# ---- design 1 ----
Design 1, routed clock nets over the placement:
Drawn at 4 px/µm.
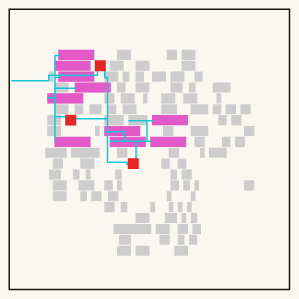

<file path="src/rtl/addr_entry_fifo_arbiter_pkg.sv">
// -----------------------------------------------------------------------------
// addr_entry_fifo_arbiter_pkg
// Shared definitions for the address-entry FIFO controller/arbiter:
//   - state_e         : drain/flush sequencer states (RUN, DRAIN, DONE)
//   - RST_SYNC_STAGES : depth of the FIFO reset bridge (2 sync flops + 1 hold)
//   - occ_width()     : width of the occupancy counter for a given FIFO depth
// -----------------------------------------------------------------------------
package addr_entry_fifo_arbiter_pkg;

    typedef enum logic [1:0] {
        RUN   = 2'd0,
        DRAIN = 2'd1,
        DONE  = 2'd2
    } state_e;

    localparam int RST_SYNC_STAGES = 3;

    // Occupancy must represent 0..depth inclusive.
    function automatic int occ_width(input int depth);
        return $clog2(depth) + 1;
    endfunction

endpackage

</file>
<file path="src/rtl/addr_entry_fifo_arbiter_if.sv">
// -----------------------------------------------------------------------------
// addr_entry_fifo_arbiter_if
// Connection between the controller/arbiter and the shared address-entry FIFO.
//   fifo_rst            : synchronous active-high reset into the FIFO
//   fifo_potential_push : FIFO data write enable
//   fifo_push           : FIFO commit
//   fifo_data_in        : entry written into the FIFO
//   fifo_pop            : FIFO dequeue
//   fifo_valid          : FIFO non-empty
//   fifo_full           : FIFO full
//   fifo_data_out       : FIFO head entry
// Modports: master = controller side, slave = FIFO side.
// -----------------------------------------------------------------------------
interface addr_entry_fifo_arbiter_if #(
    parameter type DATA_TYPE = logic
);
    logic     fifo_rst;
    logic     fifo_potential_push;
    logic     fifo_push;
    DATA_TYPE fifo_data_in;
    logic     fifo_pop;
    logic     fifo_valid;
    logic     fifo_full;
    DATA_TYPE fifo_data_out;

    modport master (
        output fifo_rst, fifo_potential_push, fifo_push, fifo_data_in, fifo_pop,
        input  fifo_valid, fifo_full, fifo_data_out
    );

    modport slave (
        input  fifo_rst, fifo_potential_push, fifo_push, fifo_data_in, fifo_pop,
        output fifo_valid, fifo_full, fifo_data_out
    );
endinterface

</file>
<file path="src/rtl/addr_entry_fifo_arbiter_rr_picker.sv">
// -----------------------------------------------------------------------------
// addr_entry_rr_picker
// Combinational rotating-priority picker. Searches req_valid starting at
// rr_ptr and wrapping modulo NUM_REQ; the first set bit wins.
//   req_valid : per-producer request bits
//   rr_ptr    : index holding highest priority this cycle (< NUM_REQ)
//   winner    : index of the selected producer (0 when none)
//   onehot    : one-hot of winner, all-zero when none
//   any       : at least one request present
// -----------------------------------------------------------------------------
module addr_entry_rr_picker #(
    parameter  int NUM_REQ = 4,
    localparam int PTR_W   = $clog2(NUM_REQ)
) (
    input  logic [NUM_REQ-1:0] req_valid,
    input  logic [PTR_W-1:0]   rr_ptr,
    output logic [PTR_W-1:0]   winner,
    output logic [NUM_REQ-1:0] onehot,
    output logic               any
);

    int idx;

    always_comb begin
        // NOTE: every output gets a default before any conditional assignment,
        // so no path leaves a value held and no latch is inferred.
        winner = '0;
        onehot = '0;
        any    = 1'b0;
        idx    = 0;
        for (int k = 0; k < NUM_REQ; k++) begin
            idx = int'(rr_ptr) + k;
            if (idx >= NUM_REQ) begin
                idx = idx - NUM_REQ;
            end
            if (!any && req_valid[idx]) begin
                any    = 1'b1;
                winner = PTR_W'(idx);
            end
        end
        onehot[winner] = any;
    end

endmodule

</file>
<file path="src/rtl/addr_entry_fifo_arbiter.sv">
// -----------------------------------------------------------------------------
// addr_entry_fifo_arbiter
// Controller and round-robin arbiter in front of the shared address-entry FIFO
// (the FIFO itself lives outside this block).
//   clk, rst       : clock; asynchronous active-low reset
//   req_valid/data : NUM_REQ producers offering entries
//   req_ready      : one-hot, entry i committed this cycle
//   fifo           : master side of the FIFO connection (push/pop/reset/status)
//   cons_*         : valid/ready view of the FIFO head for the consumer
//   flush_req      : one-cycle drain request (honoured only in RUN)
//   flush_busy     : drain in progress
//   flush_done     : one-cycle pulse once the FIFO has drained
//   occupancy      : mirrored FIFO entry count
// -----------------------------------------------------------------------------
module addr_entry_fifo_arbiter
    import addr_entry_fifo_arbiter_pkg::*;
#(
    parameter  type DATA_TYPE  = logic,
    parameter  int  NUM_REQ    = 4,
    parameter  int  FIFO_DEPTH = 4,
    localparam int  PTR_W      = $clog2(NUM_REQ),
    localparam int  OCC_W      = occ_width(FIFO_DEPTH)
) (
    input  logic                 clk,
    input  logic                 rst,
    input  logic [NUM_REQ-1:0]   req_valid,
    input  DATA_TYPE             req_data [NUM_REQ],
    output logic [NUM_REQ-1:0]   req_ready,
    addr_entry_fifo_arbiter_if.master fifo,
    output logic                 cons_valid,
    output DATA_TYPE             cons_data,
    input  logic                 cons_ready,
    input  logic                 flush_req,
    output logic                 flush_busy,
    output logic                 flush_done,
    output logic [OCC_W-1:0]     occupancy
);

    logic [RST_SYNC_STAGES-1:0] rst_sync_q, rst_sync_d;
    state_e                     state_q, state_d;
    logic [PTR_W-1:0]           rr_ptr_q, rr_ptr_d;
    logic [OCC_W-1:0]           occ_q, occ_d;

    logic                       fifo_rst_int;
    logic                       grant_en;
    logic                       potential_push;
    logic                       push;
    logic                       pop;
    logic [PTR_W-1:0]           winner;
    logic [NUM_REQ-1:0]         winner_oh;
    logic                       pick_any;

    addr_entry_rr_picker #(
        .NUM_REQ (NUM_REQ)
    ) u_picker (
        .req_valid (req_valid),
        .rr_ptr    (rr_ptr_q),
        .winner    (winner),
        .onehot    (winner_oh),
        .any       (pick_any)
    );

    // The sync chain clears asynchronously with rst, so fifo_rst rises at
    // once; it falls only after the last stage has clocked in a 1.
    assign fifo_rst_int = ~rst_sync_q[RST_SYNC_STAGES-1];

    always_comb begin
        grant_en       = (state_q == RUN) & ~flush_req & ~fifo_rst_int;
        pop            = fifo.fifo_valid & cons_ready & ~fifo_rst_int;
        potential_push = grant_en & pick_any;
        // A full FIFO still accepts when the head leaves in the same cycle.
        push           = potential_push & (~fifo.fifo_full | pop);
    end

    assign fifo.fifo_rst            = fifo_rst_int;
    assign fifo.fifo_potential_push = potential_push;
    assign fifo.fifo_push           = push;
    assign fifo.fifo_pop            = pop;
    assign fifo.fifo_data_in        = fifo_rst_int ? DATA_TYPE'('0) : req_data[winner];
    assign req_ready                = winner_oh & {NUM_REQ{push}};
    assign cons_valid               = fifo.fifo_valid & ~fifo_rst_int;
    assign cons_data                = fifo_rst_int ? DATA_TYPE'('0) : fifo.fifo_data_out;
    assign occupancy                = occ_q;
    assign flush_busy               = (state_q == DRAIN);
    assign flush_done               = (state_q == DONE);

    always_comb begin
        rst_sync_d = {rst_sync_q[RST_SYNC_STAGES-2:0], 1'b1};

        rr_ptr_d = rr_ptr_q;
        if (push) begin
            rr_ptr_d = (winner == PTR_W'(NUM_REQ - 1)) ? '0 : winner + PTR_W'(1);
        end

        occ_d = occ_q;
        if (push && !pop && (occ_q != OCC_W'(FIFO_DEPTH))) begin
            occ_d = occ_q + OCC_W'(1);
        end else if (pop && !push && (occ_q != '0)) begin
            occ_d = occ_q - OCC_W'(1);
        end

        state_d = state_q;
        unique case (state_q)
            RUN:     if (flush_req) state_d = DRAIN;
            // Wait for the final pop to retire before declaring empty.
            DRAIN:   if ((occ_q == '0) && !pop) state_d = DONE;
            DONE:    state_d = RUN;
            default: state_d = RUN;
        endcase
    end

    // NOTE: state registers use non-blocking assignments so every flop samples
    // the pre-edge value of every other flop regardless of process order.
    always_ff @(posedge clk or negedge rst) begin
        if (!rst) begin
            rst_sync_q <= '0;
            state_q    <= RUN;
            rr_ptr_q   <= '0;
            occ_q      <= '0;
        end else begin
            rst_sync_q <= rst_sync_d;
            state_q    <= state_d;
            rr_ptr_q   <= rr_ptr_d;
            occ_q      <= occ_d;
        end
    end

    a_full_matches_occ: assert property (@(posedge clk) disable iff (fifo_rst_int)
        fifo.fifo_full == (occ_q == OCC_W'(FIFO_DEPTH)));

    a_valid_matches_occ: assert property (@(posedge clk) disable iff (fifo_rst_int)
        fifo.fifo_valid == (occ_q != '0));

    a_ready_onehot0: assert property (@(posedge clk) disable iff (fifo_rst_int)
        $onehot0(req_ready));

    a_push_only_in_run: assert property (@(posedge clk) disable iff (fifo_rst_int)
        fifo.fifo_push |-> (state_q == RUN));

endmodule

</file>
<file path="src/flat_wrapper.sv">
// flat-port wrapper written by rule: the top's interface ports become plain ports
module addr_entry_fifo_arbiter_flat import addr_entry_fifo_arbiter_pkg::*;
#(
    parameter  type DATA_TYPE  = logic,
    parameter  int  NUM_REQ    = 4,
    parameter  int  FIFO_DEPTH = 4,
    localparam int  PTR_W      = $clog2(NUM_REQ),
    localparam int  OCC_W      = occ_width(FIFO_DEPTH)
)
  (clk, rst, req_valid, req_data, req_ready, cons_valid, cons_data, cons_ready, flush_req, flush_busy, flush_done, occupancy, fifo_fifo_rst, fifo_fifo_potential_push, fifo_fifo_push, fifo_fifo_data_in, fifo_fifo_pop, fifo_fifo_valid, fifo_fifo_full, fifo_fifo_data_out);
  addr_entry_fifo_arbiter_if #(.DATA_TYPE(DATA_TYPE)) fifo_i ();
  input  logic clk;
  input  logic rst;
  input  logic [NUM_REQ-1:0] req_valid;
  input  DATA_TYPE req_data[NUM_REQ];
  output logic [NUM_REQ-1:0] req_ready;
  output logic cons_valid;
  output DATA_TYPE cons_data;
  input  logic cons_ready;
  input  logic flush_req;
  output logic flush_busy;
  output logic flush_done;
  output logic [OCC_W-1:0] occupancy;
  output wire logic [$bits(fifo_i.fifo_rst)-1:0] fifo_fifo_rst;
  output wire logic [$bits(fifo_i.fifo_potential_push)-1:0] fifo_fifo_potential_push;
  output wire logic [$bits(fifo_i.fifo_push)-1:0] fifo_fifo_push;
  output wire logic [$bits(fifo_i.fifo_data_in)-1:0] fifo_fifo_data_in;
  output wire logic [$bits(fifo_i.fifo_pop)-1:0] fifo_fifo_pop;
  input wire logic [$bits(fifo_i.fifo_valid)-1:0] fifo_fifo_valid;
  input wire logic [$bits(fifo_i.fifo_full)-1:0] fifo_fifo_full;
  input wire logic [$bits(fifo_i.fifo_data_out)-1:0] fifo_fifo_data_out;
  assign fifo_fifo_rst = fifo_i.fifo_rst;
  assign fifo_fifo_potential_push = fifo_i.fifo_potential_push;
  assign fifo_fifo_push = fifo_i.fifo_push;
  assign fifo_fifo_data_in = fifo_i.fifo_data_in;
  assign fifo_fifo_pop = fifo_i.fifo_pop;
  assign fifo_i.fifo_valid = fifo_fifo_valid;
  assign fifo_i.fifo_full = fifo_fifo_full;
  assign fifo_i.fifo_data_out = fifo_fifo_data_out;
  addr_entry_fifo_arbiter #(.DATA_TYPE(DATA_TYPE), .NUM_REQ(NUM_REQ), .FIFO_DEPTH(FIFO_DEPTH)) u_core (.clk(clk), .rst(rst), .req_valid(req_valid), .req_data(req_data), .req_ready(req_ready), .fifo(fifo_i), .cons_valid(cons_valid), .cons_data(cons_data), .cons_ready(cons_ready), .flush_req(flush_req), .flush_busy(flush_busy), .flush_done(flush_done), .occupancy(occupancy));
endmodule
</file>
<file path="config.mk">
export PLATFORM = sky130hd
export DESIGN_NAME = addr_entry_fifo_arbiter_flat
export DESIGN_NICKNAME = d
export VERILOG_FILES = /design/src/rtl/addr_entry_fifo_arbiter_pkg.sv /design/src/rtl/addr_entry_fifo_arbiter_if.sv /design/src/rtl/addr_entry_fifo_arbiter_rr_picker.sv /design/src/rtl/addr_entry_fifo_arbiter.sv /design/src/flat_wrapper.sv
export SDC_FILE = /design/constraint.sdc
export NUM_CORES = 1
export LEC_CHECK = 0
export CAP_MARGIN = 20
export CELL_PAD_IN_SITES_DETAIL_PLACEMENT = 1
export CELL_PAD_IN_SITES_GLOBAL_PLACEMENT = 2
export CORE_MARGIN = 8
export CORE_UTILIZATION = 25
export DETAILED_ROUTE_END_ITERATION = 12
export GPL_TIMING_DRIVEN = 1
export PLACE_DENSITY = 0.83
export SYNTH_ARGS = -nofsm -noshare
export SYNTH_HDL_FRONTEND = slang
export SYNTH_SLANG_ARGS = --single-unit
</file>
<file path="constraint.sdc">
create_clock -name clk -period 3.5 [get_ports clk]
set_clock_uncertainty 0.15 [all_clocks]
set_input_delay 0.7 -clock clk [delete_from_list [all_inputs] [get_ports clk]]
set_output_delay 0.7 -clock clk [all_outputs]
set_load 0.03 [all_outputs]
</file>
# ---- design 2 ----
$ cat config.mk
export PLATFORM = sky130hd
export DESIGN_NAME = main_fsm
export DESIGN_NICKNAME = d
export VERILOG_FILES = /design/src/rtl/main_fsm_pkg.sv /design/src/rtl/main_fsm_ctrl_opdec.sv /design/src/rtl/main_fsm.sv
export SDC_FILE = /design/constraint.sdc
export NUM_CORES = 1
export LEC_CHECK = 0
export ABC_AREA = 0
export CORE_ASPECT_RATIO = 0.75
export CORE_MARGIN = 1
export CORE_UTILIZATION = 41
export CTS_BUF_LIST = sky130_fd_sc_hd__clkbuf_4 sky130_fd_sc_hd__clkbuf_8
export DETAILED_ROUTE_END_ITERATION = 8
export PLACE_DENSITY_LB_ADDON = 0.25
export SYNTH_ARGS = -nofsm -noshare
export SYNTH_HDL_FRONTEND = slang
export SYNTH_SLANG_ARGS = --single-unit
$ cat constraint.sdc
create_clock -name clk -period 2.1 [get_ports clk]
set_input_delay 0.315 -clock clk [delete_from_list [all_inputs] [get_ports clk]]
set_output_delay 0.315 -clock clk [all_outputs]
set_load 0.05 [all_outputs]
$ cat src/rtl/main_fsm_pkg.sv
// Shared encodings for the RV32I multicycle control sequencer: immediate
// formats, opcodes, state numbering and datapath mux/ALU select codes.
package main_fsm_pkg;

   // Immediate-extender format selects
   localparam logic [2:0] IS_I = 3'd0;
   localparam logic [2:0] IS_S = 3'd1;
   localparam logic [2:0] IS_B = 3'd2;
   localparam logic [2:0] IS_U = 3'd3;
   localparam logic [2:0] IS_J = 3'd4;

   // RV32I base opcodes handled by the sequencer
   localparam logic [6:0] OP_LOAD   = 7'b0000011;
   localparam logic [6:0] OP_STORE  = 7'b0100011;
   localparam logic [6:0] OP_R      = 7'b0110011;
   localparam logic [6:0] OP_IMM    = 7'b0010011;
   localparam logic [6:0] OP_BRANCH = 7'b1100011;
   localparam logic [6:0] OP_JAL    = 7'b1101111;
   localparam logic [6:0] OP_JALR   = 7'b1100111;
   localparam logic [6:0] OP_LUI    = 7'b0110111;
   localparam logic [6:0] OP_AUIPC  = 7'b0010111;

   // Branch flavours that are implemented; others trap
   localparam logic [2:0] F3_BEQ = 3'b000;
   localparam logic [2:0] F3_BNE = 3'b001;

   // ALU operation select
   localparam logic [1:0] ALUOP_ADD   = 2'b00;
   localparam logic [1:0] ALUOP_SUB   = 2'b01;
   localparam logic [1:0] ALUOP_FUNCT = 2'b10;

   // ALU operand A select
   localparam logic [1:0] SRCA_PC    = 2'b00;
   localparam logic [1:0] SRCA_OLDPC = 2'b01;
   localparam logic [1:0] SRCA_RS1   = 2'b10;
   localparam logic [1:0] SRCA_ZERO  = 2'b11;

   // ALU operand B select
   localparam logic [1:0] SRCB_RS2  = 2'b00;
   localparam logic [1:0] SRCB_IMM  = 2'b01;
   localparam logic [1:0] SRCB_FOUR = 2'b10;

   // Register-file write-back source select
   localparam logic [1:0] RES_ALUOUT = 2'b00;
   localparam logic [1:0] RES_RDATA  = 2'b01;
   localparam logic [1:0] RES_ALU    = 2'b10;

   // Sequencer states; numbering is visible on the debug port
   typedef enum logic [3:0] {
      ST_FETCH    = 4'd0,
      ST_DECODE   = 4'd1,
      ST_MEMADR   = 4'd2,
      ST_MEMREAD  = 4'd3,
      ST_MEMWB    = 4'd4,
      ST_MEMWRITE = 4'd5,
      ST_EXECR    = 4'd6,
      ST_EXECI    = 4'd7,
      ST_ALUWB    = 4'd8,
      ST_BRANCH   = 4'd9,
      ST_JAL      = 4'd10,
      ST_JALR     = 4'd11,
      ST_LUI      = 4'd12,
      ST_AUIPC    = 4'd13,
      ST_TRAP     = 4'd14,
      ST_JALRWB   = 4'd15
   } state_t;

endpackage

$ cat src/rtl/main_fsm_ctrl_opdec.sv
// Opcode decoder: immediate format, the state to leave DECODE for, and a
// store flag that splits the shared memory-address state into read/write.
module ctrl_opdec
   import main_fsm_pkg::*;
(
   input  logic [6:0] op_i,
   output logic [2:0] imm_src_o,
   output logic [3:0] dec_next_o,
   output logic       is_store_o
);

   // Table lookup on opcode; unknown opcodes use the I format and trap
   always_comb begin
      imm_src_o  = IS_I;
      dec_next_o = ST_TRAP;
      is_store_o = op_i[5];
      case (op_i)
         OP_LOAD:   begin imm_src_o = IS_I; dec_next_o = ST_MEMADR; end
         OP_STORE:  begin imm_src_o = IS_S; dec_next_o = ST_MEMADR; end
         OP_R:      begin imm_src_o = IS_I; dec_next_o = ST_EXECR;  end
         OP_IMM:    begin imm_src_o = IS_I; dec_next_o = ST_EXECI;  end
         OP_BRANCH: begin imm_src_o = IS_B; dec_next_o = ST_BRANCH; end
         OP_JAL:    begin imm_src_o = IS_J; dec_next_o = ST_JAL;    end
         OP_JALR:   begin imm_src_o = IS_I; dec_next_o = ST_JALR;   end
         OP_LUI:    begin imm_src_o = IS_U; dec_next_o = ST_LUI;    end
         OP_AUIPC:  begin imm_src_o = IS_U; dec_next_o = ST_AUIPC;  end
         default:   begin imm_src_o = IS_I; dec_next_o = ST_TRAP;   end
      endcase
   end

endmodule

$ cat src/rtl/main_fsm.sv
// Multicycle control sequencer for the RV32I core. Steps each instruction
// through fetch/decode/execute/memory/writeback and drives datapath enables
// and selects. Memory requests hold until mem_ready_i; bad opcodes trap.
module main_fsm
   import main_fsm_pkg::*;
(
   input  logic       clk,
   input  logic       rst,
   input  logic [6:0] op_i,
   input  logic [2:0] funct3_i,
   input  logic       zero_i,
   input  logic       mem_ready_i,
   output logic       mem_req_o,
   output logic       mem_we_o,
   output logic       adr_src_o,
   output logic       ir_write_o,
   output logic       pc_write_o,
   output logic [2:0] imm_src_o,
   output logic [1:0] alu_src_a_o,
   output logic [1:0] alu_src_b_o,
   output logic [1:0] alu_op_o,
   output logic [1:0] result_src_o,
   output logic       reg_write_o,
   output logic       illegal_o,
   output logic [3:0] state_o
);

   state_t     state;
   state_t     next_state;
   logic       illegal_q;
   logic [2:0] dec_imm_src;
   logic [3:0] dec_next;
   logic       dec_is_store;

   ctrl_opdec u_opdec (
      .op_i       (op_i),
      .imm_src_o  (dec_imm_src),
      .dec_next_o (dec_next),
      .is_store_o (dec_is_store)
   );

   // State register and sticky trap flag; reset abandons any access in flight
   always_ff @(posedge clk) begin
      if (rst) begin
         state     <= ST_FETCH;
         illegal_q <= 1'b0;
      end else begin
         state <= next_state;
         if (next_state == ST_TRAP) begin
            illegal_q <= 1'b1;
         end
      end
   end

   // Next-state and per-state output decode; everything idles at 0 by default
   always_comb begin
      next_state   = state;
      mem_req_o    = 1'b0;
      mem_we_o     = 1'b0;
      adr_src_o    = 1'b0;
      ir_write_o   = 1'b0;
      pc_write_o   = 1'b0;
      imm_src_o    = dec_imm_src;
      alu_src_a_o  = SRCA_PC;
      alu_src_b_o  = SRCB_RS2;
      alu_op_o     = ALUOP_ADD;
      result_src_o = RES_ALUOUT;
      reg_write_o  = 1'b0;
      case (state)
         ST_FETCH: begin
            mem_req_o = 1'b1;
            if (mem_ready_i) begin
               ir_write_o   = 1'b1;
               pc_write_o   = 1'b1;
               alu_src_a_o  = SRCA_PC;
               alu_src_b_o  = SRCB_FOUR;
               alu_op_o     = ALUOP_ADD;
               result_src_o = RES_ALU;
               next_state   = ST_DECODE;
            end
         end
         ST_DECODE: begin
            alu_src_a_o = SRCA_OLDPC;
            alu_src_b_o = SRCB_IMM;
            alu_op_o    = ALUOP_ADD;
            next_state  = state_t'(dec_next);
         end
         ST_MEMADR: begin
            alu_src_a_o = SRCA_RS1;
            alu_src_b_o = SRCB_IMM;
            alu_op_o    = ALUOP_ADD;
            next_state  = dec_is_store ? ST_MEMWRITE : ST_MEMREAD;
         end
         ST_MEMREAD: begin
            mem_req_o = 1'b1;
            adr_src_o = 1'b1;
            if (mem_ready_i) begin
               next_state = ST_MEMWB;
            end
         end
         ST_MEMWB: begin
            result_src_o = RES_RDATA;
            reg_write_o  = 1'b1;
            next_state   = ST_FETCH;
         end
         ST_MEMWRITE: begin
            mem_req_o = 1'b1;
            mem_we_o  = 1'b1;
            adr_src_o = 1'b1;
            if (mem_ready_i) begin
               next_state = ST_FETCH;
            end
         end
         ST_EXECR: begin
            alu_src_a_o = SRCA_RS1;
            alu_src_b_o = SRCB_RS2;
            alu_op_o    = ALUOP_FUNCT;
            next_state  = ST_ALUWB;
         end
         ST_EXECI: begin
            alu_src_a_o = SRCA_RS1;
            alu_src_b_o = SRCB_IMM;
            alu_op_o    = ALUOP_FUNCT;
            next_state  = ST_ALUWB;
         end
         ST_ALUWB: begin
            result_src_o = RES_ALUOUT;
            reg_write_o  = 1'b1;
            next_state   = ST_FETCH;
         end
         ST_BRANCH: begin
            alu_src_a_o  = SRCA_RS1;
            alu_src_b_o  = SRCB_RS2;
            alu_op_o     = ALUOP_SUB;
            result_src_o = RES_ALUOUT;
            next_state   = ST_FETCH;
            if (funct3_i == F3_BEQ) begin
               pc_write_o = zero_i;
            end else if (funct3_i == F3_BNE) begin
               pc_write_o = ~zero_i;
            end else begin
               next_state = ST_TRAP;
            end
         end
         ST_JAL: begin
            alu_src_a_o  = SRCA_OLDPC;
            alu_src_b_o  = SRCB_FOUR;
            alu_op_o     = ALUOP_ADD;
            result_src_o = RES_ALUOUT;
            pc_write_o   = 1'b1;
            next_state   = ST_ALUWB;
         end
         ST_JALR: begin
            alu_src_a_o  = SRCA_RS1;
            alu_src_b_o  = SRCB_IMM;
            alu_op_o     = ALUOP_ADD;
            result_src_o = RES_ALU;
            pc_write_o   = 1'b1;
            next_state   = ST_JALRWB;
         end
         ST_JALRWB: begin
            alu_src_a_o  = SRCA_OLDPC;
            alu_src_b_o  = SRCB_FOUR;
            alu_op_o     = ALUOP_ADD;
            result_src_o = RES_ALU;
            reg_write_o  = 1'b1;
            next_state   = ST_FETCH;
         end
         ST_LUI: begin
            alu_src_a_o = SRCA_ZERO;
            alu_src_b_o = SRCB_IMM;
            next_state  = ST_ALUWB;
         end
         ST_AUIPC: begin
            alu_src_a_o = SRCA_OLDPC;
            alu_src_b_o = SRCB_IMM;
            next_state  = ST_ALUWB;
         end
         ST_TRAP: begin
            next_state = ST_TRAP;
         end
         default: begin
            next_state = ST_TRAP;
         end
      endcase
   end

   assign illegal_o = illegal_q;
   assign state_o   = state;

endmodule

# ---- design 3 ----
[src/rtl/regfile_wb_arbiter_if.sv]
// regfile_wb_arbiter_if: write-back request, commit and status bus; read-bypass signals exist only with REGFILE_WB_BYPASS_EN
interface regfile_wb_arbiter_if #(
    parameter int ADDR_W = 5,
    parameter int DATA_W = 32
);
    logic              alu_valid;
    logic [ADDR_W-1:0] alu_addr;
    logic [DATA_W-1:0] alu_data;
    logic              alu_ready;
    logic              lsu_valid;
    logic [ADDR_W-1:0] lsu_addr;
    logic [DATA_W-1:0] lsu_data;
    logic              lsu_ready;
    logic              rf_write_enable;
    logic [ADDR_W-1:0] rf_write_addr;
    logic [DATA_W-1:0] rf_data_in;
    logic              flush;
    logic              busy;
    logic [15:0]       wb_count;
`ifdef REGFILE_WB_BYPASS_EN
    logic [ADDR_W-1:0] rd_addr1;
    logic [ADDR_W-1:0] rd_addr2;
    logic [DATA_W-1:0] rf_data_out1;
    logic [DATA_W-1:0] rf_data_out2;
    logic [DATA_W-1:0] byp_data1;
    logic [DATA_W-1:0] byp_data2;

    modport slave (
        input  alu_valid, alu_addr, alu_data, lsu_valid, lsu_addr, lsu_data, flush,
        input  rd_addr1, rd_addr2, rf_data_out1, rf_data_out2,
        output alu_ready, lsu_ready, rf_write_enable, rf_write_addr, rf_data_in, busy, wb_count,
        output byp_data1, byp_data2
    );
    modport master (
        output alu_valid, alu_addr, alu_data, lsu_valid, lsu_addr, lsu_data, flush,
        output rd_addr1, rd_addr2, rf_data_out1, rf_data_out2,
        input  alu_ready, lsu_ready, rf_write_enable, rf_write_addr, rf_data_in, busy, wb_count,
        input  byp_data1, byp_data2
    );
`else
    modport slave (
        input  alu_valid, alu_addr, alu_data, lsu_valid, lsu_addr, lsu_data, flush,
        output alu_ready, lsu_ready, rf_write_enable, rf_write_addr, rf_data_in, busy, wb_count
    );
    modport master (
        output alu_valid, alu_addr, alu_data, lsu_valid, lsu_addr, lsu_data, flush,
        input  alu_ready, lsu_ready, rf_write_enable, rf_write_addr, rf_data_in, busy, wb_count
    );
`endif
endinterface

[src/rtl/regfile_wb_arbiter.sv]
// regfile_wb_arbiter: round-robin ALU/LSU write-back arbiter feeding the regfile write port; REGFILE_WB_BYPASS_EN adds read forwarding
module regfile_wb_arbiter #(
    parameter int ADDR_W = 5,
    parameter int DATA_W = 32
) (
    input  logic                 clk,
    input  logic                 rst_n,
    regfile_wb_arbiter_if.slave  bus
);
    logic              last_q, last_d;
    logic              we_q, we_d;
    logic [ADDR_W-1:0] addr_q, addr_d;
    logic [DATA_W-1:0] data_q, data_d;
    logic [15:0]       cnt_q, cnt_d;
    logic              gnt_alu, gnt_lsu;

    // a lone requester wins; a tie goes to whoever did not win last; x0 writes are accepted but never enabled
    always_comb begin
        gnt_alu = !bus.flush && bus.alu_valid && (!bus.lsu_valid || last_q);
        gnt_lsu = !bus.flush && bus.lsu_valid && (!bus.alu_valid || !last_q);
        last_d  = gnt_alu ? 1'b0 : gnt_lsu ? 1'b1 : last_q;
        addr_d  = gnt_alu ? bus.alu_addr : gnt_lsu ? bus.lsu_addr : addr_q;
        data_d  = gnt_alu ? bus.alu_data : gnt_lsu ? bus.lsu_data : data_q;
        we_d    = (gnt_alu || gnt_lsu) && addr_d != '0;
        cnt_d   = cnt_q + {15'd0, we_q};
    end

    // output stage and commit counter; reset leaves last = LSU so the ALU wins the first tie
    always_ff @(posedge clk or negedge rst_n) begin
        if (!rst_n) begin
            last_q <= 1'b1;
            we_q   <= 1'b0;
            addr_q <= '0;
            data_q <= '0;
            cnt_q  <= '0;
        end else begin
            last_q <= last_d;
            we_q   <= we_d;
            addr_q <= addr_d;
            data_q <= data_d;
            cnt_q  <= cnt_d;
        end
    end

    assign bus.alu_ready       = gnt_alu;
    assign bus.lsu_ready       = gnt_lsu;
    assign bus.rf_write_enable = we_q;
    assign bus.rf_write_addr   = addr_q;
    assign bus.rf_data_in      = data_q;
    assign bus.busy            = we_q;
    assign bus.wb_count        = cnt_q;

`ifdef REGFILE_WB_BYPASS_EN
    // forward the write in flight so reads never see the pre-write regfile value
    always_comb begin
        bus.byp_data1 = (we_q && bus.rd_addr1 == addr_q) ? data_q : bus.rf_data_out1;
        bus.byp_data2 = (we_q && bus.rd_addr2 == addr_q) ? data_q : bus.rf_data_out2;
    end
`endif
endmodule

[src/flat_wrapper.sv]
// flat-port wrapper written by rule: the top's interface ports become plain ports
module regfile_wb_arbiter_flat 
#(
    parameter int ADDR_W = 5,
    parameter int DATA_W = 32
)
  (clk, rst_n, bus_alu_valid, bus_alu_addr, bus_alu_data, bus_lsu_valid, bus_lsu_addr, bus_lsu_data, bus_flush, bus_alu_ready, bus_lsu_ready, bus_rf_write_enable, bus_rf_write_addr, bus_rf_data_in, bus_busy, bus_wb_count);
  regfile_wb_arbiter_if #(.ADDR_W(ADDR_W), .DATA_W(DATA_W)) bus_i ();
  input  logic clk;
  input  logic rst_n;
  input wire logic [$bits(bus_i.alu_valid)-1:0] bus_alu_valid;
  input wire logic [$bits(bus_i.alu_addr)-1:0] bus_alu_addr;
  input wire logic [$bits(bus_i.alu_data)-1:0] bus_alu_data;
  input wire logic [$bits(bus_i.lsu_valid)-1:0] bus_lsu_valid;
  input wire logic [$bits(bus_i.lsu_addr)-1:0] bus_lsu_addr;
  input wire logic [$bits(bus_i.lsu_data)-1:0] bus_lsu_data;
  input wire logic [$bits(bus_i.flush)-1:0] bus_flush;
  output wire logic [$bits(bus_i.alu_ready)-1:0] bus_alu_ready;
  output wire logic [$bits(bus_i.lsu_ready)-1:0] bus_lsu_ready;
  output wire logic [$bits(bus_i.rf_write_enable)-1:0] bus_rf_write_enable;
  output wire logic [$bits(bus_i.rf_write_addr)-1:0] bus_rf_write_addr;
  output wire logic [$bits(bus_i.rf_data_in)-1:0] bus_rf_data_in;
  output wire logic [$bits(bus_i.busy)-1:0] bus_busy;
  output wire logic [$bits(bus_i.wb_count)-1:0] bus_wb_count;
  assign bus_i.alu_valid = bus_alu_valid;
  assign bus_i.alu_addr = bus_alu_addr;
  assign bus_i.alu_data = bus_alu_data;
  assign bus_i.lsu_valid = bus_lsu_valid;
  assign bus_i.lsu_addr = bus_lsu_addr;
  assign bus_i.lsu_data = bus_lsu_data;
  assign bus_i.flush = bus_flush;
  assign bus_alu_ready = bus_i.alu_ready;
  assign bus_lsu_ready = bus_i.lsu_ready;
  assign bus_rf_write_enable = bus_i.rf_write_enable;
  assign bus_rf_write_addr = bus_i.rf_write_addr;
  assign bus_rf_data_in = bus_i.rf_data_in;
  assign bus_busy = bus_i.busy;
  assign bus_wb_count = bus_i.wb_count;
  regfile_wb_arbiter #(.ADDR_W(ADDR_W), .DATA_W(DATA_W)) u_core (.clk(clk), .rst_n(rst_n), .bus(bus_i));
endmodule
[config.mk]
export PLATFORM = sky130hd
export DESIGN_NAME = regfile_wb_arbiter_flat
export DESIGN_NICKNAME = d
export VERILOG_FILES = /design/src/rtl/regfile_wb_arbiter_if.sv /design/src/rtl/regfile_wb_arbiter.sv /design/src/flat_wrapper.sv
export SDC_FILE = /design/constraint.sdc
export NUM_CORES = 1
export LEC_CHECK = 0
export ABC_AREA = 0
export CORE_MARGIN = 4
export CORE_UTILIZATION = 38
export DETAILED_ROUTE_END_ITERATION = 8
export GPL_TIMING_DRIVEN = 1
export PLACE_DENSITY = 0.8
export SETUP_SLACK_MARGIN = 0.2
export SKIP_CTS_REPAIR_TIMING = 1
export SLEW_MARGIN = 20
export SYNTH_ARGS = -nofsm -noshare
export SYNTH_HDL_FRONTEND = slang
export SYNTH_SLANG_ARGS = --single-unit
export TNS_END_PERCENT = 1
[constraint.sdc]
create_clock -name clk -period 2.05 [get_ports clk]
set_input_delay 0.41 -clock clk [delete_from_list [all_inputs] [get_ports clk]]
set_output_delay 0.41 -clock clk [all_outputs]
set_load 0.1 [all_outputs]
Design 2, gate-type map:
Drawn at 6 px/µm.
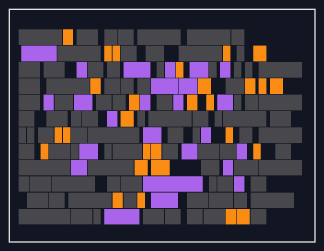
color	family	cells
purple	inverting AOI/OAI gates	25
orange	NOR gates	28

==> impl_metrics.env, design 2 <==
# physical design summary
export IMPL_ant_nets=0
export IMPL_fillers=100
export IMPL_use_met3=0.0595
export IMPL_rr_worst_depth=6
export IMPL_synthDominantAreaCellType="dfxtp_1"
export IMPL_core_util_floorplan=0.463
export IMPL_peakVddDrop_mv=0.709
export IMPL_vias=1007
export IMPL_async_flop_share=0
export IMPL_fin_crit_sh=0.990
export IMPL_status="complete, no violations"
export IMPL_p_comb_frac=0.693
export IMPL_postSynthSeqShare=0.137
export IMPL_worstPathRequired_ns=1.78
export IMPL_skew_ns=0.00666
export IMPL_buffers_excl_clock=40
export IMPL_cp_cell_sequence="clkdlybuf4s50_1 -> buf_4 -> nand3b_1 -> nor2_1 -> and3_1 -> buf_12"
export IMPL_p_sw_w=0.000453
export IMPL_worst_path_buf_inv=3
Design 1, the clock network:
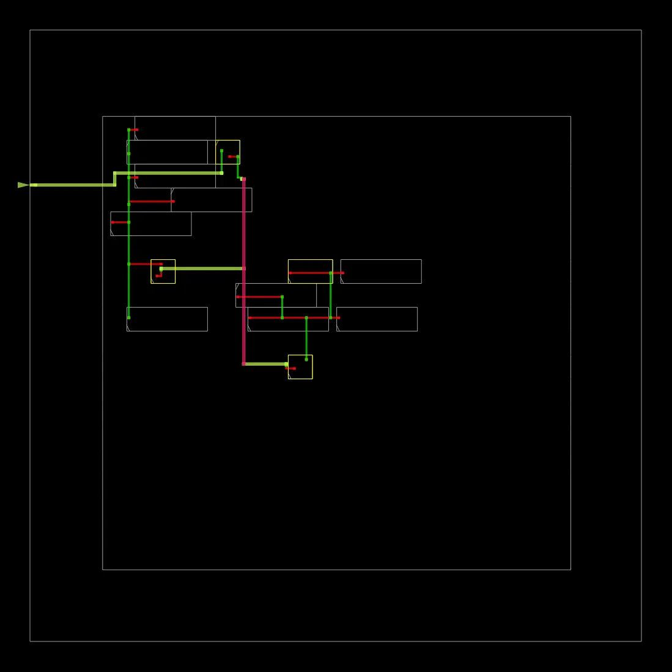
Clock Sinks: 10
CLK BUF: 4
Worst-Skew Late Latency: 0.27 ns
TritonCTS Buffers: 3
Power Clock: 0.000102 W

## Picture notes: 'routed clock nets over the placement' of design 1
[magenta] flip-flops | count: 10
[red] clock drivers | count: 3
[cyan] clock wires | length: 135 µm
routed clock nets	4

==> impl_metrics.env, design 1 <==
# physical design summary
export IMPL_status="complete, no violations"
export IMPL_sh_seq_area=0.227
export IMPL_flop_area_um2=250
export IMPL_drive_gt1_frac=0.196
export IMPL_drt_pass1_iterations=2
export IMPL_pg_seq_w=0.000217
export IMPL_syn2layout_area_growth_pct=53.1
export IMPL_rsz0062_at_grt="no"
export IMPL_edf_count=0
export IMPL_synth_cell_types=36
export IMPL_ys_top_cells_by_area="dfrtp_1, ha_1, a21oi_1"
export IMPL_n_tap_cell=31
export IMPL_worstHoldPathType="reg2reg"
export IMPL_cp_cell_sequence="clkdlybuf4s50_1 -> nand2b_1 -> a21oi_1 -> nor3b_1 -> buf_4 -> nand2b_1 -> a221oi_1 -> buf_4"
export IMPL_wl_per_cell_um=14.5
export IMPL_critPathCaptureType="primary output"
export IMPL_core_um2=2760
export IMPL_timing_fmax_mhz=302
export IMPL_grt_use_met1=0.0774
export IMPL_holdCritStartpoint="u_core.rst_sync_q[1]"
Design 3, routed clock nets over the placement:
Drawn at 3 px/µm.
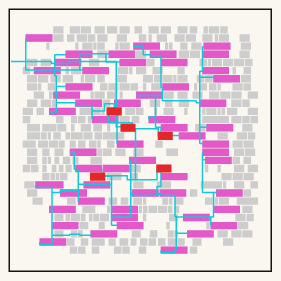
[cyan] clock wires | length: 602 µm
[red] clock drivers | count: 5
[magenta] flip-flops | count: 55
routed clock nets	6

Design 3, power grid:
Drawn at 4 px/µm. Pins as bars on the die edge.
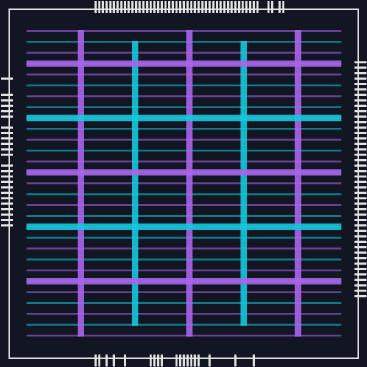
color	net
cyan	VDD
purple	VSS
met5 straps	5
met1 rails	29

==> impl_metrics.env, design 3 <==
# physical design summary
export IMPL_grt_usage=0.180
export IMPL_wl_per_cell_um=16.5
export IMPL_fin_crit_sh=0.941
export IMPL_viasPerCell=5.17
export IMPL_reg2reg_from="u_core.last_q"
export IMPL_p_clk_frac=0.146
export IMPL_fin_tns_setup_ns=0
export IMPL_comb_cell_power_w=0.00227
export IMPL_fp_dieH_um=86.8
export IMPL_crit_path_top_delay_cell="dfstp_2"
export IMPL_worstHoldPathType="in2async"
export IMPL_pg_seq_w=0.00142
export IMPL_globalRouteOverflowTotal=0
export IMPL_antenna_found_initial=0
export IMPL_inv_count=33
export IMPL_sequentialPowerShare=0.328
export IMPL_boundaryPins=136
export IMPL_top_logic_kind="AND-OR/OR-AND gates"
export IMPL_status="complete, no violations"
export IMPL_fin_cells=430
export IMPL_logic_area_um2=797
export IMPL_relSlewSlack=0.741
export IMPL_ys_warnings_count=0
export IMPL_critPathCaptureType="primary output"
export IMPL_drt_pass1_iterations=7

==> notes/layouts.md <==
Pictures saved along the way, in no particular order.

Wiring by layer.
shot_01.png
Drawn at 6 px/µm.
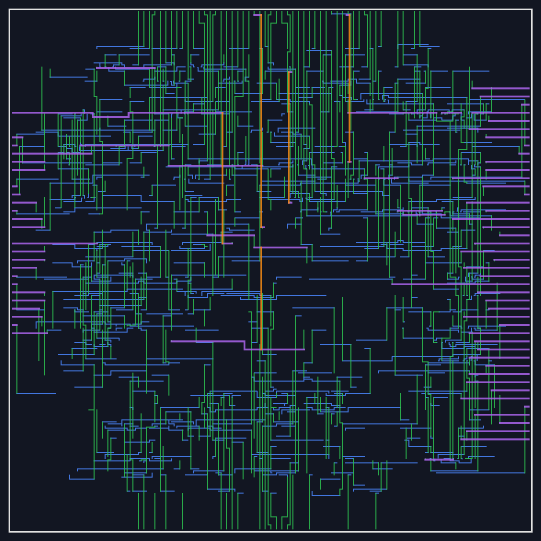
shot_02.png
Drawn at 6 px/µm.
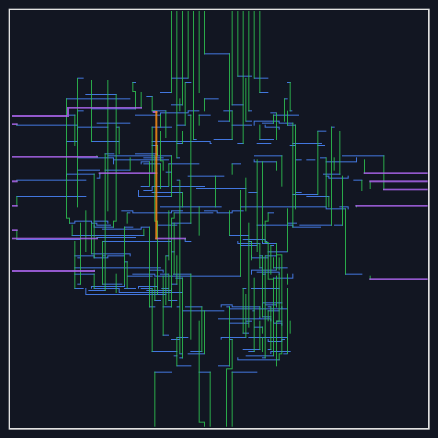
shot_03.png
Drawn at 10 px/µm.
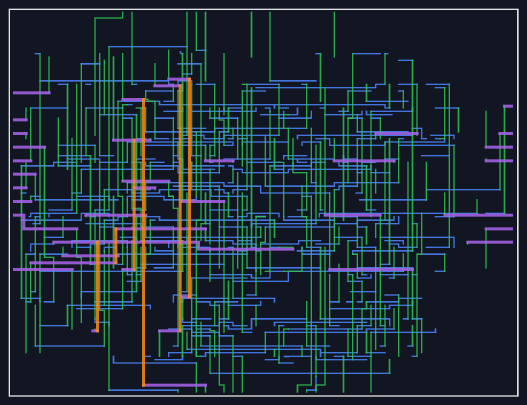
| from | picture |
|---|---|
| design 2 | shot_03.png |
| design 1 | shot_02.png |
| design 3 | shot_01.png |
Of these, most wire: shot_01.png
Of these, least wire: shot_02.png


# ---- design 4 ----
Design 4, gate-type map:
Drawn at 1.5 px/µm.
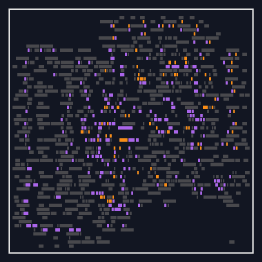

`src/rtl/sqr_fixed_iter_if.sv`:
```
// rtl/sqr_fixed_iter_if.sv - operand/result handshake bundle for the iterative squarer
interface sqr_fixed_iter_if #(
  parameter int WL = 24
);
  logic [WL-1:0] din;
  logic          din_valid;
  logic          din_ready;
  logic [WL-1:0] dout;
  logic          dout_valid;
  logic          dout_ready;

  // master drives operands in and accepts results
  modport master (
    output din, din_valid, dout_ready,
    input  din_ready, dout, dout_valid
  );

  // slave is the squarer itself
  modport slave (
    input  din, din_valid, dout_ready,
    output din_ready, dout, dout_valid
  );
endinterface

```
`src/rtl/sqr_fixed_iter.sv`:
```
// rtl/sqr_fixed_iter.sv - MSB-first shift-add squarer, Q1.(WL-1) in, Q2.(WL-2) out; optional SQR_EARLY_EXIT_EN skips leading zeros
module sqr_fixed_iter #(
  parameter int WL = 24,
  parameter int CW = 5
) (
  input  logic             CLK,
  input  logic             nRST,
  input  logic             CE,
  output logic             busy,
  sqr_fixed_iter_if.slave  bus
);

  typedef enum logic [1:0] {IDLE, CALC, ROUND, DONE} state_t;

  state_t          state;
  logic [WL-1:0]   mcand;
  logic [WL-1:0]   mplier;
  logic [2*WL-1:0] acc;
  logic [CW-1:0]   cnt;

  // Partial product for this iteration: multiplicand when the current multiplier MSB is set
  logic [2*WL-1:0] addend;
  assign addend = mplier[WL-1] ? {{WL{1'b0}}, mcand} : '0;

  // Rounded upper half of the exact product; the +1 cannot wrap since max input squares below all-ones
  logic [WL-1:0] rounded;
  assign rounded = acc[2*WL-1:WL] + {{(WL-1){1'b0}}, acc[WL-1]};

`ifdef SQR_EARLY_EXIT_EN
  // Significant length of the operand: index of its highest set bit plus one, zero for din=0
  logic [CW-1:0] din_len;
  always_comb begin
    din_len = '0;
    for (int i = 0; i < WL; i++) begin
      if (bus.din[i]) din_len = CW'(i + 1);
    end
  end
`endif

  // Control FSM and datapath; everything holds while CE is low
  always_ff @(posedge CLK or negedge nRST) begin
    if (!nRST) begin
      state          <= IDLE;
      mcand          <= '0;
      mplier         <= '0;
      acc            <= '0;
      cnt            <= '0;
      bus.dout       <= '0;
      bus.dout_valid <= 1'b0;
      bus.din_ready  <= 1'b1;
      busy           <= 1'b0;
    end else if (CE) begin
      case (state)
        IDLE: begin
          if (bus.din_valid && bus.din_ready) begin
            mcand         <= bus.din;
            acc           <= '0;
            bus.din_ready <= 1'b0;
            busy          <= 1'b1;
`ifdef SQR_EARLY_EXIT_EN
            // Leading zeros of the multiplier add nothing, so align its top bit and run only the significant iterations
            mplier <= bus.din << (CW'(WL) - din_len);
            cnt    <= din_len;
            state  <= (din_len == '0) ? ROUND : CALC;
`else
            mplier <= bus.din;
            cnt    <= CW'(WL);
            state  <= CALC;
`endif
          end
        end
        CALC: begin
          acc    <= (acc << 1) + addend;
          mplier <= mplier << 1;
          cnt    <= cnt - 1'b1;
          if (cnt == CW'(1)) state <= ROUND;
        end
        ROUND: begin
          bus.dout       <= rounded;
          bus.dout_valid <= 1'b1;
          state          <= DONE;
        end
        DONE: begin
          // din_ready only returns once the result is gone, keeping a single operation in flight
          if (bus.dout_ready) begin
            bus.dout_valid <= 1'b0;
            bus.din_ready  <= 1'b1;
            busy           <= 1'b0;
            state          <= IDLE;
          end
        end
        default: begin
          state          <= IDLE;
          bus.dout_valid <= 1'b0;
          bus.din_ready  <= 1'b1;
          busy           <= 1'b0;
        end
      endcase
    end
  end

endmodule

```
`src/flat_wrapper.sv`:
```
// flat-port wrapper written by rule: the top's interface ports become plain ports
module sqr_fixed_iter_flat 
#(
  parameter int WL = 24,
  parameter int CW = 5
)
  (CLK, nRST, CE, busy, bus_din, bus_din_valid, bus_dout_ready, bus_din_ready, bus_dout, bus_dout_valid);
  sqr_fixed_iter_if #(.WL(WL)) bus_i ();
  input  logic CLK;
  input  logic nRST;
  input  logic CE;
  output logic busy;
  input wire logic [$bits(bus_i.din)-1:0] bus_din;
  input wire logic [$bits(bus_i.din_valid)-1:0] bus_din_valid;
  input wire logic [$bits(bus_i.dout_ready)-1:0] bus_dout_ready;
  output wire logic [$bits(bus_i.din_ready)-1:0] bus_din_ready;
  output wire logic [$bits(bus_i.dout)-1:0] bus_dout;
  output wire logic [$bits(bus_i.dout_valid)-1:0] bus_dout_valid;
  assign bus_i.din = bus_din;
  assign bus_i.din_valid = bus_din_valid;
  assign bus_i.dout_ready = bus_dout_ready;
  assign bus_din_ready = bus_i.din_ready;
  assign bus_dout = bus_i.dout;
  assign bus_dout_valid = bus_i.dout_valid;
  sqr_fixed_iter #(.WL(WL), .CW(CW)) u_core (.CLK(CLK), .nRST(nRST), .CE(CE), .busy(busy), .bus(bus_i));
endmodule
```
`config.mk`:
```
export PLATFORM = sky130hd
export DESIGN_NAME = sqr_fixed_iter_flat
export DESIGN_NICKNAME = d
export VERILOG_FILES = /design/src/rtl/sqr_fixed_iter_if.sv /design/src/rtl/sqr_fixed_iter.sv /design/src/flat_wrapper.sv
export SDC_FILE = /design/constraint.sdc
export NUM_CORES = 1
export LEC_CHECK = 0
export CAP_MARGIN = 20
export CORE_UTILIZATION = 30
export DETAILED_ROUTE_END_ITERATION = 10
export PLACE_DENSITY = 0.44
export SLEW_MARGIN = 15
export SYNTH_ARGS = -nofsm -noshare
export SYNTH_HDL_FRONTEND = slang
export SYNTH_SLANG_ARGS = --single-unit
```
`constraint.sdc`:
```
create_clock -name CLK -period 4.3 [get_ports CLK]
set_clock_uncertainty 0.15 [all_clocks]
set_input_delay 1.075 -clock CLK [delete_from_list [all_inputs] [get_ports CLK]]
set_output_delay 1.075 -clock CLK [all_outputs]
set_load 0.01 [all_outputs]
```
# ---- design 5 ----
[src/rtl/sd_block_scanner.sv]
// Scans consecutive SD blocks from BASE_ADDR for an 8-byte signature at the
// start of a block, mirroring every received byte into a 512-byte buffer.
module sd_block_scanner #(
  parameter logic [31:0] BASE_ADDR  = 32'd8192,
  parameter int          MAX_BLOCKS = 1024,
  parameter logic [63:0] SIG        = 64'h444C41425F544142,
  parameter logic [19:0] TIMEOUT    = 20'd1000000
) (
  input  logic        clk,
  input  logic        reset,
  input  logic        start,
  input  logic        abort,
  input  logic        init_finish,
  output logic        rd_req,
  output logic [31:0] block_address,
  input  logic [7:0]  dout,
  input  logic        out_valid,
  output logic        buf_we,
  output logic [8:0]  buf_addr,
  output logic [7:0]  buf_wdata,
  output logic        busy,
  output logic        done,
  output logic        found,
  output logic        err,
  output logic [31:0] match_addr,
  output logic [15:0] blocks_scanned
);

  typedef enum logic [2:0] {IDLE, WAIT_INIT, REQ, READ, CHECK, DONE} state_t;

  localparam logic [15:0] MAX_BLK    = 16'(MAX_BLOCKS);
  localparam logic [19:0] TIMER_LAST = TIMEOUT - 20'd1;

  state_t      state_reg, state_next;
  logic [9:0]  byte_cnt_reg, byte_cnt_next;
  logic        sig_ok_reg, sig_ok_next;
  logic [19:0] timer_reg, timer_next;
  logic [31:0] addr_reg, addr_next;
  logic        found_reg, found_next;
  logic        err_reg, err_next;
  logic [31:0] match_reg, match_next;
  logic [15:0] scanned_reg, scanned_next;

  logic [7:0]  sig_byte [8];
  logic        scan_active;

  generate
    for (genvar gi = 0; gi < 8; gi++) begin : g_sig
      assign sig_byte[gi] = SIG[63-8*gi -: 8];
    end
  endgenerate

  assign scan_active = (state_reg != IDLE) && (state_reg != DONE);

  always_comb begin
    state_next    = state_reg;
    byte_cnt_next = byte_cnt_reg;
    sig_ok_next   = sig_ok_reg;
    timer_next    = timer_reg;
    addr_next     = addr_reg;
    found_next    = found_reg;
    err_next      = err_reg;
    match_next    = match_reg;
    scanned_next  = scanned_reg;

    // Abort freezes all bookkeeping except the result flags.
    if (abort && scan_active) begin
      state_next = IDLE;
      found_next = 1'b0;
      err_next   = 1'b0;
    end else begin
      case (state_reg)
        IDLE: begin
          if (start) begin
            state_next   = WAIT_INIT;
            found_next   = 1'b0;
            err_next     = 1'b0;
            match_next   = 32'd0;
            scanned_next = 16'd0;
            addr_next    = BASE_ADDR;
          end
        end
        WAIT_INIT: begin
          if (init_finish) state_next = REQ;
        end
        REQ: begin
          byte_cnt_next = 10'd0;
          sig_ok_next   = 1'b1;
          timer_next    = 20'd0;
          state_next    = READ;
        end
        READ: begin
          if (byte_cnt_reg[9]) begin
            state_next   = CHECK;
            scanned_next = scanned_reg + 16'd1;
          end else if (out_valid) begin
            byte_cnt_next = byte_cnt_reg + 10'd1;
            timer_next    = 20'd0;
            if (byte_cnt_reg[9:3] == 7'd0 && dout != sig_byte[byte_cnt_reg[2:0]])
              sig_ok_next = 1'b0;
          end else if (timer_reg == TIMER_LAST) begin
            state_next = DONE;
            err_next   = 1'b1;
            found_next = 1'b0;
          end else begin
            timer_next = timer_reg + 20'd1;
          end
        end
        CHECK: begin
          if (sig_ok_reg) begin
            state_next = DONE;
            found_next = 1'b1;
            match_next = addr_reg;
          end else if (scanned_reg == MAX_BLK) begin
            state_next = DONE;
            found_next = 1'b0;
          end else begin
            addr_next  = addr_reg + 32'd1;
            state_next = REQ;
          end
        end
        DONE:    state_next = IDLE;
        default: state_next = IDLE;
      endcase
    end
  end

  always_ff @(posedge clk) begin
    if (reset) begin
      state_reg    <= IDLE;
      byte_cnt_reg <= 10'd0;
      sig_ok_reg   <= 1'b0;
      timer_reg    <= 20'd0;
      addr_reg     <= BASE_ADDR;
      found_reg    <= 1'b0;
      err_reg      <= 1'b0;
      match_reg    <= 32'd0;
      scanned_reg  <= 16'd0;
    end else begin
      state_reg    <= state_next;
      byte_cnt_reg <= byte_cnt_next;
      sig_ok_reg   <= sig_ok_next;
      timer_reg    <= timer_next;
      addr_reg     <= addr_next;
      found_reg    <= found_next;
      err_reg      <= err_next;
      match_reg    <= match_next;
      scanned_reg  <= scanned_next;
    end
  end

  // The cycle spent at byte_cnt == 512 never writes, keeping buf_addr in 0..511.
  assign buf_we         = (state_reg == READ) && out_valid && !byte_cnt_reg[9];
  assign buf_addr       = byte_cnt_reg[8:0];
  assign buf_wdata      = dout;
  assign rd_req         = (state_reg == REQ);
  assign busy           = (state_reg != IDLE);
  assign done           = (state_reg == DONE);
  assign block_address  = addr_reg;
  assign found          = found_reg;
  assign err            = err_reg;
  assign match_addr     = match_reg;
  assign blocks_scanned = scanned_reg;

endmodule

[config.mk]
export PLATFORM = sky130hd
export DESIGN_NAME = sd_block_scanner
export DESIGN_NICKNAME = d
export VERILOG_FILES = /design/src/rtl/sd_block_scanner.sv
export SDC_FILE = /design/constraint.sdc
export NUM_CORES = 1
export LEC_CHECK = 0
export CAP_MARGIN = 10
export CORE_ASPECT_RATIO = 1.75
export CORE_MARGIN = 5
export CORE_UTILIZATION = 52
export CTS_CLUSTER_SIZE = 16
export DETAILED_ROUTE_END_ITERATION = 6
export PLACE_DENSITY = 0.8
export RECOVER_POWER = 100
export SYNTH_ARGS = -nofsm -noshare
export SYNTH_HDL_FRONTEND = slang
export SYNTH_SLANG_ARGS = --single-unit
[constraint.sdc]
create_clock -name clk -period 3.1 [get_ports clk]
set_input_delay 0.31 -clock clk [delete_from_list [all_inputs] [get_ports clk]]
set_output_delay 0.31 -clock clk [all_outputs]
set_load 0.02 [all_outputs]
# ---- design 6 ----
### config.mk
export PLATFORM = sky130hd
export DESIGN_NAME = sprite_motion_ctrl
export DESIGN_NICKNAME = d
export VERILOG_FILES = /design/src/rtl/sprite_motion_ctrl.sv
export SDC_FILE = /design/constraint.sdc
export NUM_CORES = 1
export LEC_CHECK = 0
export CORE_MARGIN = 1.5
export CORE_UTILIZATION = 61
export CTS_BUF_LIST = sky130_fd_sc_hd__clkbuf_8
export DETAILED_ROUTE_END_ITERATION = 12
export GPL_TIMING_DRIVEN = 0
export PLACE_DENSITY_LB_ADDON = 0.2
export SLEW_MARGIN = 20
export SYNTH_ARGS = -nofsm -noshare
export SYNTH_HDL_FRONTEND = slang
export SYNTH_SLANG_ARGS = --single-unit
### constraint.sdc
create_clock -name clk -period 8.09 [get_ports clk]
set_clock_uncertainty 0.15 [all_clocks]
set_input_delay 1.618 -clock clk [delete_from_list [all_inputs] [get_ports clk]]
set_output_delay 1.618 -clock clk [all_outputs]
set_load 0.02 [all_outputs]
### src/rtl/sprite_motion_ctrl.sv
// Turns scaled joystick positions into clamped sprite motion once per video frame,
// and turns debounced fire presses into a valid/ready shot request with a frame cooldown.
module sprite_motion_ctrl #(
   parameter int H_MAX         = 640,
   parameter int V_MAX         = 480,
   parameter int SPRITE_W      = 32,
   parameter int SPRITE_H      = 32,
   parameter int CENTER_X      = 320,
   parameter int CENTER_Y      = 240,
   parameter int DEADZONE      = 24,
   parameter int SPEED_SHIFT   = 4,
   parameter int FIRE_COOLDOWN = 8,
   parameter int START_X       = 304,
   parameter int START_Y       = 224
) (
   input  logic        clk,
   input  logic        reset,
   input  logic        frame_tick,
   input  logic [10:0] scaled_x,
   input  logic [10:0] scaled_y,
   input  logic        fire_tick,
   output logic [10:0] sprite_x,
   output logic [10:0] sprite_y,
   output logic        pos_valid,
   output logic        facing_left,
   output logic        shot_valid,
   input  logic        shot_ready,
   output logic [10:0] shot_x,
   output logic [10:0] shot_y
);

   localparam int CW = $clog2(FIRE_COOLDOWN + 1);
   localparam logic signed [12:0] X_LIMIT = 13'(H_MAX - SPRITE_W);
   localparam logic signed [12:0] Y_LIMIT = 13'(V_MAX - SPRITE_H);
   localparam logic signed [11:0] CX      = 12'(CENTER_X);
   localparam logic signed [11:0] CY      = 12'(CENTER_Y);
   localparam logic signed [11:0] DZ      = 12'(DEADZONE);
   localparam logic [10:0]        HALF_W  = 11'(SPRITE_W / 2);
   localparam logic [10:0]        HALF_H  = 11'(SPRITE_H / 2);

   typedef enum logic [1:0] {IDLE, SAMPLE, CALC, UPDATE} state_t;

   state_t            state, next_state;
   logic signed [11:0] off_x, off_y;
   logic signed [11:0] vel_x, vel_y;
   logic [CW-1:0]      cooldown;
   logic               fire_accept;

   // Any stick offset outside the deadzone must move at least one pixel,
   // even when the arithmetic shift rounds it to zero.
   function automatic logic signed [11:0] calc_vel(input logic signed [11:0] off);
      logic signed [11:0] mag;
      logic signed [11:0] v;
      mag = off[11] ? -off : off;
      v   = off >>> SPEED_SHIFT;
      if (mag <= DZ)
         v = 12'sd0;
      else if (v == 12'sd0)
         v = off[11] ? -12'sd1 : 12'sd1;
      return v;
   endfunction

   function automatic logic [10:0] clamp_pos(input logic [10:0] pos,
                                             input logic signed [11:0] vel,
                                             input logic signed [12:0] limit);
      logic signed [12:0] sum;
      sum = $signed({2'b00, pos}) + $signed({vel[11], vel});
      if (sum[12])
         return 11'd0;
      else if (sum > limit)
         return limit[10:0];
      else
         return sum[10:0];
   endfunction

   always_ff @(posedge clk) begin
      if (!reset)
         state <= IDLE;
      else
         state <= next_state;
   end

   always_comb begin
      next_state = state;
      unique case (state)
         IDLE:    if (frame_tick) next_state = SAMPLE;
         SAMPLE:  next_state = CALC;
         CALC:    next_state = UPDATE;
         UPDATE:  next_state = IDLE;
         default: next_state = IDLE;
      endcase
   end

   // Motion pipeline: one stage per FSM state, position registered on UPDATE.
   always_ff @(posedge clk) begin
      if (!reset) begin
         off_x       <= '0;
         off_y       <= '0;
         vel_x       <= '0;
         vel_y       <= '0;
         sprite_x    <= 11'(START_X);
         sprite_y    <= 11'(START_Y);
         pos_valid   <= 1'b0;
         facing_left <= 1'b0;
      end else begin
         pos_valid <= 1'b0;
         unique case (state)
            SAMPLE: begin
               off_x <= $signed({1'b0, scaled_x}) - CX;
               off_y <= $signed({1'b0, scaled_y}) - CY;
            end
            CALC: begin
               vel_x <= calc_vel(off_x);
               vel_y <= calc_vel(off_y);
            end
            UPDATE: begin
               sprite_x  <= clamp_pos(sprite_x, vel_x, X_LIMIT);
               sprite_y  <= clamp_pos(sprite_y, vel_y, Y_LIMIT);
               pos_valid <= 1'b1;
               if (vel_x != 12'sd0)
                  facing_left <= vel_x[11];
            end
            default: ;
         endcase
      end
   end

   assign fire_accept = fire_tick && !shot_valid && (cooldown == '0);

   // A completed handshake restarts the cooldown; presses that cannot be accepted are dropped.
   always_ff @(posedge clk) begin
      if (!reset) begin
         shot_valid <= 1'b0;
         shot_x     <= '0;
         shot_y     <= '0;
         cooldown   <= '0;
      end else if (shot_valid && shot_ready) begin
         shot_valid <= 1'b0;
         cooldown   <= CW'(FIRE_COOLDOWN);
      end else begin
         if (frame_tick && (cooldown != '0))
            cooldown <= cooldown - CW'(1);
         if (fire_accept) begin
            shot_valid <= 1'b1;
            shot_x     <= sprite_x + HALF_W;
            shot_y     <= sprite_y + HALF_H;
         end
      end
   end

endmodule
# ---- design 7 ----
### src/rtl/mhsa_pkg.sv
// Shared constants and types for the MHSA datapath blocks.
// The weight-fetch FSM state type lives here so checkers and benches can decode it.
package mhsa_pkg;

  localparam int MHSA_WIDTH = 64;
  localparam int WV_WORDS   = 2048;

  typedef enum logic [1:0] {
    WV_IDLE  = 2'd0,
    WV_FETCH = 2'd1,
    WV_DRAIN = 2'd2,
    WV_DONE  = 2'd3
  } wv_state_e;

endpackage

### src/rtl/wv_fetch_if.sv
// Output word stream of the weight fetcher.
// Handshake: a word transfers on a rising edge where out_valid && out_ready; while out_valid=1 and
// out_ready=0 the master holds out_data/out_last; out_valid never depends on out_ready.
interface wv_fetch_if #(
  parameter int WIDTH = mhsa_pkg::MHSA_WIDTH
);
  logic             out_valid;
  logic             out_ready;
  logic [WIDTH-1:0] out_data;
  logic             out_last;

  modport master (output out_valid, output out_data, output out_last, input out_ready);
  modport slave  (input out_valid, input out_data, input out_last, output out_ready);
endinterface

### src/rtl/wv_fetch_fifo.sv
// Small output buffer holding fetched words together with their last flag.
// Depth need not be a power of two; pointers wrap explicitly.
module wv_fetch_fifo
  import mhsa_pkg::*;
#(
  parameter int WIDTH      = MHSA_WIDTH,
  parameter int FIFO_DEPTH = 2,
  localparam int CW        = $clog2(FIFO_DEPTH + 1),
  localparam int PW        = $clog2(FIFO_DEPTH)
) (
  input  logic             clk,
  input  logic             rst_n,
  input  logic             push,
  input  logic [WIDTH-1:0] push_data,
  input  logic             push_last,
  output logic [CW-1:0]    count,
  wv_fetch_if.master       m
);

  logic [WIDTH:0]  mem_q [FIFO_DEPTH];
  logic [PW-1:0]   wr_ptr_q, wr_ptr_d;
  logic [PW-1:0]   rd_ptr_q, rd_ptr_d;
  logic [CW-1:0]   count_q, count_d;
  logic            pop;

  always_comb begin
    pop      = (count_q != '0) && m.out_ready;
    wr_ptr_d = wr_ptr_q;
    rd_ptr_d = rd_ptr_q;
    count_d  = count_q;
    if (push) wr_ptr_d = (wr_ptr_q == PW'(FIFO_DEPTH - 1)) ? '0 : wr_ptr_q + PW'(1);
    if (pop)  rd_ptr_d = (rd_ptr_q == PW'(FIFO_DEPTH - 1)) ? '0 : rd_ptr_q + PW'(1);
    // Simultaneous push and pop leaves occupancy unchanged.
    case ({push, pop})
      2'b10:   count_d = count_q + CW'(1);
      2'b01:   count_d = count_q - CW'(1);
      default: count_d = count_q;
    endcase
  end

  always_ff @(posedge clk or negedge rst_n) begin
    if (!rst_n) begin
      wr_ptr_q <= '0;
      rd_ptr_q <= '0;
      count_q  <= '0;
    end else begin
      wr_ptr_q <= wr_ptr_d;
      rd_ptr_q <= rd_ptr_d;
      count_q  <= count_d;
    end
  end

  always_ff @(posedge clk) begin
    if (push) mem_q[wr_ptr_q] <= {push_last, push_data};
  end

  // Storage is not reset, so the head is masked to zero whenever the buffer is empty.
  assign m.out_valid = (count_q != '0);
  assign m.out_data  = m.out_valid ? mem_q[rd_ptr_q][WIDTH-1:0] : '0;
  assign m.out_last  = m.out_valid ? mem_q[rd_ptr_q][WIDTH] : 1'b0;
  assign count       = count_q;

endmodule

### src/rtl/wv_fetch.sv
// Weight-vector burst fetcher: reads num_words consecutive words from a registered-output
// memory and streams them out with valid/ready, never holding more reads than buffer space.
module wv_fetch
  import mhsa_pkg::*;
#(
  parameter int WIDTH      = MHSA_WIDTH,
  parameter int FIFO_DEPTH = 2
) (
  input  logic             clk,
  input  logic             rst_n,
  input  logic             start,
  input  logic [31:0]      base_addr,
  input  logic [15:0]      num_words,
  output logic             busy,
  output logic             done,
  output logic [31:0]      mem_addr,
  output logic             mem_write_en,
  input  logic [WIDTH-1:0] mem_data_out,
  output logic             out_valid,
  input  logic             out_ready,
  output logic [WIDTH-1:0] out_data,
  output logic             out_last,
  output wv_state_e        dbg_state
);

  localparam int CW = $clog2(FIFO_DEPTH + 1);

  wv_state_e   state_q, state_d;
  logic [31:0] base_q, base_d;
  logic [15:0] num_q, num_d;
  logic [15:0] issued_q, issued_d;
  logic        inflight_q, inflight_d;
  logic        inflight_last_q, inflight_last_d;
  logic        issue, room, pop;
  logic [CW-1:0] fifo_count;

  wv_fetch_if #(.WIDTH(WIDTH)) stream_if ();

  assign stream_if.out_ready = out_ready;
  assign out_valid           = stream_if.out_valid;
  assign out_data            = stream_if.out_data;
  assign out_last            = stream_if.out_last;

  assign pop = stream_if.out_valid && out_ready;
  // A pop this cycle frees a slot in time for the read issued now, keeping 1 word/cycle.
  assign room = (32'(fifo_count) + 32'(inflight_q)) < (32'(FIFO_DEPTH) + 32'(pop));

  always_comb begin
    state_d         = state_q;
    base_d          = base_q;
    num_d           = num_q;
    issued_d        = issued_q;
    inflight_d      = 1'b0;
    inflight_last_d = 1'b0;
    issue           = 1'b0;
    case (state_q)
      WV_IDLE: begin
        if (start) begin
          base_d   = base_addr;
          num_d    = num_words;
          issued_d = '0;
          state_d  = (num_words == 16'd0) ? WV_DONE : WV_FETCH;
        end
      end
      WV_FETCH: begin
        if (issued_q == num_q) begin
          state_d = WV_DRAIN;
        end else if (room) begin
          issue           = 1'b1;
          issued_d        = issued_q + 16'd1;
          inflight_d      = 1'b1;
          inflight_last_d = (issued_q == num_q - 16'd1);
        end
      end
      WV_DRAIN: begin
        if (pop && stream_if.out_last) state_d = WV_DONE;
      end
      WV_DONE:  state_d = WV_IDLE;
      default:  state_d = WV_IDLE;
    endcase
  end

  always_ff @(posedge clk or negedge rst_n) begin
    if (!rst_n) begin
      state_q         <= WV_IDLE;
      base_q          <= '0;
      num_q           <= '0;
      issued_q        <= '0;
      inflight_q      <= 1'b0;
      inflight_last_q <= 1'b0;
    end else begin
      state_q         <= state_d;
      base_q          <= base_d;
      num_q           <= num_d;
      issued_q        <= issued_d;
      inflight_q      <= inflight_d;
      inflight_last_q <= inflight_last_d;
    end
  end

  // The memory returns data one cycle after the address; only cycles after an issue are captured.
  wv_fetch_fifo #(
    .WIDTH      (WIDTH),
    .FIFO_DEPTH (FIFO_DEPTH)
  ) u_fifo (
    .clk       (clk),
    .rst_n     (rst_n),
    .push      (inflight_q),
    .push_data (mem_data_out),
    .push_last (inflight_last_q),
    .count     (fifo_count),
    .m         (stream_if)
  );

  assign mem_addr     = base_q + {16'd0, issued_q};
  assign mem_write_en = 1'b0;
  assign busy         = (state_q != WV_IDLE);
  assign done         = (state_q == WV_DONE);
  assign dbg_state    = state_q;

endmodule

### config.mk
export PLATFORM = sky130hd
export DESIGN_NAME = wv_fetch
export DESIGN_NICKNAME = d
export VERILOG_FILES = /design/src/rtl/mhsa_pkg.sv /design/src/rtl/wv_fetch_if.sv /design/src/rtl/wv_fetch_fifo.sv /design/src/rtl/wv_fetch.sv
export SDC_FILE = /design/constraint.sdc
export NUM_CORES = 1
export LEC_CHECK = 0
export CAP_MARGIN = 10
export CORE_MARGIN = 1
export CORE_UTILIZATION = 46
export CTS_CLUSTER_SIZE = 12
export DETAILED_ROUTE_END_ITERATION = 10
export PLACE_DENSITY = 0.77
export REMOVE_ABC_BUFFERS = 1
export SYNTH_ARGS = -nofsm -noshare
export SYNTH_HDL_FRONTEND = slang
export SYNTH_HIERARCHICAL = 1
export SYNTH_SLANG_ARGS = --single-unit
### constraint.sdc
create_clock -name clk -period 3.4 [get_ports clk]
set_input_delay 0.51 -clock clk [delete_from_list [all_inputs] [get_ports clk]]
set_output_delay 0.51 -clock clk [all_outputs]
set_load 0.02 [all_outputs]
# ---- design 8 ----
--- src/rtl/booth_mul_seq.sv ---
// Purpose : sequential signed radix-2 Booth multiplier; drives an external (WIDTH+1)-bit adder once per iteration.
// Latency : done/product in cycle 2*WIDTH+1 after start is sampled high in IDLE (17 cycles for WIDTH=8).
// Backpr. : no queueing; start is only sampled in IDLE, so requests made while busy (including the DONE cycle) are dropped.
//
// Ports:
//   clk, rst          rising-edge clock, synchronous active-high reset
//   start             multiply request, sampled only in IDLE
//   mcand, mplier     signed operands, captured when start is accepted
//   add_x/add_y/add_cin  operands to the external adder; add_z is its combinational sum
//   busy              high from the cycle after start is accepted through the DONE cycle
//   done              one-cycle pulse; product valid from that cycle and held until the next completion
//   product           signed 2*WIDTH-bit result
module booth_mul_seq #(
    parameter int WIDTH = 8
) (
    input  logic                 clk,
    input  logic                 rst,
    input  logic                 start,
    input  logic [WIDTH-1:0]     mcand,
    input  logic [WIDTH-1:0]     mplier,
    output logic [WIDTH:0]       add_x,
    output logic [WIDTH:0]       add_y,
    output logic                 add_cin,
    input  logic [WIDTH:0]       add_z,
    output logic                 busy,
    output logic                 done,
    output logic [2*WIDTH-1:0]   product
);

    localparam int CNT_W = (WIDTH > 1) ? $clog2(WIDTH) : 1;

    typedef enum logic [1:0] {
        S_IDLE  = 2'd0,
        S_ADD   = 2'd1,
        S_SHIFT = 2'd2,
        S_DONE  = 2'd3
    } state_t;

    state_t             state, state_nxt;
    logic [WIDTH:0]     acc;        // one guard bit so -2^(W-1) * -2^(W-1) cannot overflow
    logic [WIDTH-1:0]   q;
    logic               q_1;
    logic [WIDTH:0]     m;          // sign-extended multiplicand
    logic [CNT_W-1:0]   cnt;

    logic               last_iter;
    logic [WIDTH:0]     acc_sh;
    logic [WIDTH-1:0]   q_sh;

    assign last_iter = (cnt == CNT_W'(WIDTH - 1));

    // Arithmetic right shift of {acc, q, q_1}; acc[WIDTH] is replicated.
    assign acc_sh = {acc[WIDTH], acc[WIDTH:1]};
    assign q_sh   = {acc[0], q[WIDTH-1:1]};

    assign add_x = acc;

    // Next state and adder operand mux. Subtraction is ~M with carry-in 1.
    always_comb begin
        state_nxt = state;
        add_y     = '0;
        add_cin   = 1'b0;
        case (state)
            S_IDLE: begin
                if (start) begin
                    state_nxt = S_ADD;
                end
            end
            S_ADD: begin
                case ({q[0], q_1})
                    2'b01: begin
                        add_y = m;
                    end
                    2'b10: begin
                        add_y   = ~m;
                        add_cin = 1'b1;
                    end
                    default: begin
                        add_y   = '0;
                        add_cin = 1'b0;
                    end
                endcase
                state_nxt = S_SHIFT;
            end
            S_SHIFT: begin
                state_nxt = last_iter ? S_DONE : S_ADD;
            end
            S_DONE: begin
                state_nxt = S_IDLE;
            end
            default: begin
                state_nxt = S_IDLE;
            end
        endcase
    end

    always_ff @(posedge clk) begin
        if (rst) begin
            state   <= S_IDLE;
            acc     <= '0;
            q       <= '0;
            q_1     <= 1'b0;
            m       <= '0;
            cnt     <= '0;
            product <= '0;
            busy    <= 1'b0;
            done    <= 1'b0;
        end else begin
            state <= state_nxt;
            case (state)
                S_IDLE: begin
                    if (start) begin
                        acc  <= '0;
                        q    <= mplier;
                        q_1  <= 1'b0;
                        m    <= {mcand[WIDTH-1], mcand};
                        cnt  <= '0;
                        busy <= 1'b1;
                    end
                end
                S_ADD: begin
                    acc <= add_z;
                end
                S_SHIFT: begin
                    acc <= acc_sh;
                    q   <= q_sh;
                    q_1 <= q[0];
                    if (last_iter) begin
                        // Load the result on entry to DONE so it is valid while done is high.
                        product <= {acc_sh[WIDTH-1:0], q_sh};
                        done    <= 1'b1;
                    end else begin
                        cnt <= cnt + CNT_W'(1);
                    end
                end
                S_DONE: begin
                    done <= 1'b0;
                    busy <= 1'b0;
                end
                default: begin
                    done <= 1'b0;
                    busy <= 1'b0;
                end
            endcase
        end
    end

endmodule

--- config.mk ---
export PLATFORM = sky130hd
export DESIGN_NAME = booth_mul_seq
export DESIGN_NICKNAME = d
export VERILOG_FILES = /design/src/rtl/booth_mul_seq.sv
export SDC_FILE = /design/constraint.sdc
export NUM_CORES = 1
export LEC_CHECK = 0
export CORE_UTILIZATION = 35
export CTS_CLUSTER_SIZE = 20
export DETAILED_ROUTE_END_ITERATION = 7
export HOLD_SLACK_MARGIN = 0.08
export PLACE_DENSITY_LB_ADDON = 0.2
export SYNTH_ARGS = -nofsm -noshare
export SYNTH_HDL_FRONTEND = slang
export SYNTH_SLANG_ARGS = --single-unit
--- constraint.sdc ---
create_clock -name clk -period 4.69 [get_ports clk]
set_clock_uncertainty 0.2 [all_clocks]
set_input_delay 0.938 -clock clk [delete_from_list [all_inputs] [get_ports clk]]
set_output_delay 0.938 -clock clk [all_outputs]
set_load 0.1 [all_outputs]

## Gallery

Wiring by layer.
panel A
Drawn at 3 px/µm.
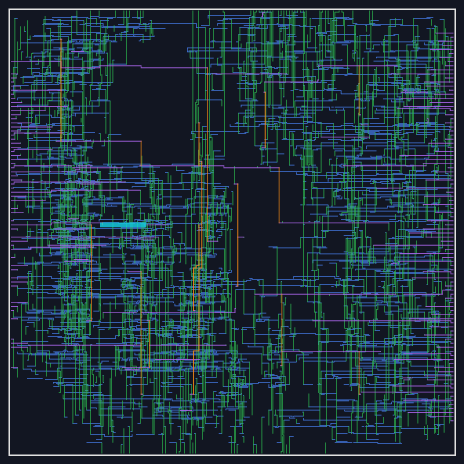
panel B
Drawn at 3 px/µm.
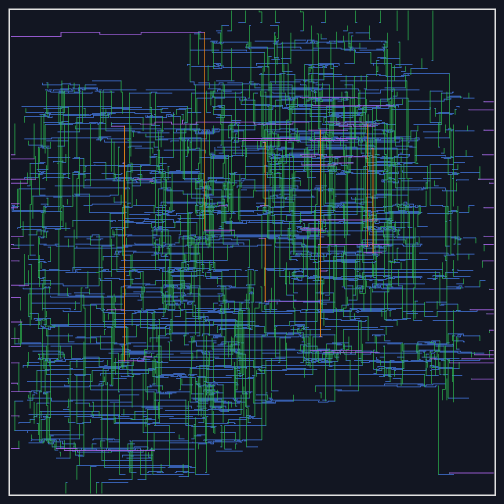
panel C
Drawn at 6 px/µm.
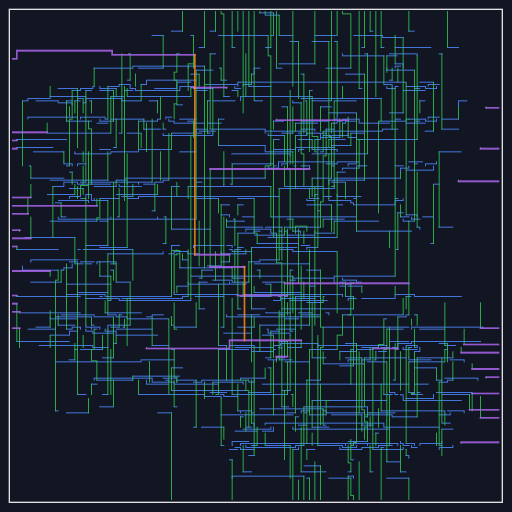
panel D
Drawn at 4 px/µm.
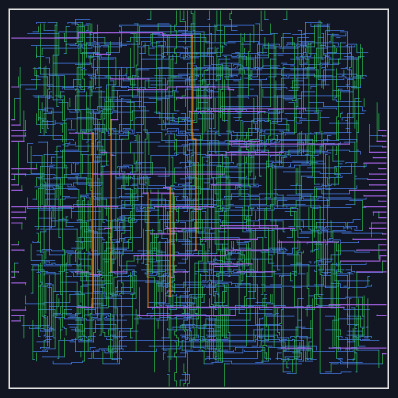
panel E
Drawn at 4 px/µm.
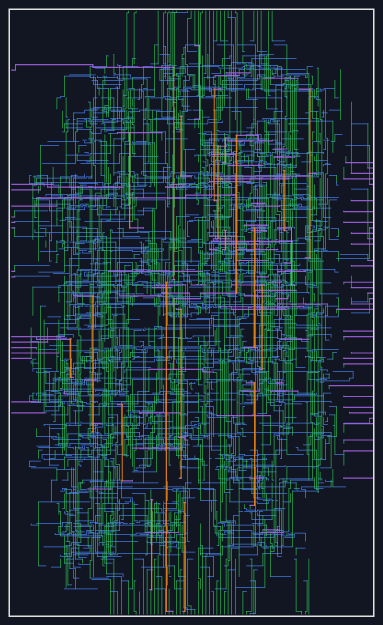
Panel C is design 8.
Panel D is design 6.
Panel B is design 4.
Panel E is design 5.
Panel A is design 7.
Of these, largest die: panel B
Of these, smallest die: panel C

Key to panel B:
color	layer	wire length
purple	metal 3	711 µm
green	metal 2	8960 µm
orange	metal 4	331 µm
blue	metal 1	10300 µm

Design 8, power grid:
Drawn at 4 px/µm. Pins as bars on the die edge.
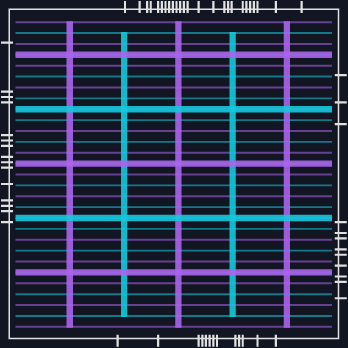
color	net
cyan	VDD
purple	VSS
met4 straps	5
met1 rails	29
signal pins	65

==> impl_metrics.env, design 8 <==
# physical design summary
export IMPL_status="complete, no violations"
export IMPL_ys_sh_mux=0.0823
export IMPL_arrival_ns=2.11
export IMPL_path_clk_slew_ns=0.09
export IMPL_fin_tns_setup_ns=0
export IMPL_crit_end="add_y[7]"
export IMPL_worstPathRequired_ns=3.55
export IMPL_mostFrequentLayoutCell="clkdlybuf4s50_1"
export IMPL_vias=1945
export IMPL_wl_per_cell_um=13.9
export IMPL_ys_flops=49
export IMPL_clkbuf_count=6
export IMPL_hpwl_um=3560
export IMPL_p_comb_frac=0.277
export IMPL_crit_cells=5
export IMPL_ff2ff_setup_slack_ns=2.46
export IMPL_timing_fmax_mhz=308
export IMPL_worstReg2RegEnd="cnt[2]"
export IMPL_core_util_floorplan=0.371
export IMPL_aoi_share=0.205
Design 6, the clock network:
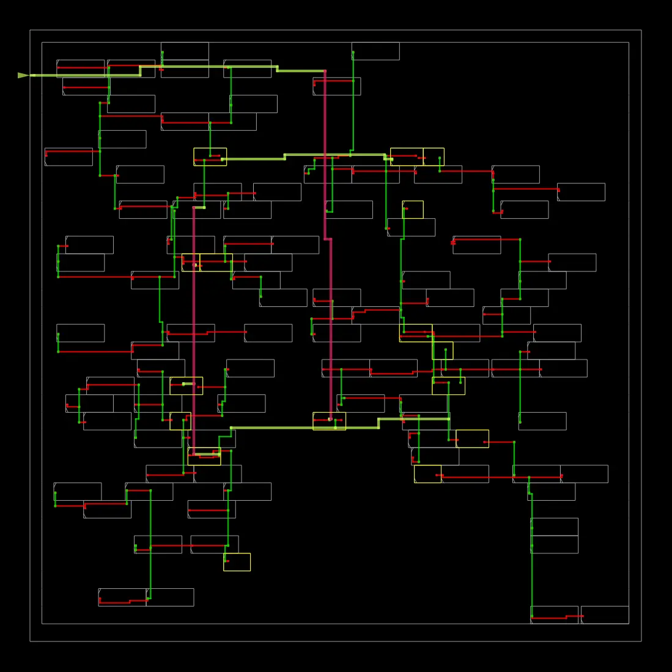
Power Clock: 0.000299 W
Worst-Skew Late Latency: 0.36 ns
Flops: 93
TritonCTS Buffers: 9
CLK BUF: 9

==> impl_metrics.env, design 6 <==
# physical design summary
export IMPL_ys_cells=599
export IMPL_synth_cell_types=68
export IMPL_num_rows=33
export IMPL_worst_slack_ns=4.75
export IMPL_xor_share=0.0636
export IMPL_gp_congestion=0.847
export IMPL_cts_resized=0
export IMPL_start_kind="input port"
export IMPL_diodes=0
export IMPL_worstPathRequired_ns=8.17
export IMPL_clk_path_buf_depth=2
export IMPL_dominant_cells="multi-input combinational cells"
export IMPL_sequentialPowerShare=0.423
export IMPL_worst_path_buf_inv=4
export IMPL_rr_worst_depth=10
export IMPL_crit_path_top_delay_cell="clkdlybuf4s50_1"
export IMPL_status="complete, no violations"
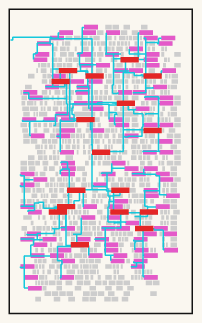
Design 5: routed clock nets over the placement
Drawn at 2 px/µm.
[magenta] flip-flops | count: 116
[red] clock drivers | count: 17
[cyan] clock wires | length: 1460 µm
flops lie	all over the die

==> impl_metrics.env, design 5 <==
# physical design summary
export IMPL_status="complete, no violations"
export IMPL_logic_area_um2=3220
export IMPL_syn_inst=741
export IMPL_sequentialPowerShare=0.391
export IMPL_slew_violations=0
export IMPL_ys_cells=741
export IMPL_dominant_cells="multi-input combinational cells"
export IMPL_first_global_vias=5865
export IMPL_ff2ff_setup_slack_ns=0.42
export IMPL_synthDominantAreaCellType="dfxtp_1"
export IMPL_comb_cells=542
export IMPL_diodes=0
export IMPL_fin_cells=981
export IMPL_hpwl_um=12300
export IMPL_fp_nets=763
export IMPL_clock_area_frac=0.0817
export IMPL_insertion_delay_ns=0.41
export IMPL_routed_wirelength_um=17100
export IMPL_fin_crit_sh=0.889
export IMPL_edf_count=0
export IMPL_common_cells="dfxtp_1, a21oi_1, nand2_1"
export IMPL_vias=6029
export IMPL_max_stage_delay_ns=0.74
export IMPL_p_clk_frac=0.530
export IMPL_hold_slack_ns=0.265
export IMPL_reg2reg_from="timer_reg[18]"
export IMPL_path_clk_slew_ns=0.05
export IMPL_rsz0062_at_grt="no"
Design 4, the clock network:
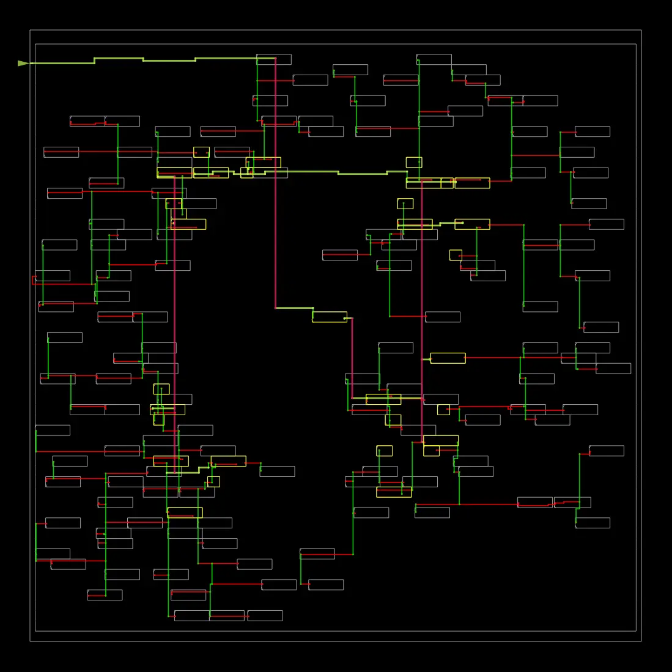
TritonCTS Buffers: 17
Worst-Skew Late Latency: 0.44 ns
Clock Sinks: 130

## Picture notes: 'gate-type map' of design 4
color	family	cells
purple	inverting AOI/OAI gates	193
orange	NOR gates	75

==> impl_metrics.env, design 4 <==
# physical design summary
export IMPL_grt_max_degree=80
export IMPL_place_inst=1169
export IMPL_fp_dieH_um=161
export IMPL_synth_cell_types=64
export IMPL_drt_iter0_markers=396
export IMPL_flop_area_um2=3250
export IMPL_met3WireLength_um=711
export IMPL_syn_cell_area_um2=7630
export IMPL_worstReg2RegEnd="u_core.acc[26]"
export IMPL_p_comb_frac=0.394
export IMPL_warnings=30
export IMPL_gp_congestion=0.821
export IMPL_hold_slack_ns=0.330
export IMPL_antenna_found_initial=0
export IMPL_pg_seq_w=0.00216
export IMPL_edf_count=0
export IMPL_clkbuf_count=17
export IMPL_num_rows=57
export IMPL_sh_comb_area=0.447
export IMPL_status="complete, no violations"
export IMPL_final_cell_mix="dfrtp_1, nand2_1, nand3_1"
export IMPL_grt_use_met1=0.235
export IMPL_nets=925
export IMPL_logic_area_um2=4070
export IMPL_cpLargestDelayFamily="AND-OR/OR-AND gates"
Design 7, gate-type map:
Drawn at 2 px/µm.
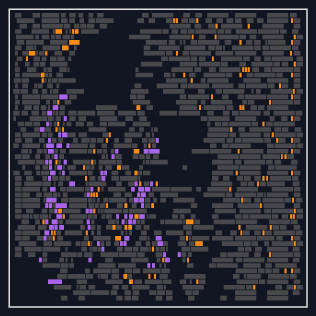
color	family	cells
purple	inverting AOI/OAI gates	83
orange	NOR gates	123

==> impl_metrics.env, design 7 <==
# physical design summary
export IMPL_warnings=30
export IMPL_buffers_excl_clock=272
export IMPL_cts_tree="yes"
export IMPL_status="complete, no violations"
export IMPL_peakVddDrop_mv=0.656
export IMPL_largest_register_ffs=130
export IMPL_timing_fmax_mhz=300
export IMPL_htree_levels=1
export IMPL_postCtsSetupBuffers=1
export IMPL_syn_cell_area_um2=9820
export IMPL_viasPerCell=5.26
export IMPL_top_power_group="combinational cells"
export IMPL_dominant_cells="sequential cells"
export IMPL_globalRouteOverflowTotal=0
export IMPL_ys_flops=202

# ---- design 9 ----
Design 9, wiring by layer:
Drawn at 3 px/µm.
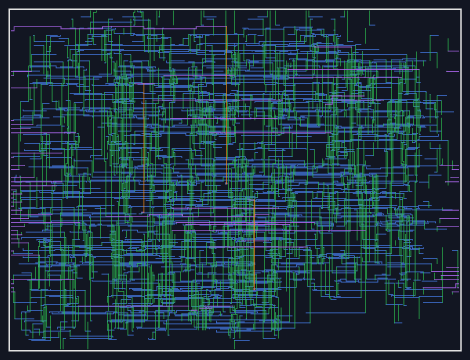

<file path="src/rtl/program_loader.sv">
// program_loader: streams a program image (length N, N data words, checksum)
// into main memory through its Address/DataIn/MemWrite port and holds the
// CPU halted until the image is loaded and its checksum matches.
// Optional feature macro: LOADER_VERIFY_EN -- after a good checksum, read the
// image back through MemVal and compare its sum before releasing the CPU.
module program_loader #(
  parameter int ADDR_W    = 16,
  parameter int DATA_W    = 16,
  parameter int BASE_ADDR = 0,
  parameter int MAX_WORDS = 257
) (
  input  logic              clock,
  input  logic              reset,
  input  logic              start,
  input  logic [DATA_W-1:0] in_data,
  input  logic              in_valid,
  output logic              in_ready,
  output logic [ADDR_W-1:0] Address,
  output logic [DATA_W-1:0] DataIn,
  output logic              MemWrite,
  input  logic [DATA_W-1:0] MemVal,
  output logic              cpu_hold,
  output logic              done,
  output logic              error,
  output logic [1:0]        err_code,
  output logic [ADDR_W-1:0] words_loaded
);

  // Counter width covers N up to 2^ADDR_W plus the verify tail (N+1).
  localparam int CW = ((ADDR_W > DATA_W) ? ADDR_W : DATA_W) + 2;
  localparam logic [ADDR_W-1:0] BASE  = ADDR_W'(BASE_ADDR);
  localparam logic [CW-1:0]     MAXW  = CW'(MAX_WORDS);

  // The image must fit below the top of the address space so Address never wraps.
  if ((longint'(BASE_ADDR) + longint'(MAX_WORDS)) > (longint'(1) << ADDR_W) ||
      MAX_WORDS < 1) begin : g_bad_cfg
    $error("program_loader: BASE_ADDR+MAX_WORDS exceeds 2^ADDR_W");
  end

  typedef enum logic [2:0] {
    S_IDLE,
    S_HDR,
    S_DATA,
    S_CSUM,
`ifdef LOADER_VERIFY_EN
    S_VERIFY,
`endif
    S_DONE,
    S_ERR
  } state_t;

  state_t            state_q, state_d;
  logic [CW-1:0]     n_q, n_d;         // image length from header
  logic [CW-1:0]     cnt_q, cnt_d;     // data words written so far
  logic [DATA_W-1:0] sum_q, sum_d;     // running checksum of data words
  logic [ADDR_W-1:0] addr_q, addr_d;
  logic [DATA_W-1:0] data_q, data_d;
  logic              we_q, we_d;
  logic [1:0]        ec_q, ec_d;
  logic              xfer;

`ifdef LOADER_VERIFY_EN
  // vcyc counts edges since the checksum edge; reads are issued for
  // vcyc 0..N-1 and MemVal lands two edges later (registered addr + memory).
  logic [CW-1:0]     vcyc_q, vcyc_d;
  logic [DATA_W-1:0] vsum_q, vsum_d;
`else
  logic unused_memval;
  assign unused_memval = ^MemVal;
`endif

  assign xfer = in_valid & in_ready;

  // Next-state, datapath updates and state-decoded outputs.
  always_comb begin
    state_d  = state_q;
    n_d      = n_q;
    cnt_d    = cnt_q;
    sum_d    = sum_q;
    addr_d   = addr_q;
    data_d   = data_q;
    we_d     = 1'b0;
    ec_d     = ec_q;
    in_ready = 1'b0;
    cpu_hold = 1'b1;
    done     = 1'b0;
    error    = 1'b0;
`ifdef LOADER_VERIFY_EN
    vcyc_d   = vcyc_q;
    vsum_d   = vsum_q;
`endif
    unique case (state_q)
      S_IDLE: begin
        cpu_hold = 1'b0;
        if (start) begin
          state_d = S_HDR;
          cnt_d   = '0;
        end
      end
      S_HDR: begin
        in_ready = 1'b1;
        if (xfer) begin
          n_d = CW'(in_data);
          if (in_data == '0 || CW'(in_data) > MAXW) begin
            state_d = S_ERR;
            ec_d    = 2'd1;
          end else begin
            state_d = S_DATA;
            cnt_d   = '0;
            sum_d   = '0;
          end
        end
      end
      S_DATA: begin
        in_ready = 1'b1;
        if (xfer) begin
          addr_d = BASE + cnt_q[ADDR_W-1:0];
          data_d = in_data;
          we_d   = 1'b1;
          sum_d  = sum_q + in_data;
          cnt_d  = cnt_q + 1'b1;
          if (cnt_q + 1'b1 == n_q) state_d = S_CSUM;
        end
      end
      S_CSUM: begin
        in_ready = 1'b1;
        if (xfer) begin
          if (in_data == sum_q) begin
`ifdef LOADER_VERIFY_EN
            state_d = S_VERIFY;
            addr_d  = BASE;
            vcyc_d  = '0;
            vsum_d  = '0;
`else
            state_d = S_DONE;
`endif
          end else begin
            state_d = S_ERR;
            ec_d    = 2'd2;
          end
        end
      end
`ifdef LOADER_VERIFY_EN
      S_VERIFY: begin
        vcyc_d = vcyc_q + 1'b1;
        if (vcyc_q + 1'b1 < n_q) addr_d = BASE + ADDR_W'(vcyc_q + 1'b1);
        if (vcyc_q >= CW'(1) && vcyc_q <= n_q) vsum_d = vsum_q + MemVal;
        if (vcyc_q == n_q + 1'b1) begin
          if (vsum_q == sum_q) begin
            state_d = S_DONE;
          end else begin
            state_d = S_ERR;
            ec_d    = 2'd3;
          end
        end
      end
`endif
      S_DONE: begin
        cpu_hold = 1'b0;
        done     = 1'b1;
        if (start) begin
          state_d = S_HDR;
          cnt_d   = '0;
        end
      end
      S_ERR: begin
        error = 1'b1;
        if (start) begin
          state_d = S_HDR;
          cnt_d   = '0;
          ec_d    = 2'd0;
        end
      end
      default: state_d = S_IDLE;
    endcase
  end

  // State and datapath registers with synchronous active-low reset.
  always_ff @(posedge clock) begin
    if (!reset) begin
      state_q <= S_IDLE;
      n_q     <= '0;
      cnt_q   <= '0;
      sum_q   <= '0;
      addr_q  <= '0;
      data_q  <= '0;
      we_q    <= 1'b0;
      ec_q    <= 2'd0;
    end else begin
      state_q <= state_d;
      n_q     <= n_d;
      cnt_q   <= cnt_d;
      sum_q   <= sum_d;
      addr_q  <= addr_d;
      data_q  <= data_d;
      we_q    <= we_d;
      ec_q    <= ec_d;
    end
  end

`ifdef LOADER_VERIFY_EN
  // Readback counter and sum registers.
  always_ff @(posedge clock) begin
    if (!reset) begin
      vcyc_q <= '0;
      vsum_q <= '0;
    end else begin
      vcyc_q <= vcyc_d;
      vsum_q <= vsum_d;
    end
  end
`endif

  assign Address      = addr_q;
  assign DataIn       = data_q;
  assign MemWrite     = we_q;
  assign err_code     = ec_q;
  assign words_loaded = cnt_q[ADDR_W-1:0];

endmodule

</file>
<file path="config.mk">
export PLATFORM = sky130hd
export DESIGN_NAME = program_loader
export DESIGN_NICKNAME = d
export VERILOG_FILES = /design/src/rtl/program_loader.sv
export SDC_FILE = /design/constraint.sdc
export NUM_CORES = 1
export LEC_CHECK = 0
export ABC_AREA = 0
export ABC_CLOCK_PERIOD_IN_PS = 3400
export CELL_PAD_IN_SITES_DETAIL_PLACEMENT = 2
export CELL_PAD_IN_SITES_GLOBAL_PLACEMENT = 2
export CORE_ASPECT_RATIO = 0.75
export CORE_MARGIN = 1.5
export CORE_UTILIZATION = 30
export DETAILED_ROUTE_END_ITERATION = 7
export GPL_TIMING_DRIVEN = 0
export PLACE_DENSITY_LB_ADDON = 0.12
export SETUP_SLACK_MARGIN = 0.5
export SKIP_CTS_REPAIR_TIMING = 1
export SLEW_MARGIN = 0
export SYNTH_ARGS = -nofsm -noshare
export SYNTH_HDL_FRONTEND = slang
export SYNTH_SLANG_ARGS = --single-unit
</file>
<file path="constraint.sdc">
create_clock -name clock -period 3.4 [get_ports clock]
set_clock_uncertainty 0.1 [all_clocks]
set_input_delay 0.68 -clock clock [delete_from_list [all_inputs] [get_ports clock]]
set_output_delay 0.68 -clock clock [all_outputs]
set_load 0.05 [all_outputs]
</file>
# ---- design 10 ----
`src/rtl/seq_add32.sv`:
```
// seq_add32: multi-cycle ripple-carry adder.
//
// Computes a + b + c_in one CHUNK-bit slice per clock, least significant
// slice first, keeping the inter-slice carry in a register. A start/done
// handshake frames each operation: start is accepted in IDLE or in the
// single DONE cycle, busy is high while slices are being computed and done
// pulses for one cycle when sum/c_out/ovf have been updated.
//
// Ports:
//   clk    - rising-edge clock
//   rst    - asynchronous, active-high reset
//   start  - operation request, accepted when not busy
//   a, b   - WIDTH-bit operands, captured on an accepted start
//   c_in   - carry-in, captured on an accepted start
//   busy   - high while slices are being computed
//   done   - one-cycle pulse, result valid
//   sum    - WIDTH-bit result, holds the last completed value
//   c_out  - carry out of bit WIDTH-1
//   ovf    - signed overflow (carry into MSB xor carry out of MSB)

module seq_add32 #(
    parameter int WIDTH = 32,
    parameter int CHUNK = 8
) (
    input  logic             clk,
    input  logic             rst,
    input  logic             start,
    input  logic [WIDTH-1:0] a,
    input  logic [WIDTH-1:0] b,
    input  logic             c_in,
    output logic             busy,
    output logic             done,
    output logic [WIDTH-1:0] sum,
    output logic             c_out,
    output logic             ovf
);

    localparam int NS    = WIDTH / CHUNK;
    localparam int IDX_W = (NS > 1) ? $clog2(NS) : 1;
    localparam logic [IDX_W-1:0] LAST_IDX = IDX_W'(NS - 1);

    typedef enum logic [1:0] {
        IDLE,
        RUN,
        DONE
    } state_t;

    state_t           state;
    state_t           state_next;
    logic [IDX_W-1:0] idx;
    logic             carry;
    logic [WIDTH-1:0] a_reg;
    logic [WIDTH-1:0] b_reg;
    logic [WIDTH-1:0] acc;
    logic [WIDTH-1:0] acc_next;
    logic [CHUNK-1:0] a_slice;
    logic [CHUNK-1:0] b_slice;
    logic [CHUNK:0]   slice_sum;
    logic [CHUNK-1:0] low_sum;
    logic             accept;
    logic             last_slice;

    assign busy       = (state == RUN);
    assign done       = (state == DONE);
    assign accept     = start && ((state == IDLE) || (state == DONE));
    assign last_slice = (idx == LAST_IDX);

    // One slice of the ripple chain. low_sum adds everything below the
    // slice's top bit, so its MSB is the carry into that top bit; on the
    // last slice this is the carry into bit WIDTH-1 needed for ovf.
    always_comb begin
        a_slice   = a_reg[int'(idx) * CHUNK +: CHUNK];
        b_slice   = b_reg[int'(idx) * CHUNK +: CHUNK];
        slice_sum = {1'b0, a_slice} + {1'b0, b_slice} + {{CHUNK{1'b0}}, carry};
        low_sum   = {1'b0, a_slice[CHUNK-2:0]} + {1'b0, b_slice[CHUNK-2:0]}
                    + {{(CHUNK-1){1'b0}}, carry};
        acc_next  = acc;
        acc_next[int'(idx) * CHUNK +: CHUNK] = slice_sum[CHUNK-1:0];
    end

    // State register.
    always_ff @(posedge clk or posedge rst) begin
        if (rst) begin
            state <= IDLE;
        end else begin
            state <= state_next;
        end
    end

    // Next-state logic. DONE may accept a new start directly so that
    // back-to-back operations take exactly NS+1 cycles each.
    always_comb begin
        state_next = state;
        case (state)
            IDLE:    if (start) state_next = RUN;
            RUN:     if (last_slice) state_next = DONE;
            DONE:    state_next = start ? RUN : IDLE;
            default: state_next = IDLE;
        endcase
    end

    // Datapath. The published result is taken from acc_next on the last
    // slice edge, because the top slice is being written into acc on that
    // same edge.
    always_ff @(posedge clk or posedge rst) begin
        if (rst) begin
            idx   <= '0;
            carry <= 1'b0;
            a_reg <= '0;
            b_reg <= '0;
            acc   <= '0;
            sum   <= '0;
            c_out <= 1'b0;
            ovf   <= 1'b0;
        end else if (accept) begin
            a_reg <= a;
            b_reg <= b;
            carry <= c_in;
            idx   <= '0;
        end else if (state == RUN) begin
            acc   <= acc_next;
            carry <= slice_sum[CHUNK];
            if (last_slice) begin
                sum   <= acc_next;
                c_out <= slice_sum[CHUNK];
                ovf   <= low_sum[CHUNK-1] ^ slice_sum[CHUNK];
            end else begin
                idx <= idx + 1'b1;
            end
        end
    end

endmodule
```
`config.mk`:
```
export PLATFORM = sky130hd
export DESIGN_NAME = seq_add32
export DESIGN_NICKNAME = d
export VERILOG_FILES = /design/src/rtl/seq_add32.sv
export SDC_FILE = /design/constraint.sdc
export NUM_CORES = 1
export LEC_CHECK = 0
export CAP_MARGIN = 10
export CORE_MARGIN = 10
export CORE_UTILIZATION = 50
export DETAILED_ROUTE_END_ITERATION = 6
export HOLD_SLACK_MARGIN = 0.12
export PLACE_DENSITY = 0.78
export RECOVER_POWER = 100
export SYNTH_ARGS = -nofsm -noshare
export SYNTH_HDL_FRONTEND = slang
export SYNTH_SLANG_ARGS = --single-unit
```
`constraint.sdc`:
```
create_clock -name clk -period 6 [get_ports clk]
set_input_delay 1.2 -clock clk [delete_from_list [all_inputs] [get_ports clk]]
set_output_delay 1.2 -clock clk [all_outputs]
set_load 0.05 [all_outputs]
```
# ---- design 11 ----
<file path="config.mk">
export PLATFORM = sky130hd
export DESIGN_NAME = demux4_deserializer
export DESIGN_NICKNAME = d
export VERILOG_FILES = /design/src/rtl/demux4_deserializer.sv
export SDC_FILE = /design/constraint.sdc
export NUM_CORES = 1
export LEC_CHECK = 0
export CAP_MARGIN = 20
export CORE_MARGIN = 2
export CORE_UTILIZATION = 55
export CTS_BUF_LIST = sky130_fd_sc_hd__clkbuf_2
export CTS_CLUSTER_SIZE = 40
export DETAILED_ROUTE_END_ITERATION = 16
export GPL_TIMING_DRIVEN = 0
export PLACE_DENSITY = 0.79
export SETUP_SLACK_MARGIN = 0.2
export SYNTH_ARGS = -nofsm -noshare
export SYNTH_HDL_FRONTEND = slang
export SYNTH_SLANG_ARGS = --single-unit
</file>
<file path="constraint.sdc">
create_clock -name clk -period 1.88 [get_ports clk]
set_input_delay 0.282 -clock clk [delete_from_list [all_inputs] [get_ports clk]]
set_output_delay 0.282 -clock clk [all_outputs]
set_load 0.01 [all_outputs]
</file>
<file path="src/rtl/demux4_deserializer.sv">
// Assembles four independent MSB-first WIDTH-bit words from the demux lanes and round-robins them onto one output port.
// Latency: final bit sampled at edge E -> lane pending after E -> out_valid after E+1 (output idle).
// Backpressure: one hold slot per lane; a lane completing while its slot is still full drops the word and sets sticky overflow.
module demux4_deserializer #(
  parameter int WIDTH = 8
) (
  input  logic             clk,
  input  logic             rst_n,
  input  logic             bit_valid,
  input  logic [1:0]       sel,
  input  logic             y0,
  input  logic             y1,
  input  logic             y2,
  input  logic             y3,
  output logic             out_valid,
  input  logic             out_ready,
  output logic [WIDTH-1:0] out_data,
  output logic [1:0]       out_ch,
  output logic [3:0]       overflow
);

  localparam int CW = (WIDTH > 2) ? $clog2(WIDTH) : 1;

  // Only the low WIDTH-1 bits of each shifter are kept: the top bit would be
  // shifted out on the completing bit and never reaches the hold register.
  logic [3:0][WIDTH-2:0] r_sh;
  logic [3:0][CW-1:0]    r_cnt;
  logic [3:0][WIDTH-1:0] r_hold;
  logic [3:0]            r_pend;
  logic [3:0]            r_ovf;
  logic                  r_out_valid;
  logic [WIDTH-1:0]      r_out_data;
  logic [1:0]            r_out_ch;
  logic [1:0]            r_last;

  logic [3:0]            w_y;
  logic                  w_bit;
  logic [3:0]            w_strobe;
  logic [3:0]            w_done;
  logic [3:0][WIDTH-1:0] w_word;
  logic                  w_load;
  logic                  w_found;
  logic [1:0]            w_pick;
  logic [3:0]            w_grant;

  assign w_y   = {y3, y2, y1, y0};
  assign w_bit = w_y[sel];

  // Per-lane strobe, completion detect and the word formed by the incoming bit.
  always_comb begin
    w_strobe = 4'b0000;
    w_done   = 4'b0000;
    w_word   = '0;
    for (int i = 0; i < 4; i++) begin
      w_strobe[i] = bit_valid && (sel == 2'(i));
      w_done[i]   = w_strobe[i] && (r_cnt[i] == CW'(WIDTH - 1));
      w_word[i]   = {r_sh[i], w_bit};
    end
  end

  // Output slot can take a new word when empty or being drained this cycle.
  assign w_load = !r_out_valid || out_ready;

  // Round-robin search over the registered pending flags, starting after the last grant.
  always_comb begin
    w_pick  = r_last + 2'd1;
    w_found = 1'b0;
    for (int k = 1; k <= 4; k++) begin
      if (!w_found && r_pend[r_last + 2'(k)]) begin
        w_pick  = r_last + 2'(k);
        w_found = 1'b1;
      end
    end
  end

  assign w_grant = (w_load && w_found) ? (4'b0001 << w_pick) : 4'b0000;

  // Lane state: shifting, word completion into hold, pending and sticky overflow.
  always_ff @(posedge clk or negedge rst_n) begin
    if (!rst_n) begin
      r_sh   <= '0;
      r_cnt  <= '0;
      r_hold <= '0;
      r_pend <= 4'b0000;
      r_ovf  <= 4'b0000;
    end else begin
      for (int i = 0; i < 4; i++) begin
        if (w_strobe[i]) begin
          r_sh[i] <= w_word[i][WIDTH-2:0];
          if (w_done[i]) begin
            r_cnt[i] <= '0;
          end else begin
            r_cnt[i] <= r_cnt[i] + CW'(1);
          end
        end
        // A grant frees the slot in the same cycle, so a completing word may refill it.
        if (w_done[i] && (!r_pend[i] || w_grant[i])) begin
          r_hold[i] <= w_word[i];
          r_pend[i] <= 1'b1;
        end else if (w_grant[i]) begin
          r_pend[i] <= 1'b0;
        end
        if (w_done[i] && r_pend[i] && !w_grant[i]) begin
          r_ovf[i] <= 1'b1;
        end
      end
    end
  end

  // Output register: loads the arbiter's pick, or empties when nothing is pending.
  always_ff @(posedge clk or negedge rst_n) begin
    if (!rst_n) begin
      r_out_valid <= 1'b0;
      r_out_data  <= '0;
      r_out_ch    <= 2'd0;
      r_last      <= 2'd3;
    end else if (w_load) begin
      if (w_found) begin
        r_out_valid <= 1'b1;
        r_out_data  <= r_hold[w_pick];
        r_out_ch    <= w_pick;
        r_last      <= w_pick;
      end else begin
        r_out_valid <= 1'b0;
      end
    end
  end

  assign out_valid = r_out_valid;
  assign out_data  = r_out_data;
  assign out_ch    = r_out_ch;
  assign overflow  = r_ovf;

endmodule

</file>
# ---- design 12 ----
`src/rtl/ram_pin_arbiter_if.sv`:
```
// ram_pin_arbiter_if: requester handshakes, response and RAM pin bus of ram_pin_arbiter.
interface ram_pin_arbiter_if #(
  parameter int RAM_PINS = 4
) ();
  logic                req0_valid;
  logic [15:0]         req0_addr;
  logic                req0_ready;
  logic                req1_valid;
  logic [15:0]         req1_addr;
  logic                req1_ready;
  logic                rsp_valid;
  logic                rsp_id;
  logic [15:0]         rsp_data;
  logic [RAM_PINS-1:0] addr_pins;
  logic [RAM_PINS-1:0] data_pins;
  logic                busy;
  modport slave (
    input  req0_valid, req0_addr, req1_valid, req1_addr, data_pins,
    output req0_ready, req1_ready, rsp_valid, rsp_id, rsp_data, addr_pins, busy
  );
  modport master (
    output req0_valid, req0_addr, req1_valid, req1_addr, data_pins,
    input  req0_ready, req1_ready, rsp_valid, rsp_id, rsp_data, addr_pins, busy
  );
endinterface

```
`src/rtl/ram_pin_arbiter.sv`:
```
// ram_pin_arbiter: two-port 16-bit read arbiter over a narrow serialized RAM pin bus.
// Define RAM_ARB_FAIRNESS_EN to cap consecutive port-0 grants while port 1 waits.
module ram_pin_arbiter #(
  parameter int RAM_PINS     = 4,
  parameter int READ_LATENCY = 2,
  parameter int MAX_WAIT     = 3
) (
  input logic clk,
  input logic reset,
  ram_pin_arbiter_if.slave bus
);
  localparam int NIB = 16 / RAM_PINS;
  localparam int CW  = $clog2(NIB + READ_LATENCY + 1);
  localparam logic [CW-1:0] K_NIB  = CW'(NIB - 1);
  localparam logic [CW-1:0] K_WAIT = CW'(READ_LATENCY < 2 ? 0 : READ_LATENCY - 2);
  typedef enum logic [1:0] {IDLE, ADDR, WAIT, DATA} state_t;
  state_t state, state_nx;
  logic [CW-1:0] k, k_nx;
  logic [15:0] ash, d_nx;
  logic [15-RAM_PINS:0] dsh;
  logic id, force1, g0, g1, last;
  if (!(RAM_PINS == 1 || RAM_PINS == 2 || RAM_PINS == 4 || RAM_PINS == 8) ||
      READ_LATENCY < 1 || MAX_WAIT < 1) begin : g_bad_params
    $error("ram_pin_arbiter: unsupported parameter values");
  end
  assign g0 = !reset && state == IDLE && bus.req0_valid && !force1;
  assign g1 = !reset && state == IDLE && bus.req1_valid && (!bus.req0_valid || force1);
  assign bus.req0_ready = g0;
  assign bus.req1_ready = g1;
  assign bus.busy = state != IDLE;
  assign bus.addr_pins = state == ADDR ? ash[RAM_PINS-1:0] : '0;
  assign last = state == DATA && k == K_NIB;
  // earlier nibbles sit in dsh; the final one joins them straight from the pins
  assign d_nx = {bus.data_pins, dsh};
  always_comb begin
    state_nx = state;
    k_nx = k + CW'(1);
    case (state)
      IDLE: begin
        k_nx = '0;
        if (g0 || g1) state_nx = ADDR;
      end
      ADDR: if (k == K_NIB) begin
        state_nx = READ_LATENCY > 1 ? WAIT : DATA;
        k_nx = '0;
      end
      WAIT: if (k == K_WAIT) begin
        state_nx = DATA;
        k_nx = '0;
      end
      DATA: if (k == K_NIB) begin
        state_nx = IDLE;
        k_nx = '0;
      end
      default: state_nx = IDLE;
    endcase
  end
  always_ff @(posedge clk) begin
    if (reset) begin
      state <= IDLE;
      k <= '0;
      ash <= '0;
      dsh <= '0;
      id <= 1'b0;
      bus.rsp_valid <= 1'b0;
      bus.rsp_id <= 1'b0;
      bus.rsp_data <= '0;
    end else begin
      state <= state_nx;
      k <= k_nx;
      bus.rsp_valid <= last;
      if (g0 || g1) begin
        ash <= g0 ? bus.req0_addr : bus.req1_addr;
        id <= g1;
      end else if (state == ADDR) ash <= ash >> RAM_PINS;
      if (state == DATA) dsh <= d_nx[15:RAM_PINS];
      if (last) begin
        bus.rsp_data <= d_nx;
        bus.rsp_id <= id;
      end
    end
  end
`ifdef RAM_ARB_FAIRNESS_EN
  localparam int FW = $clog2(MAX_WAIT + 1) < 2 ? 2 : $clog2(MAX_WAIT + 1);
  logic [FW-1:0] cnt;
  always_ff @(posedge clk) begin
    if (reset || g1 || (g0 && !bus.req1_valid)) cnt <= '0;
    else if (g0) cnt <= cnt + FW'(1);
  end
  assign force1 = cnt == FW'(MAX_WAIT) && bus.req1_valid;
`else
  assign force1 = 1'b0;
`endif
endmodule
```
`src/flat_wrapper.sv`:
```
// flat-port wrapper written by rule: the top's interface ports become plain ports
module ram_pin_arbiter_flat 
#(
  parameter int RAM_PINS     = 4,
  parameter int READ_LATENCY = 2,
  parameter int MAX_WAIT     = 3
)
  (clk, reset, bus_req0_valid, bus_req0_addr, bus_req1_valid, bus_req1_addr, bus_data_pins, bus_req0_ready, bus_req1_ready, bus_rsp_valid, bus_rsp_id, bus_rsp_data, bus_addr_pins, bus_busy);
  ram_pin_arbiter_if #(.RAM_PINS(RAM_PINS)) bus_i ();
  input logic clk;
  input logic reset;
  input wire logic [$bits(bus_i.req0_valid)-1:0] bus_req0_valid;
  input wire logic [$bits(bus_i.req0_addr)-1:0] bus_req0_addr;
  input wire logic [$bits(bus_i.req1_valid)-1:0] bus_req1_valid;
  input wire logic [$bits(bus_i.req1_addr)-1:0] bus_req1_addr;
  input wire logic [$bits(bus_i.data_pins)-1:0] bus_data_pins;
  output wire logic [$bits(bus_i.req0_ready)-1:0] bus_req0_ready;
  output wire logic [$bits(bus_i.req1_ready)-1:0] bus_req1_ready;
  output wire logic [$bits(bus_i.rsp_valid)-1:0] bus_rsp_valid;
  output wire logic [$bits(bus_i.rsp_id)-1:0] bus_rsp_id;
  output wire logic [$bits(bus_i.rsp_data)-1:0] bus_rsp_data;
  output wire logic [$bits(bus_i.addr_pins)-1:0] bus_addr_pins;
  output wire logic [$bits(bus_i.busy)-1:0] bus_busy;
  assign bus_i.req0_valid = bus_req0_valid;
  assign bus_i.req0_addr = bus_req0_addr;
  assign bus_i.req1_valid = bus_req1_valid;
  assign bus_i.req1_addr = bus_req1_addr;
  assign bus_i.data_pins = bus_data_pins;
  assign bus_req0_ready = bus_i.req0_ready;
  assign bus_req1_ready = bus_i.req1_ready;
  assign bus_rsp_valid = bus_i.rsp_valid;
  assign bus_rsp_id = bus_i.rsp_id;
  assign bus_rsp_data = bus_i.rsp_data;
  assign bus_addr_pins = bus_i.addr_pins;
  assign bus_busy = bus_i.busy;
  ram_pin_arbiter #(.RAM_PINS(RAM_PINS), .READ_LATENCY(READ_LATENCY), .MAX_WAIT(MAX_WAIT)) u_core (.clk(clk), .reset(reset), .bus(bus_i));
endmodule
```
`config.mk`:
```
export PLATFORM = sky130hd
export DESIGN_NAME = ram_pin_arbiter_flat
export DESIGN_NICKNAME = d
export VERILOG_FILES = /design/src/rtl/ram_pin_arbiter_if.sv /design/src/rtl/ram_pin_arbiter.sv /design/src/flat_wrapper.sv
export SDC_FILE = /design/constraint.sdc
export NUM_CORES = 1
export LEC_CHECK = 0
export CORE_MARGIN = 10
export CORE_UTILIZATION = 45
export CTS_CLUSTER_DIAMETER = 150
export DETAILED_ROUTE_END_ITERATION = 7
export GPL_TIMING_DRIVEN = 0
export HOLD_SLACK_MARGIN = 0.02
export PLACE_DENSITY = 0.82
export RECOVER_POWER = 100
export SYNTH_ARGS = -nofsm -noshare
export SYNTH_HDL_FRONTEND = slang
export SYNTH_SLANG_ARGS = --single-unit
```
`constraint.sdc`:
```
create_clock -name clk -period 3.1 [get_ports clk]
set_input_delay 0.93 -clock clk [delete_from_list [all_inputs] [get_ports clk]]
set_output_delay 0.93 -clock clk [all_outputs]
set_load 0.01 [all_outputs]
```
Design 12, gate-type map:
Drawn at 3 px/µm.
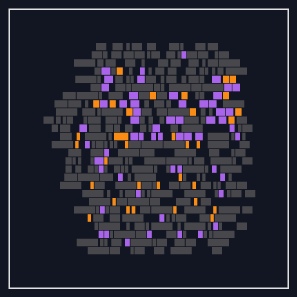
color	family	cells
purple	inverting AOI/OAI gates	57
orange	NOR gates	33

==> impl_metrics.env, design 12 <==
# physical design summary
export IMPL_ys_flops=52
export IMPL_swShare=0.330
export IMPL_numCtsBuffers=5
export IMPL_core_util_floorplan=0.463
export IMPL_most_common_cell="nand2_1"
export IMPL_common_cells="nand2_1, dfxtp_1, a21oi_1, nor2_1"
export IMPL_worstReg2RegEnd="u_core.ash[4]"
export IMPL_aoi_share=0.165
export IMPL_buffers_excl_clock=86
export IMPL_worstPathRequired_ns=2.17
export IMPL_nets=399
export IMPL_synth_cell_types=26
export IMPL_core_um2=5110
export IMPL_warnings=32
export IMPL_insertion_delay_ns=0.31
export IMPL_ys_top_cells_by_area="dfxtp_1, nand2_1, mux2i_1"
export IMPL_status="complete, no violations"
export IMPL_hold_viol_final=0
export IMPL_htree_levels=2
export IMPL_drc=0
export IMPL_cellPowerDensity_nw_per_um2=552
Design 10, wiring by layer:
Drawn at 4 px/µm.
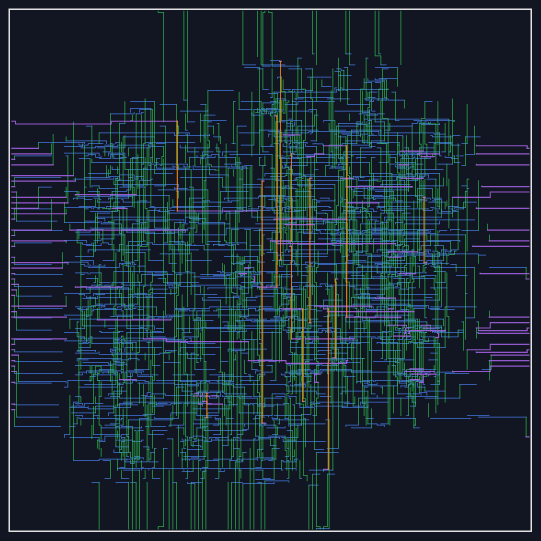
color	layer	wire length
green	metal 2	7860 µm
purple	metal 3	971 µm
orange	metal 4	405 µm
blue	metal 1	6420 µm

==> impl_metrics.env, design 10 <==
# physical design summary
export IMPL_drv_cap=3
export IMPL_rr_worst_depth=8
export IMPL_most_common_cell="nand2_1"
export IMPL_synth_adder_area_share=0.0334
export IMPL_syn_inst=598
export IMPL_total_power_w=0.00529
export IMPL_path_clk_slew_ns=0.06
export IMPL_n_tap_cell=147
export IMPL_relSlewSlack=-1.39
export IMPL_worst_slew_pin_transition_ns=3.56
export IMPL_worst_slack_ns=1.87
export IMPL_cpLargestDelayFamily="buffers and inverters"
export IMPL_drt_iter0_markers=499
export IMPL_hold_viol_final=0
export IMPL_status="finished, violations left"
export IMPL_drive_gt1_frac=0.0792
export IMPL_fin_cells=854
export IMPL_async_flop_share=1.00
export IMPL_grt_max_degree=85
export IMPL_cp_cell_sequence="dlygate4sd3_1 -> clkinvlp_2 -> buf_4"
export IMPL_vias=4801
export IMPL_violations="capacitance limit, slew limit"
export IMPL_postCtsSetupBuffers=0
export IMPL_grt_use_met1=0.230
export IMPL_cts_tree="yes"
export IMPL_slew_violations=205
export IMPL_ff2ff_setup_slack_ns=1.89
export IMPL_htree_levels=4
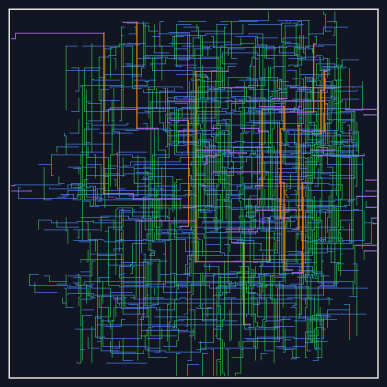
Design 11: wiring by layer
Drawn at 4 px/µm.
color	layer	wire length
blue	metal 1	4220 µm
orange	metal 4	333 µm
purple	metal 3	372 µm
green	metal 2	4870 µm

Design 11, gate-type map:
Drawn at 3 px/µm.
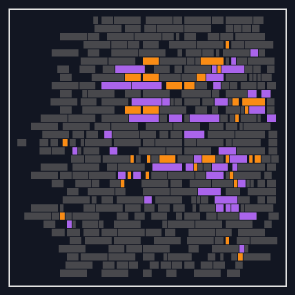
color	family	cells
purple	inverting AOI/OAI gates	43
orange	NOR gates	32

==> impl_metrics.env, design 11 <==
# physical design summary
export IMPL_routed_wirelength_um=9790
export IMPL_p_comb_frac=0.518
export IMPL_ant_nets=0
export IMPL_ys_top_cells_by_area="dfrtp_1, mux2_2, mux2_4"
export IMPL_final_cell_mix="dfrtp_1, mux2_2, mux2_4"
export IMPL_ys_flops=93
export IMPL_ys_sh_mux=0.211
export IMPL_cellPowerDensity_nw_per_um2=1730
export IMPL_status="finished, violations left"
export IMPL_largest_register="r_hold"
export IMPL_grt_pass1_wl_um=14500
export IMPL_use_met2=0.359
export IMPL_peakVddDrop_mv=0.952
export IMPL_drv_cap=0
export IMPL_worst_slack_ns=-0.409
export IMPL_total_power_w=0.00945
export IMPL_hold_viol_final=0
export IMPL_largestRegisters="r_hold: 32 flops, r_sh: 28 flops, r_cnt: 12 flops"
export IMPL_grt_use_met1=0.306
export IMPL_grt_max_degree=62
export IMPL_violations="setup timing"
export IMPL_max_stage_delay_ns=0.68
export IMPL_setup_viol=47
export IMPL_layout_nonclk_buf_frac=0.116
Design 9, power grid:
Drawn at 2 px/µm. Pins as bars on the die edge.
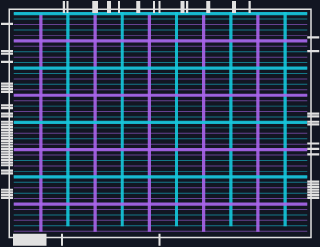
color	net
purple	VSS
cyan	VDD
met1 rails	41
rows	40

## Picture notes: 'wiring by layer' of design 9
color	layer	wire length
purple	metal 3	986 µm
orange	metal 4	125 µm
green	metal 2	8960 µm
blue	metal 1	9530 µm

==> impl_metrics.env, design 9 <==
# physical design summary
export IMPL_status="complete, no violations"
export IMPL_p_comb_frac=0.086
export IMPL_p_clk_frac=0.489
export IMPL_placed_cell_area_um2=5860
export IMPL_antenna_found_initial=0
export IMPL_postSynthSeqShare=0.362
export IMPL_holdCritStartpoint="Address[10]"
export IMPL_final_cell_mix="nand2_1, dfxtp_1, a21oi_1"
export IMPL_wl_met2_um=8960
export IMPL_seq_cell_count=88
export IMPL_cts_sink_count=88
export IMPL_powerClk_w=0.00121
export IMPL_insertion_delay_ns=0.35
export IMPL_worst_slew_pin_transition_ns=0.805
export IMPL_worstReg2RegEnd="state_q[0]"
export IMPL_synth_adder_area_share=0.0452
export IMPL_drv_cap=0
export IMPL_common_cells="nand2_1, dfxtp_1, a21oi_1"
export IMPL_drc=0
export IMPL_syn_cell_area_um2=4870
export IMPL_core_util_floorplan=0.305
export IMPL_synth_cell_types=58
export IMPL_worst_path_buf_inv=2

==> layout pictures side by side <==
Routed clock nets over the placement.
Plate I
Drawn at 2 px/µm.
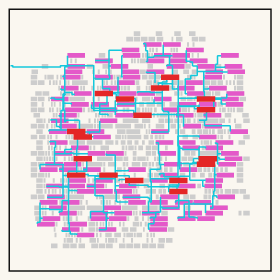
Plate II
Drawn at 3 px/µm.
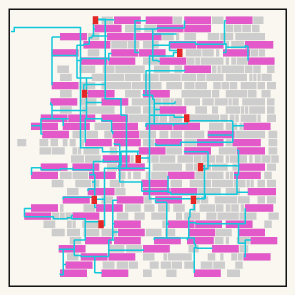
Plate III
Drawn at 2 px/µm.
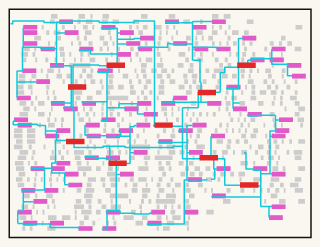
Plate IV
Drawn at 3 px/µm.
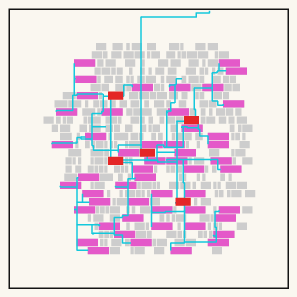
The one with the most sequential cells is Plate I.
Design 12 is Plate IV.
Design 9 is Plate III.
Design 10 is Plate I.
Design 11 is Plate II.

Key to Plate III:
[magenta] flip-flops | count: 88
[red] clock drivers | count: 9
[cyan] clock wires | length: 1490 µm
flops lie	all over the die



==> layout pictures side by side <==
The clock network.
(a)
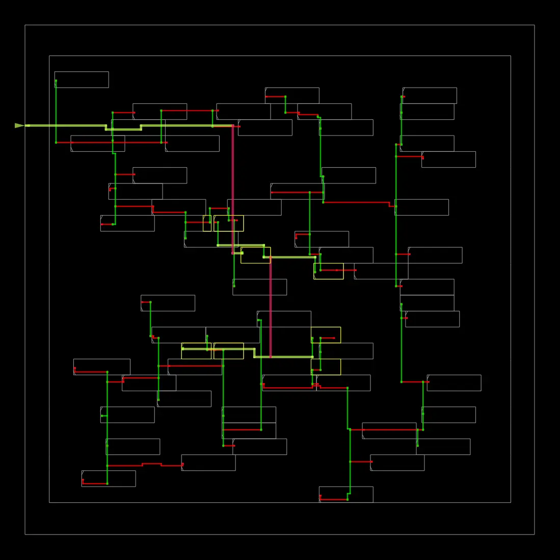
(b)
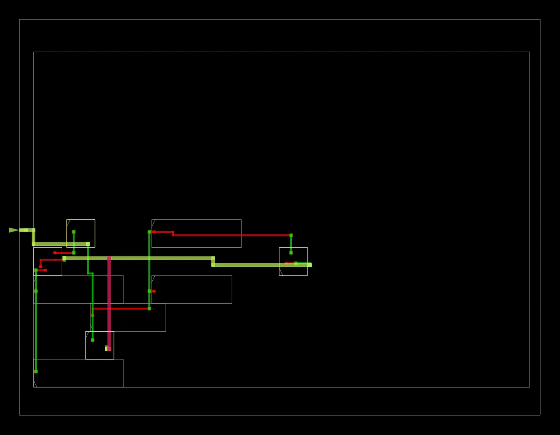
(c)
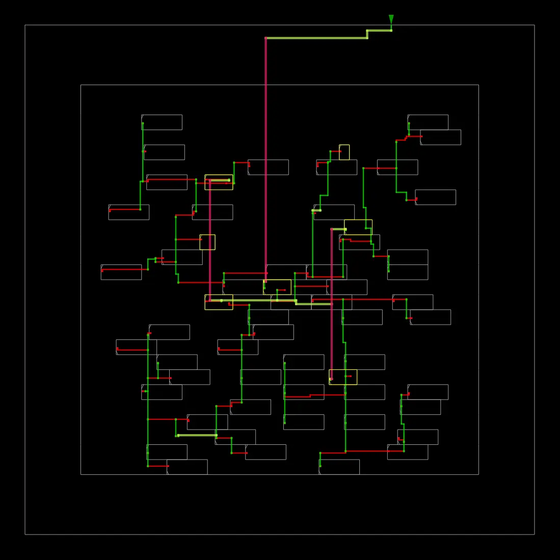
(d)
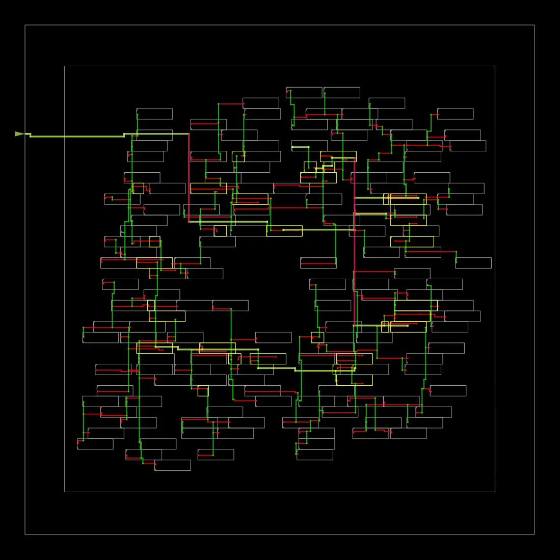
(e)
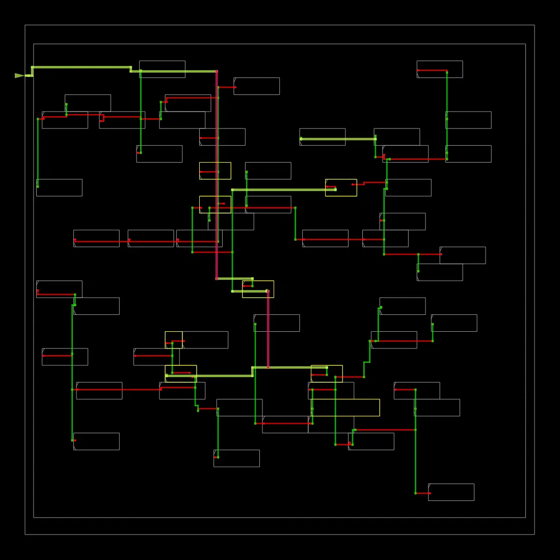
(f)
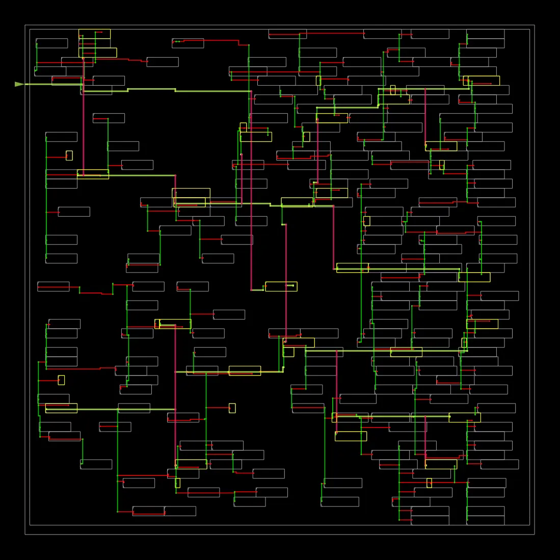
(c): design 12
(e): design 8
(f): design 7
(d): design 10
(a): design 3
(b): design 2
Of these, most sequential cells: (f)
Of these, most clock buffers: (f)


==> screenshots <==
Gate-type map.
image #1
Drawn at 2 px/µm.
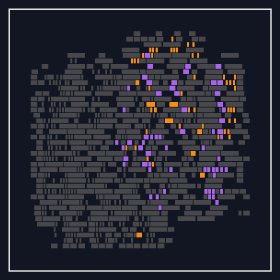
image #2
Drawn at 3 px/µm.
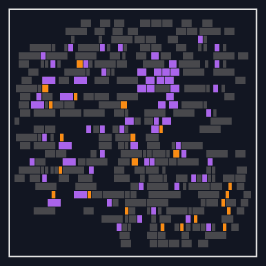
image #3
Drawn at 2 px/µm.
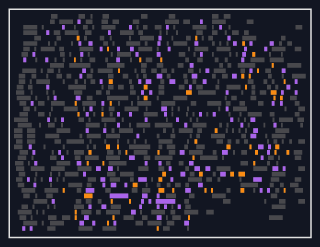
image #4
Drawn at 3 px/µm.
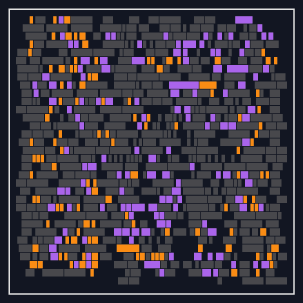
image #5
Drawn at 4 px/µm.
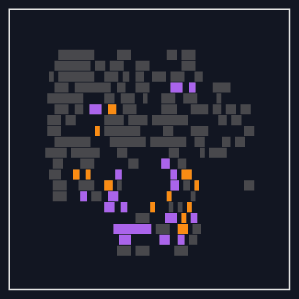
image #6
Drawn at 3 px/µm.
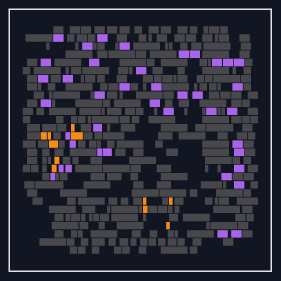
| picture | from |
|---|---|
| image #6 | design 3 |
| image #2 | design 8 |
| image #1 | design 10 |
| image #5 | design 1 |
| image #4 | design 6 |
| image #3 | design 9 |
The one with the fewest cells is image #5.

No activity file was given, so power comes from the tool's default toggle rates.
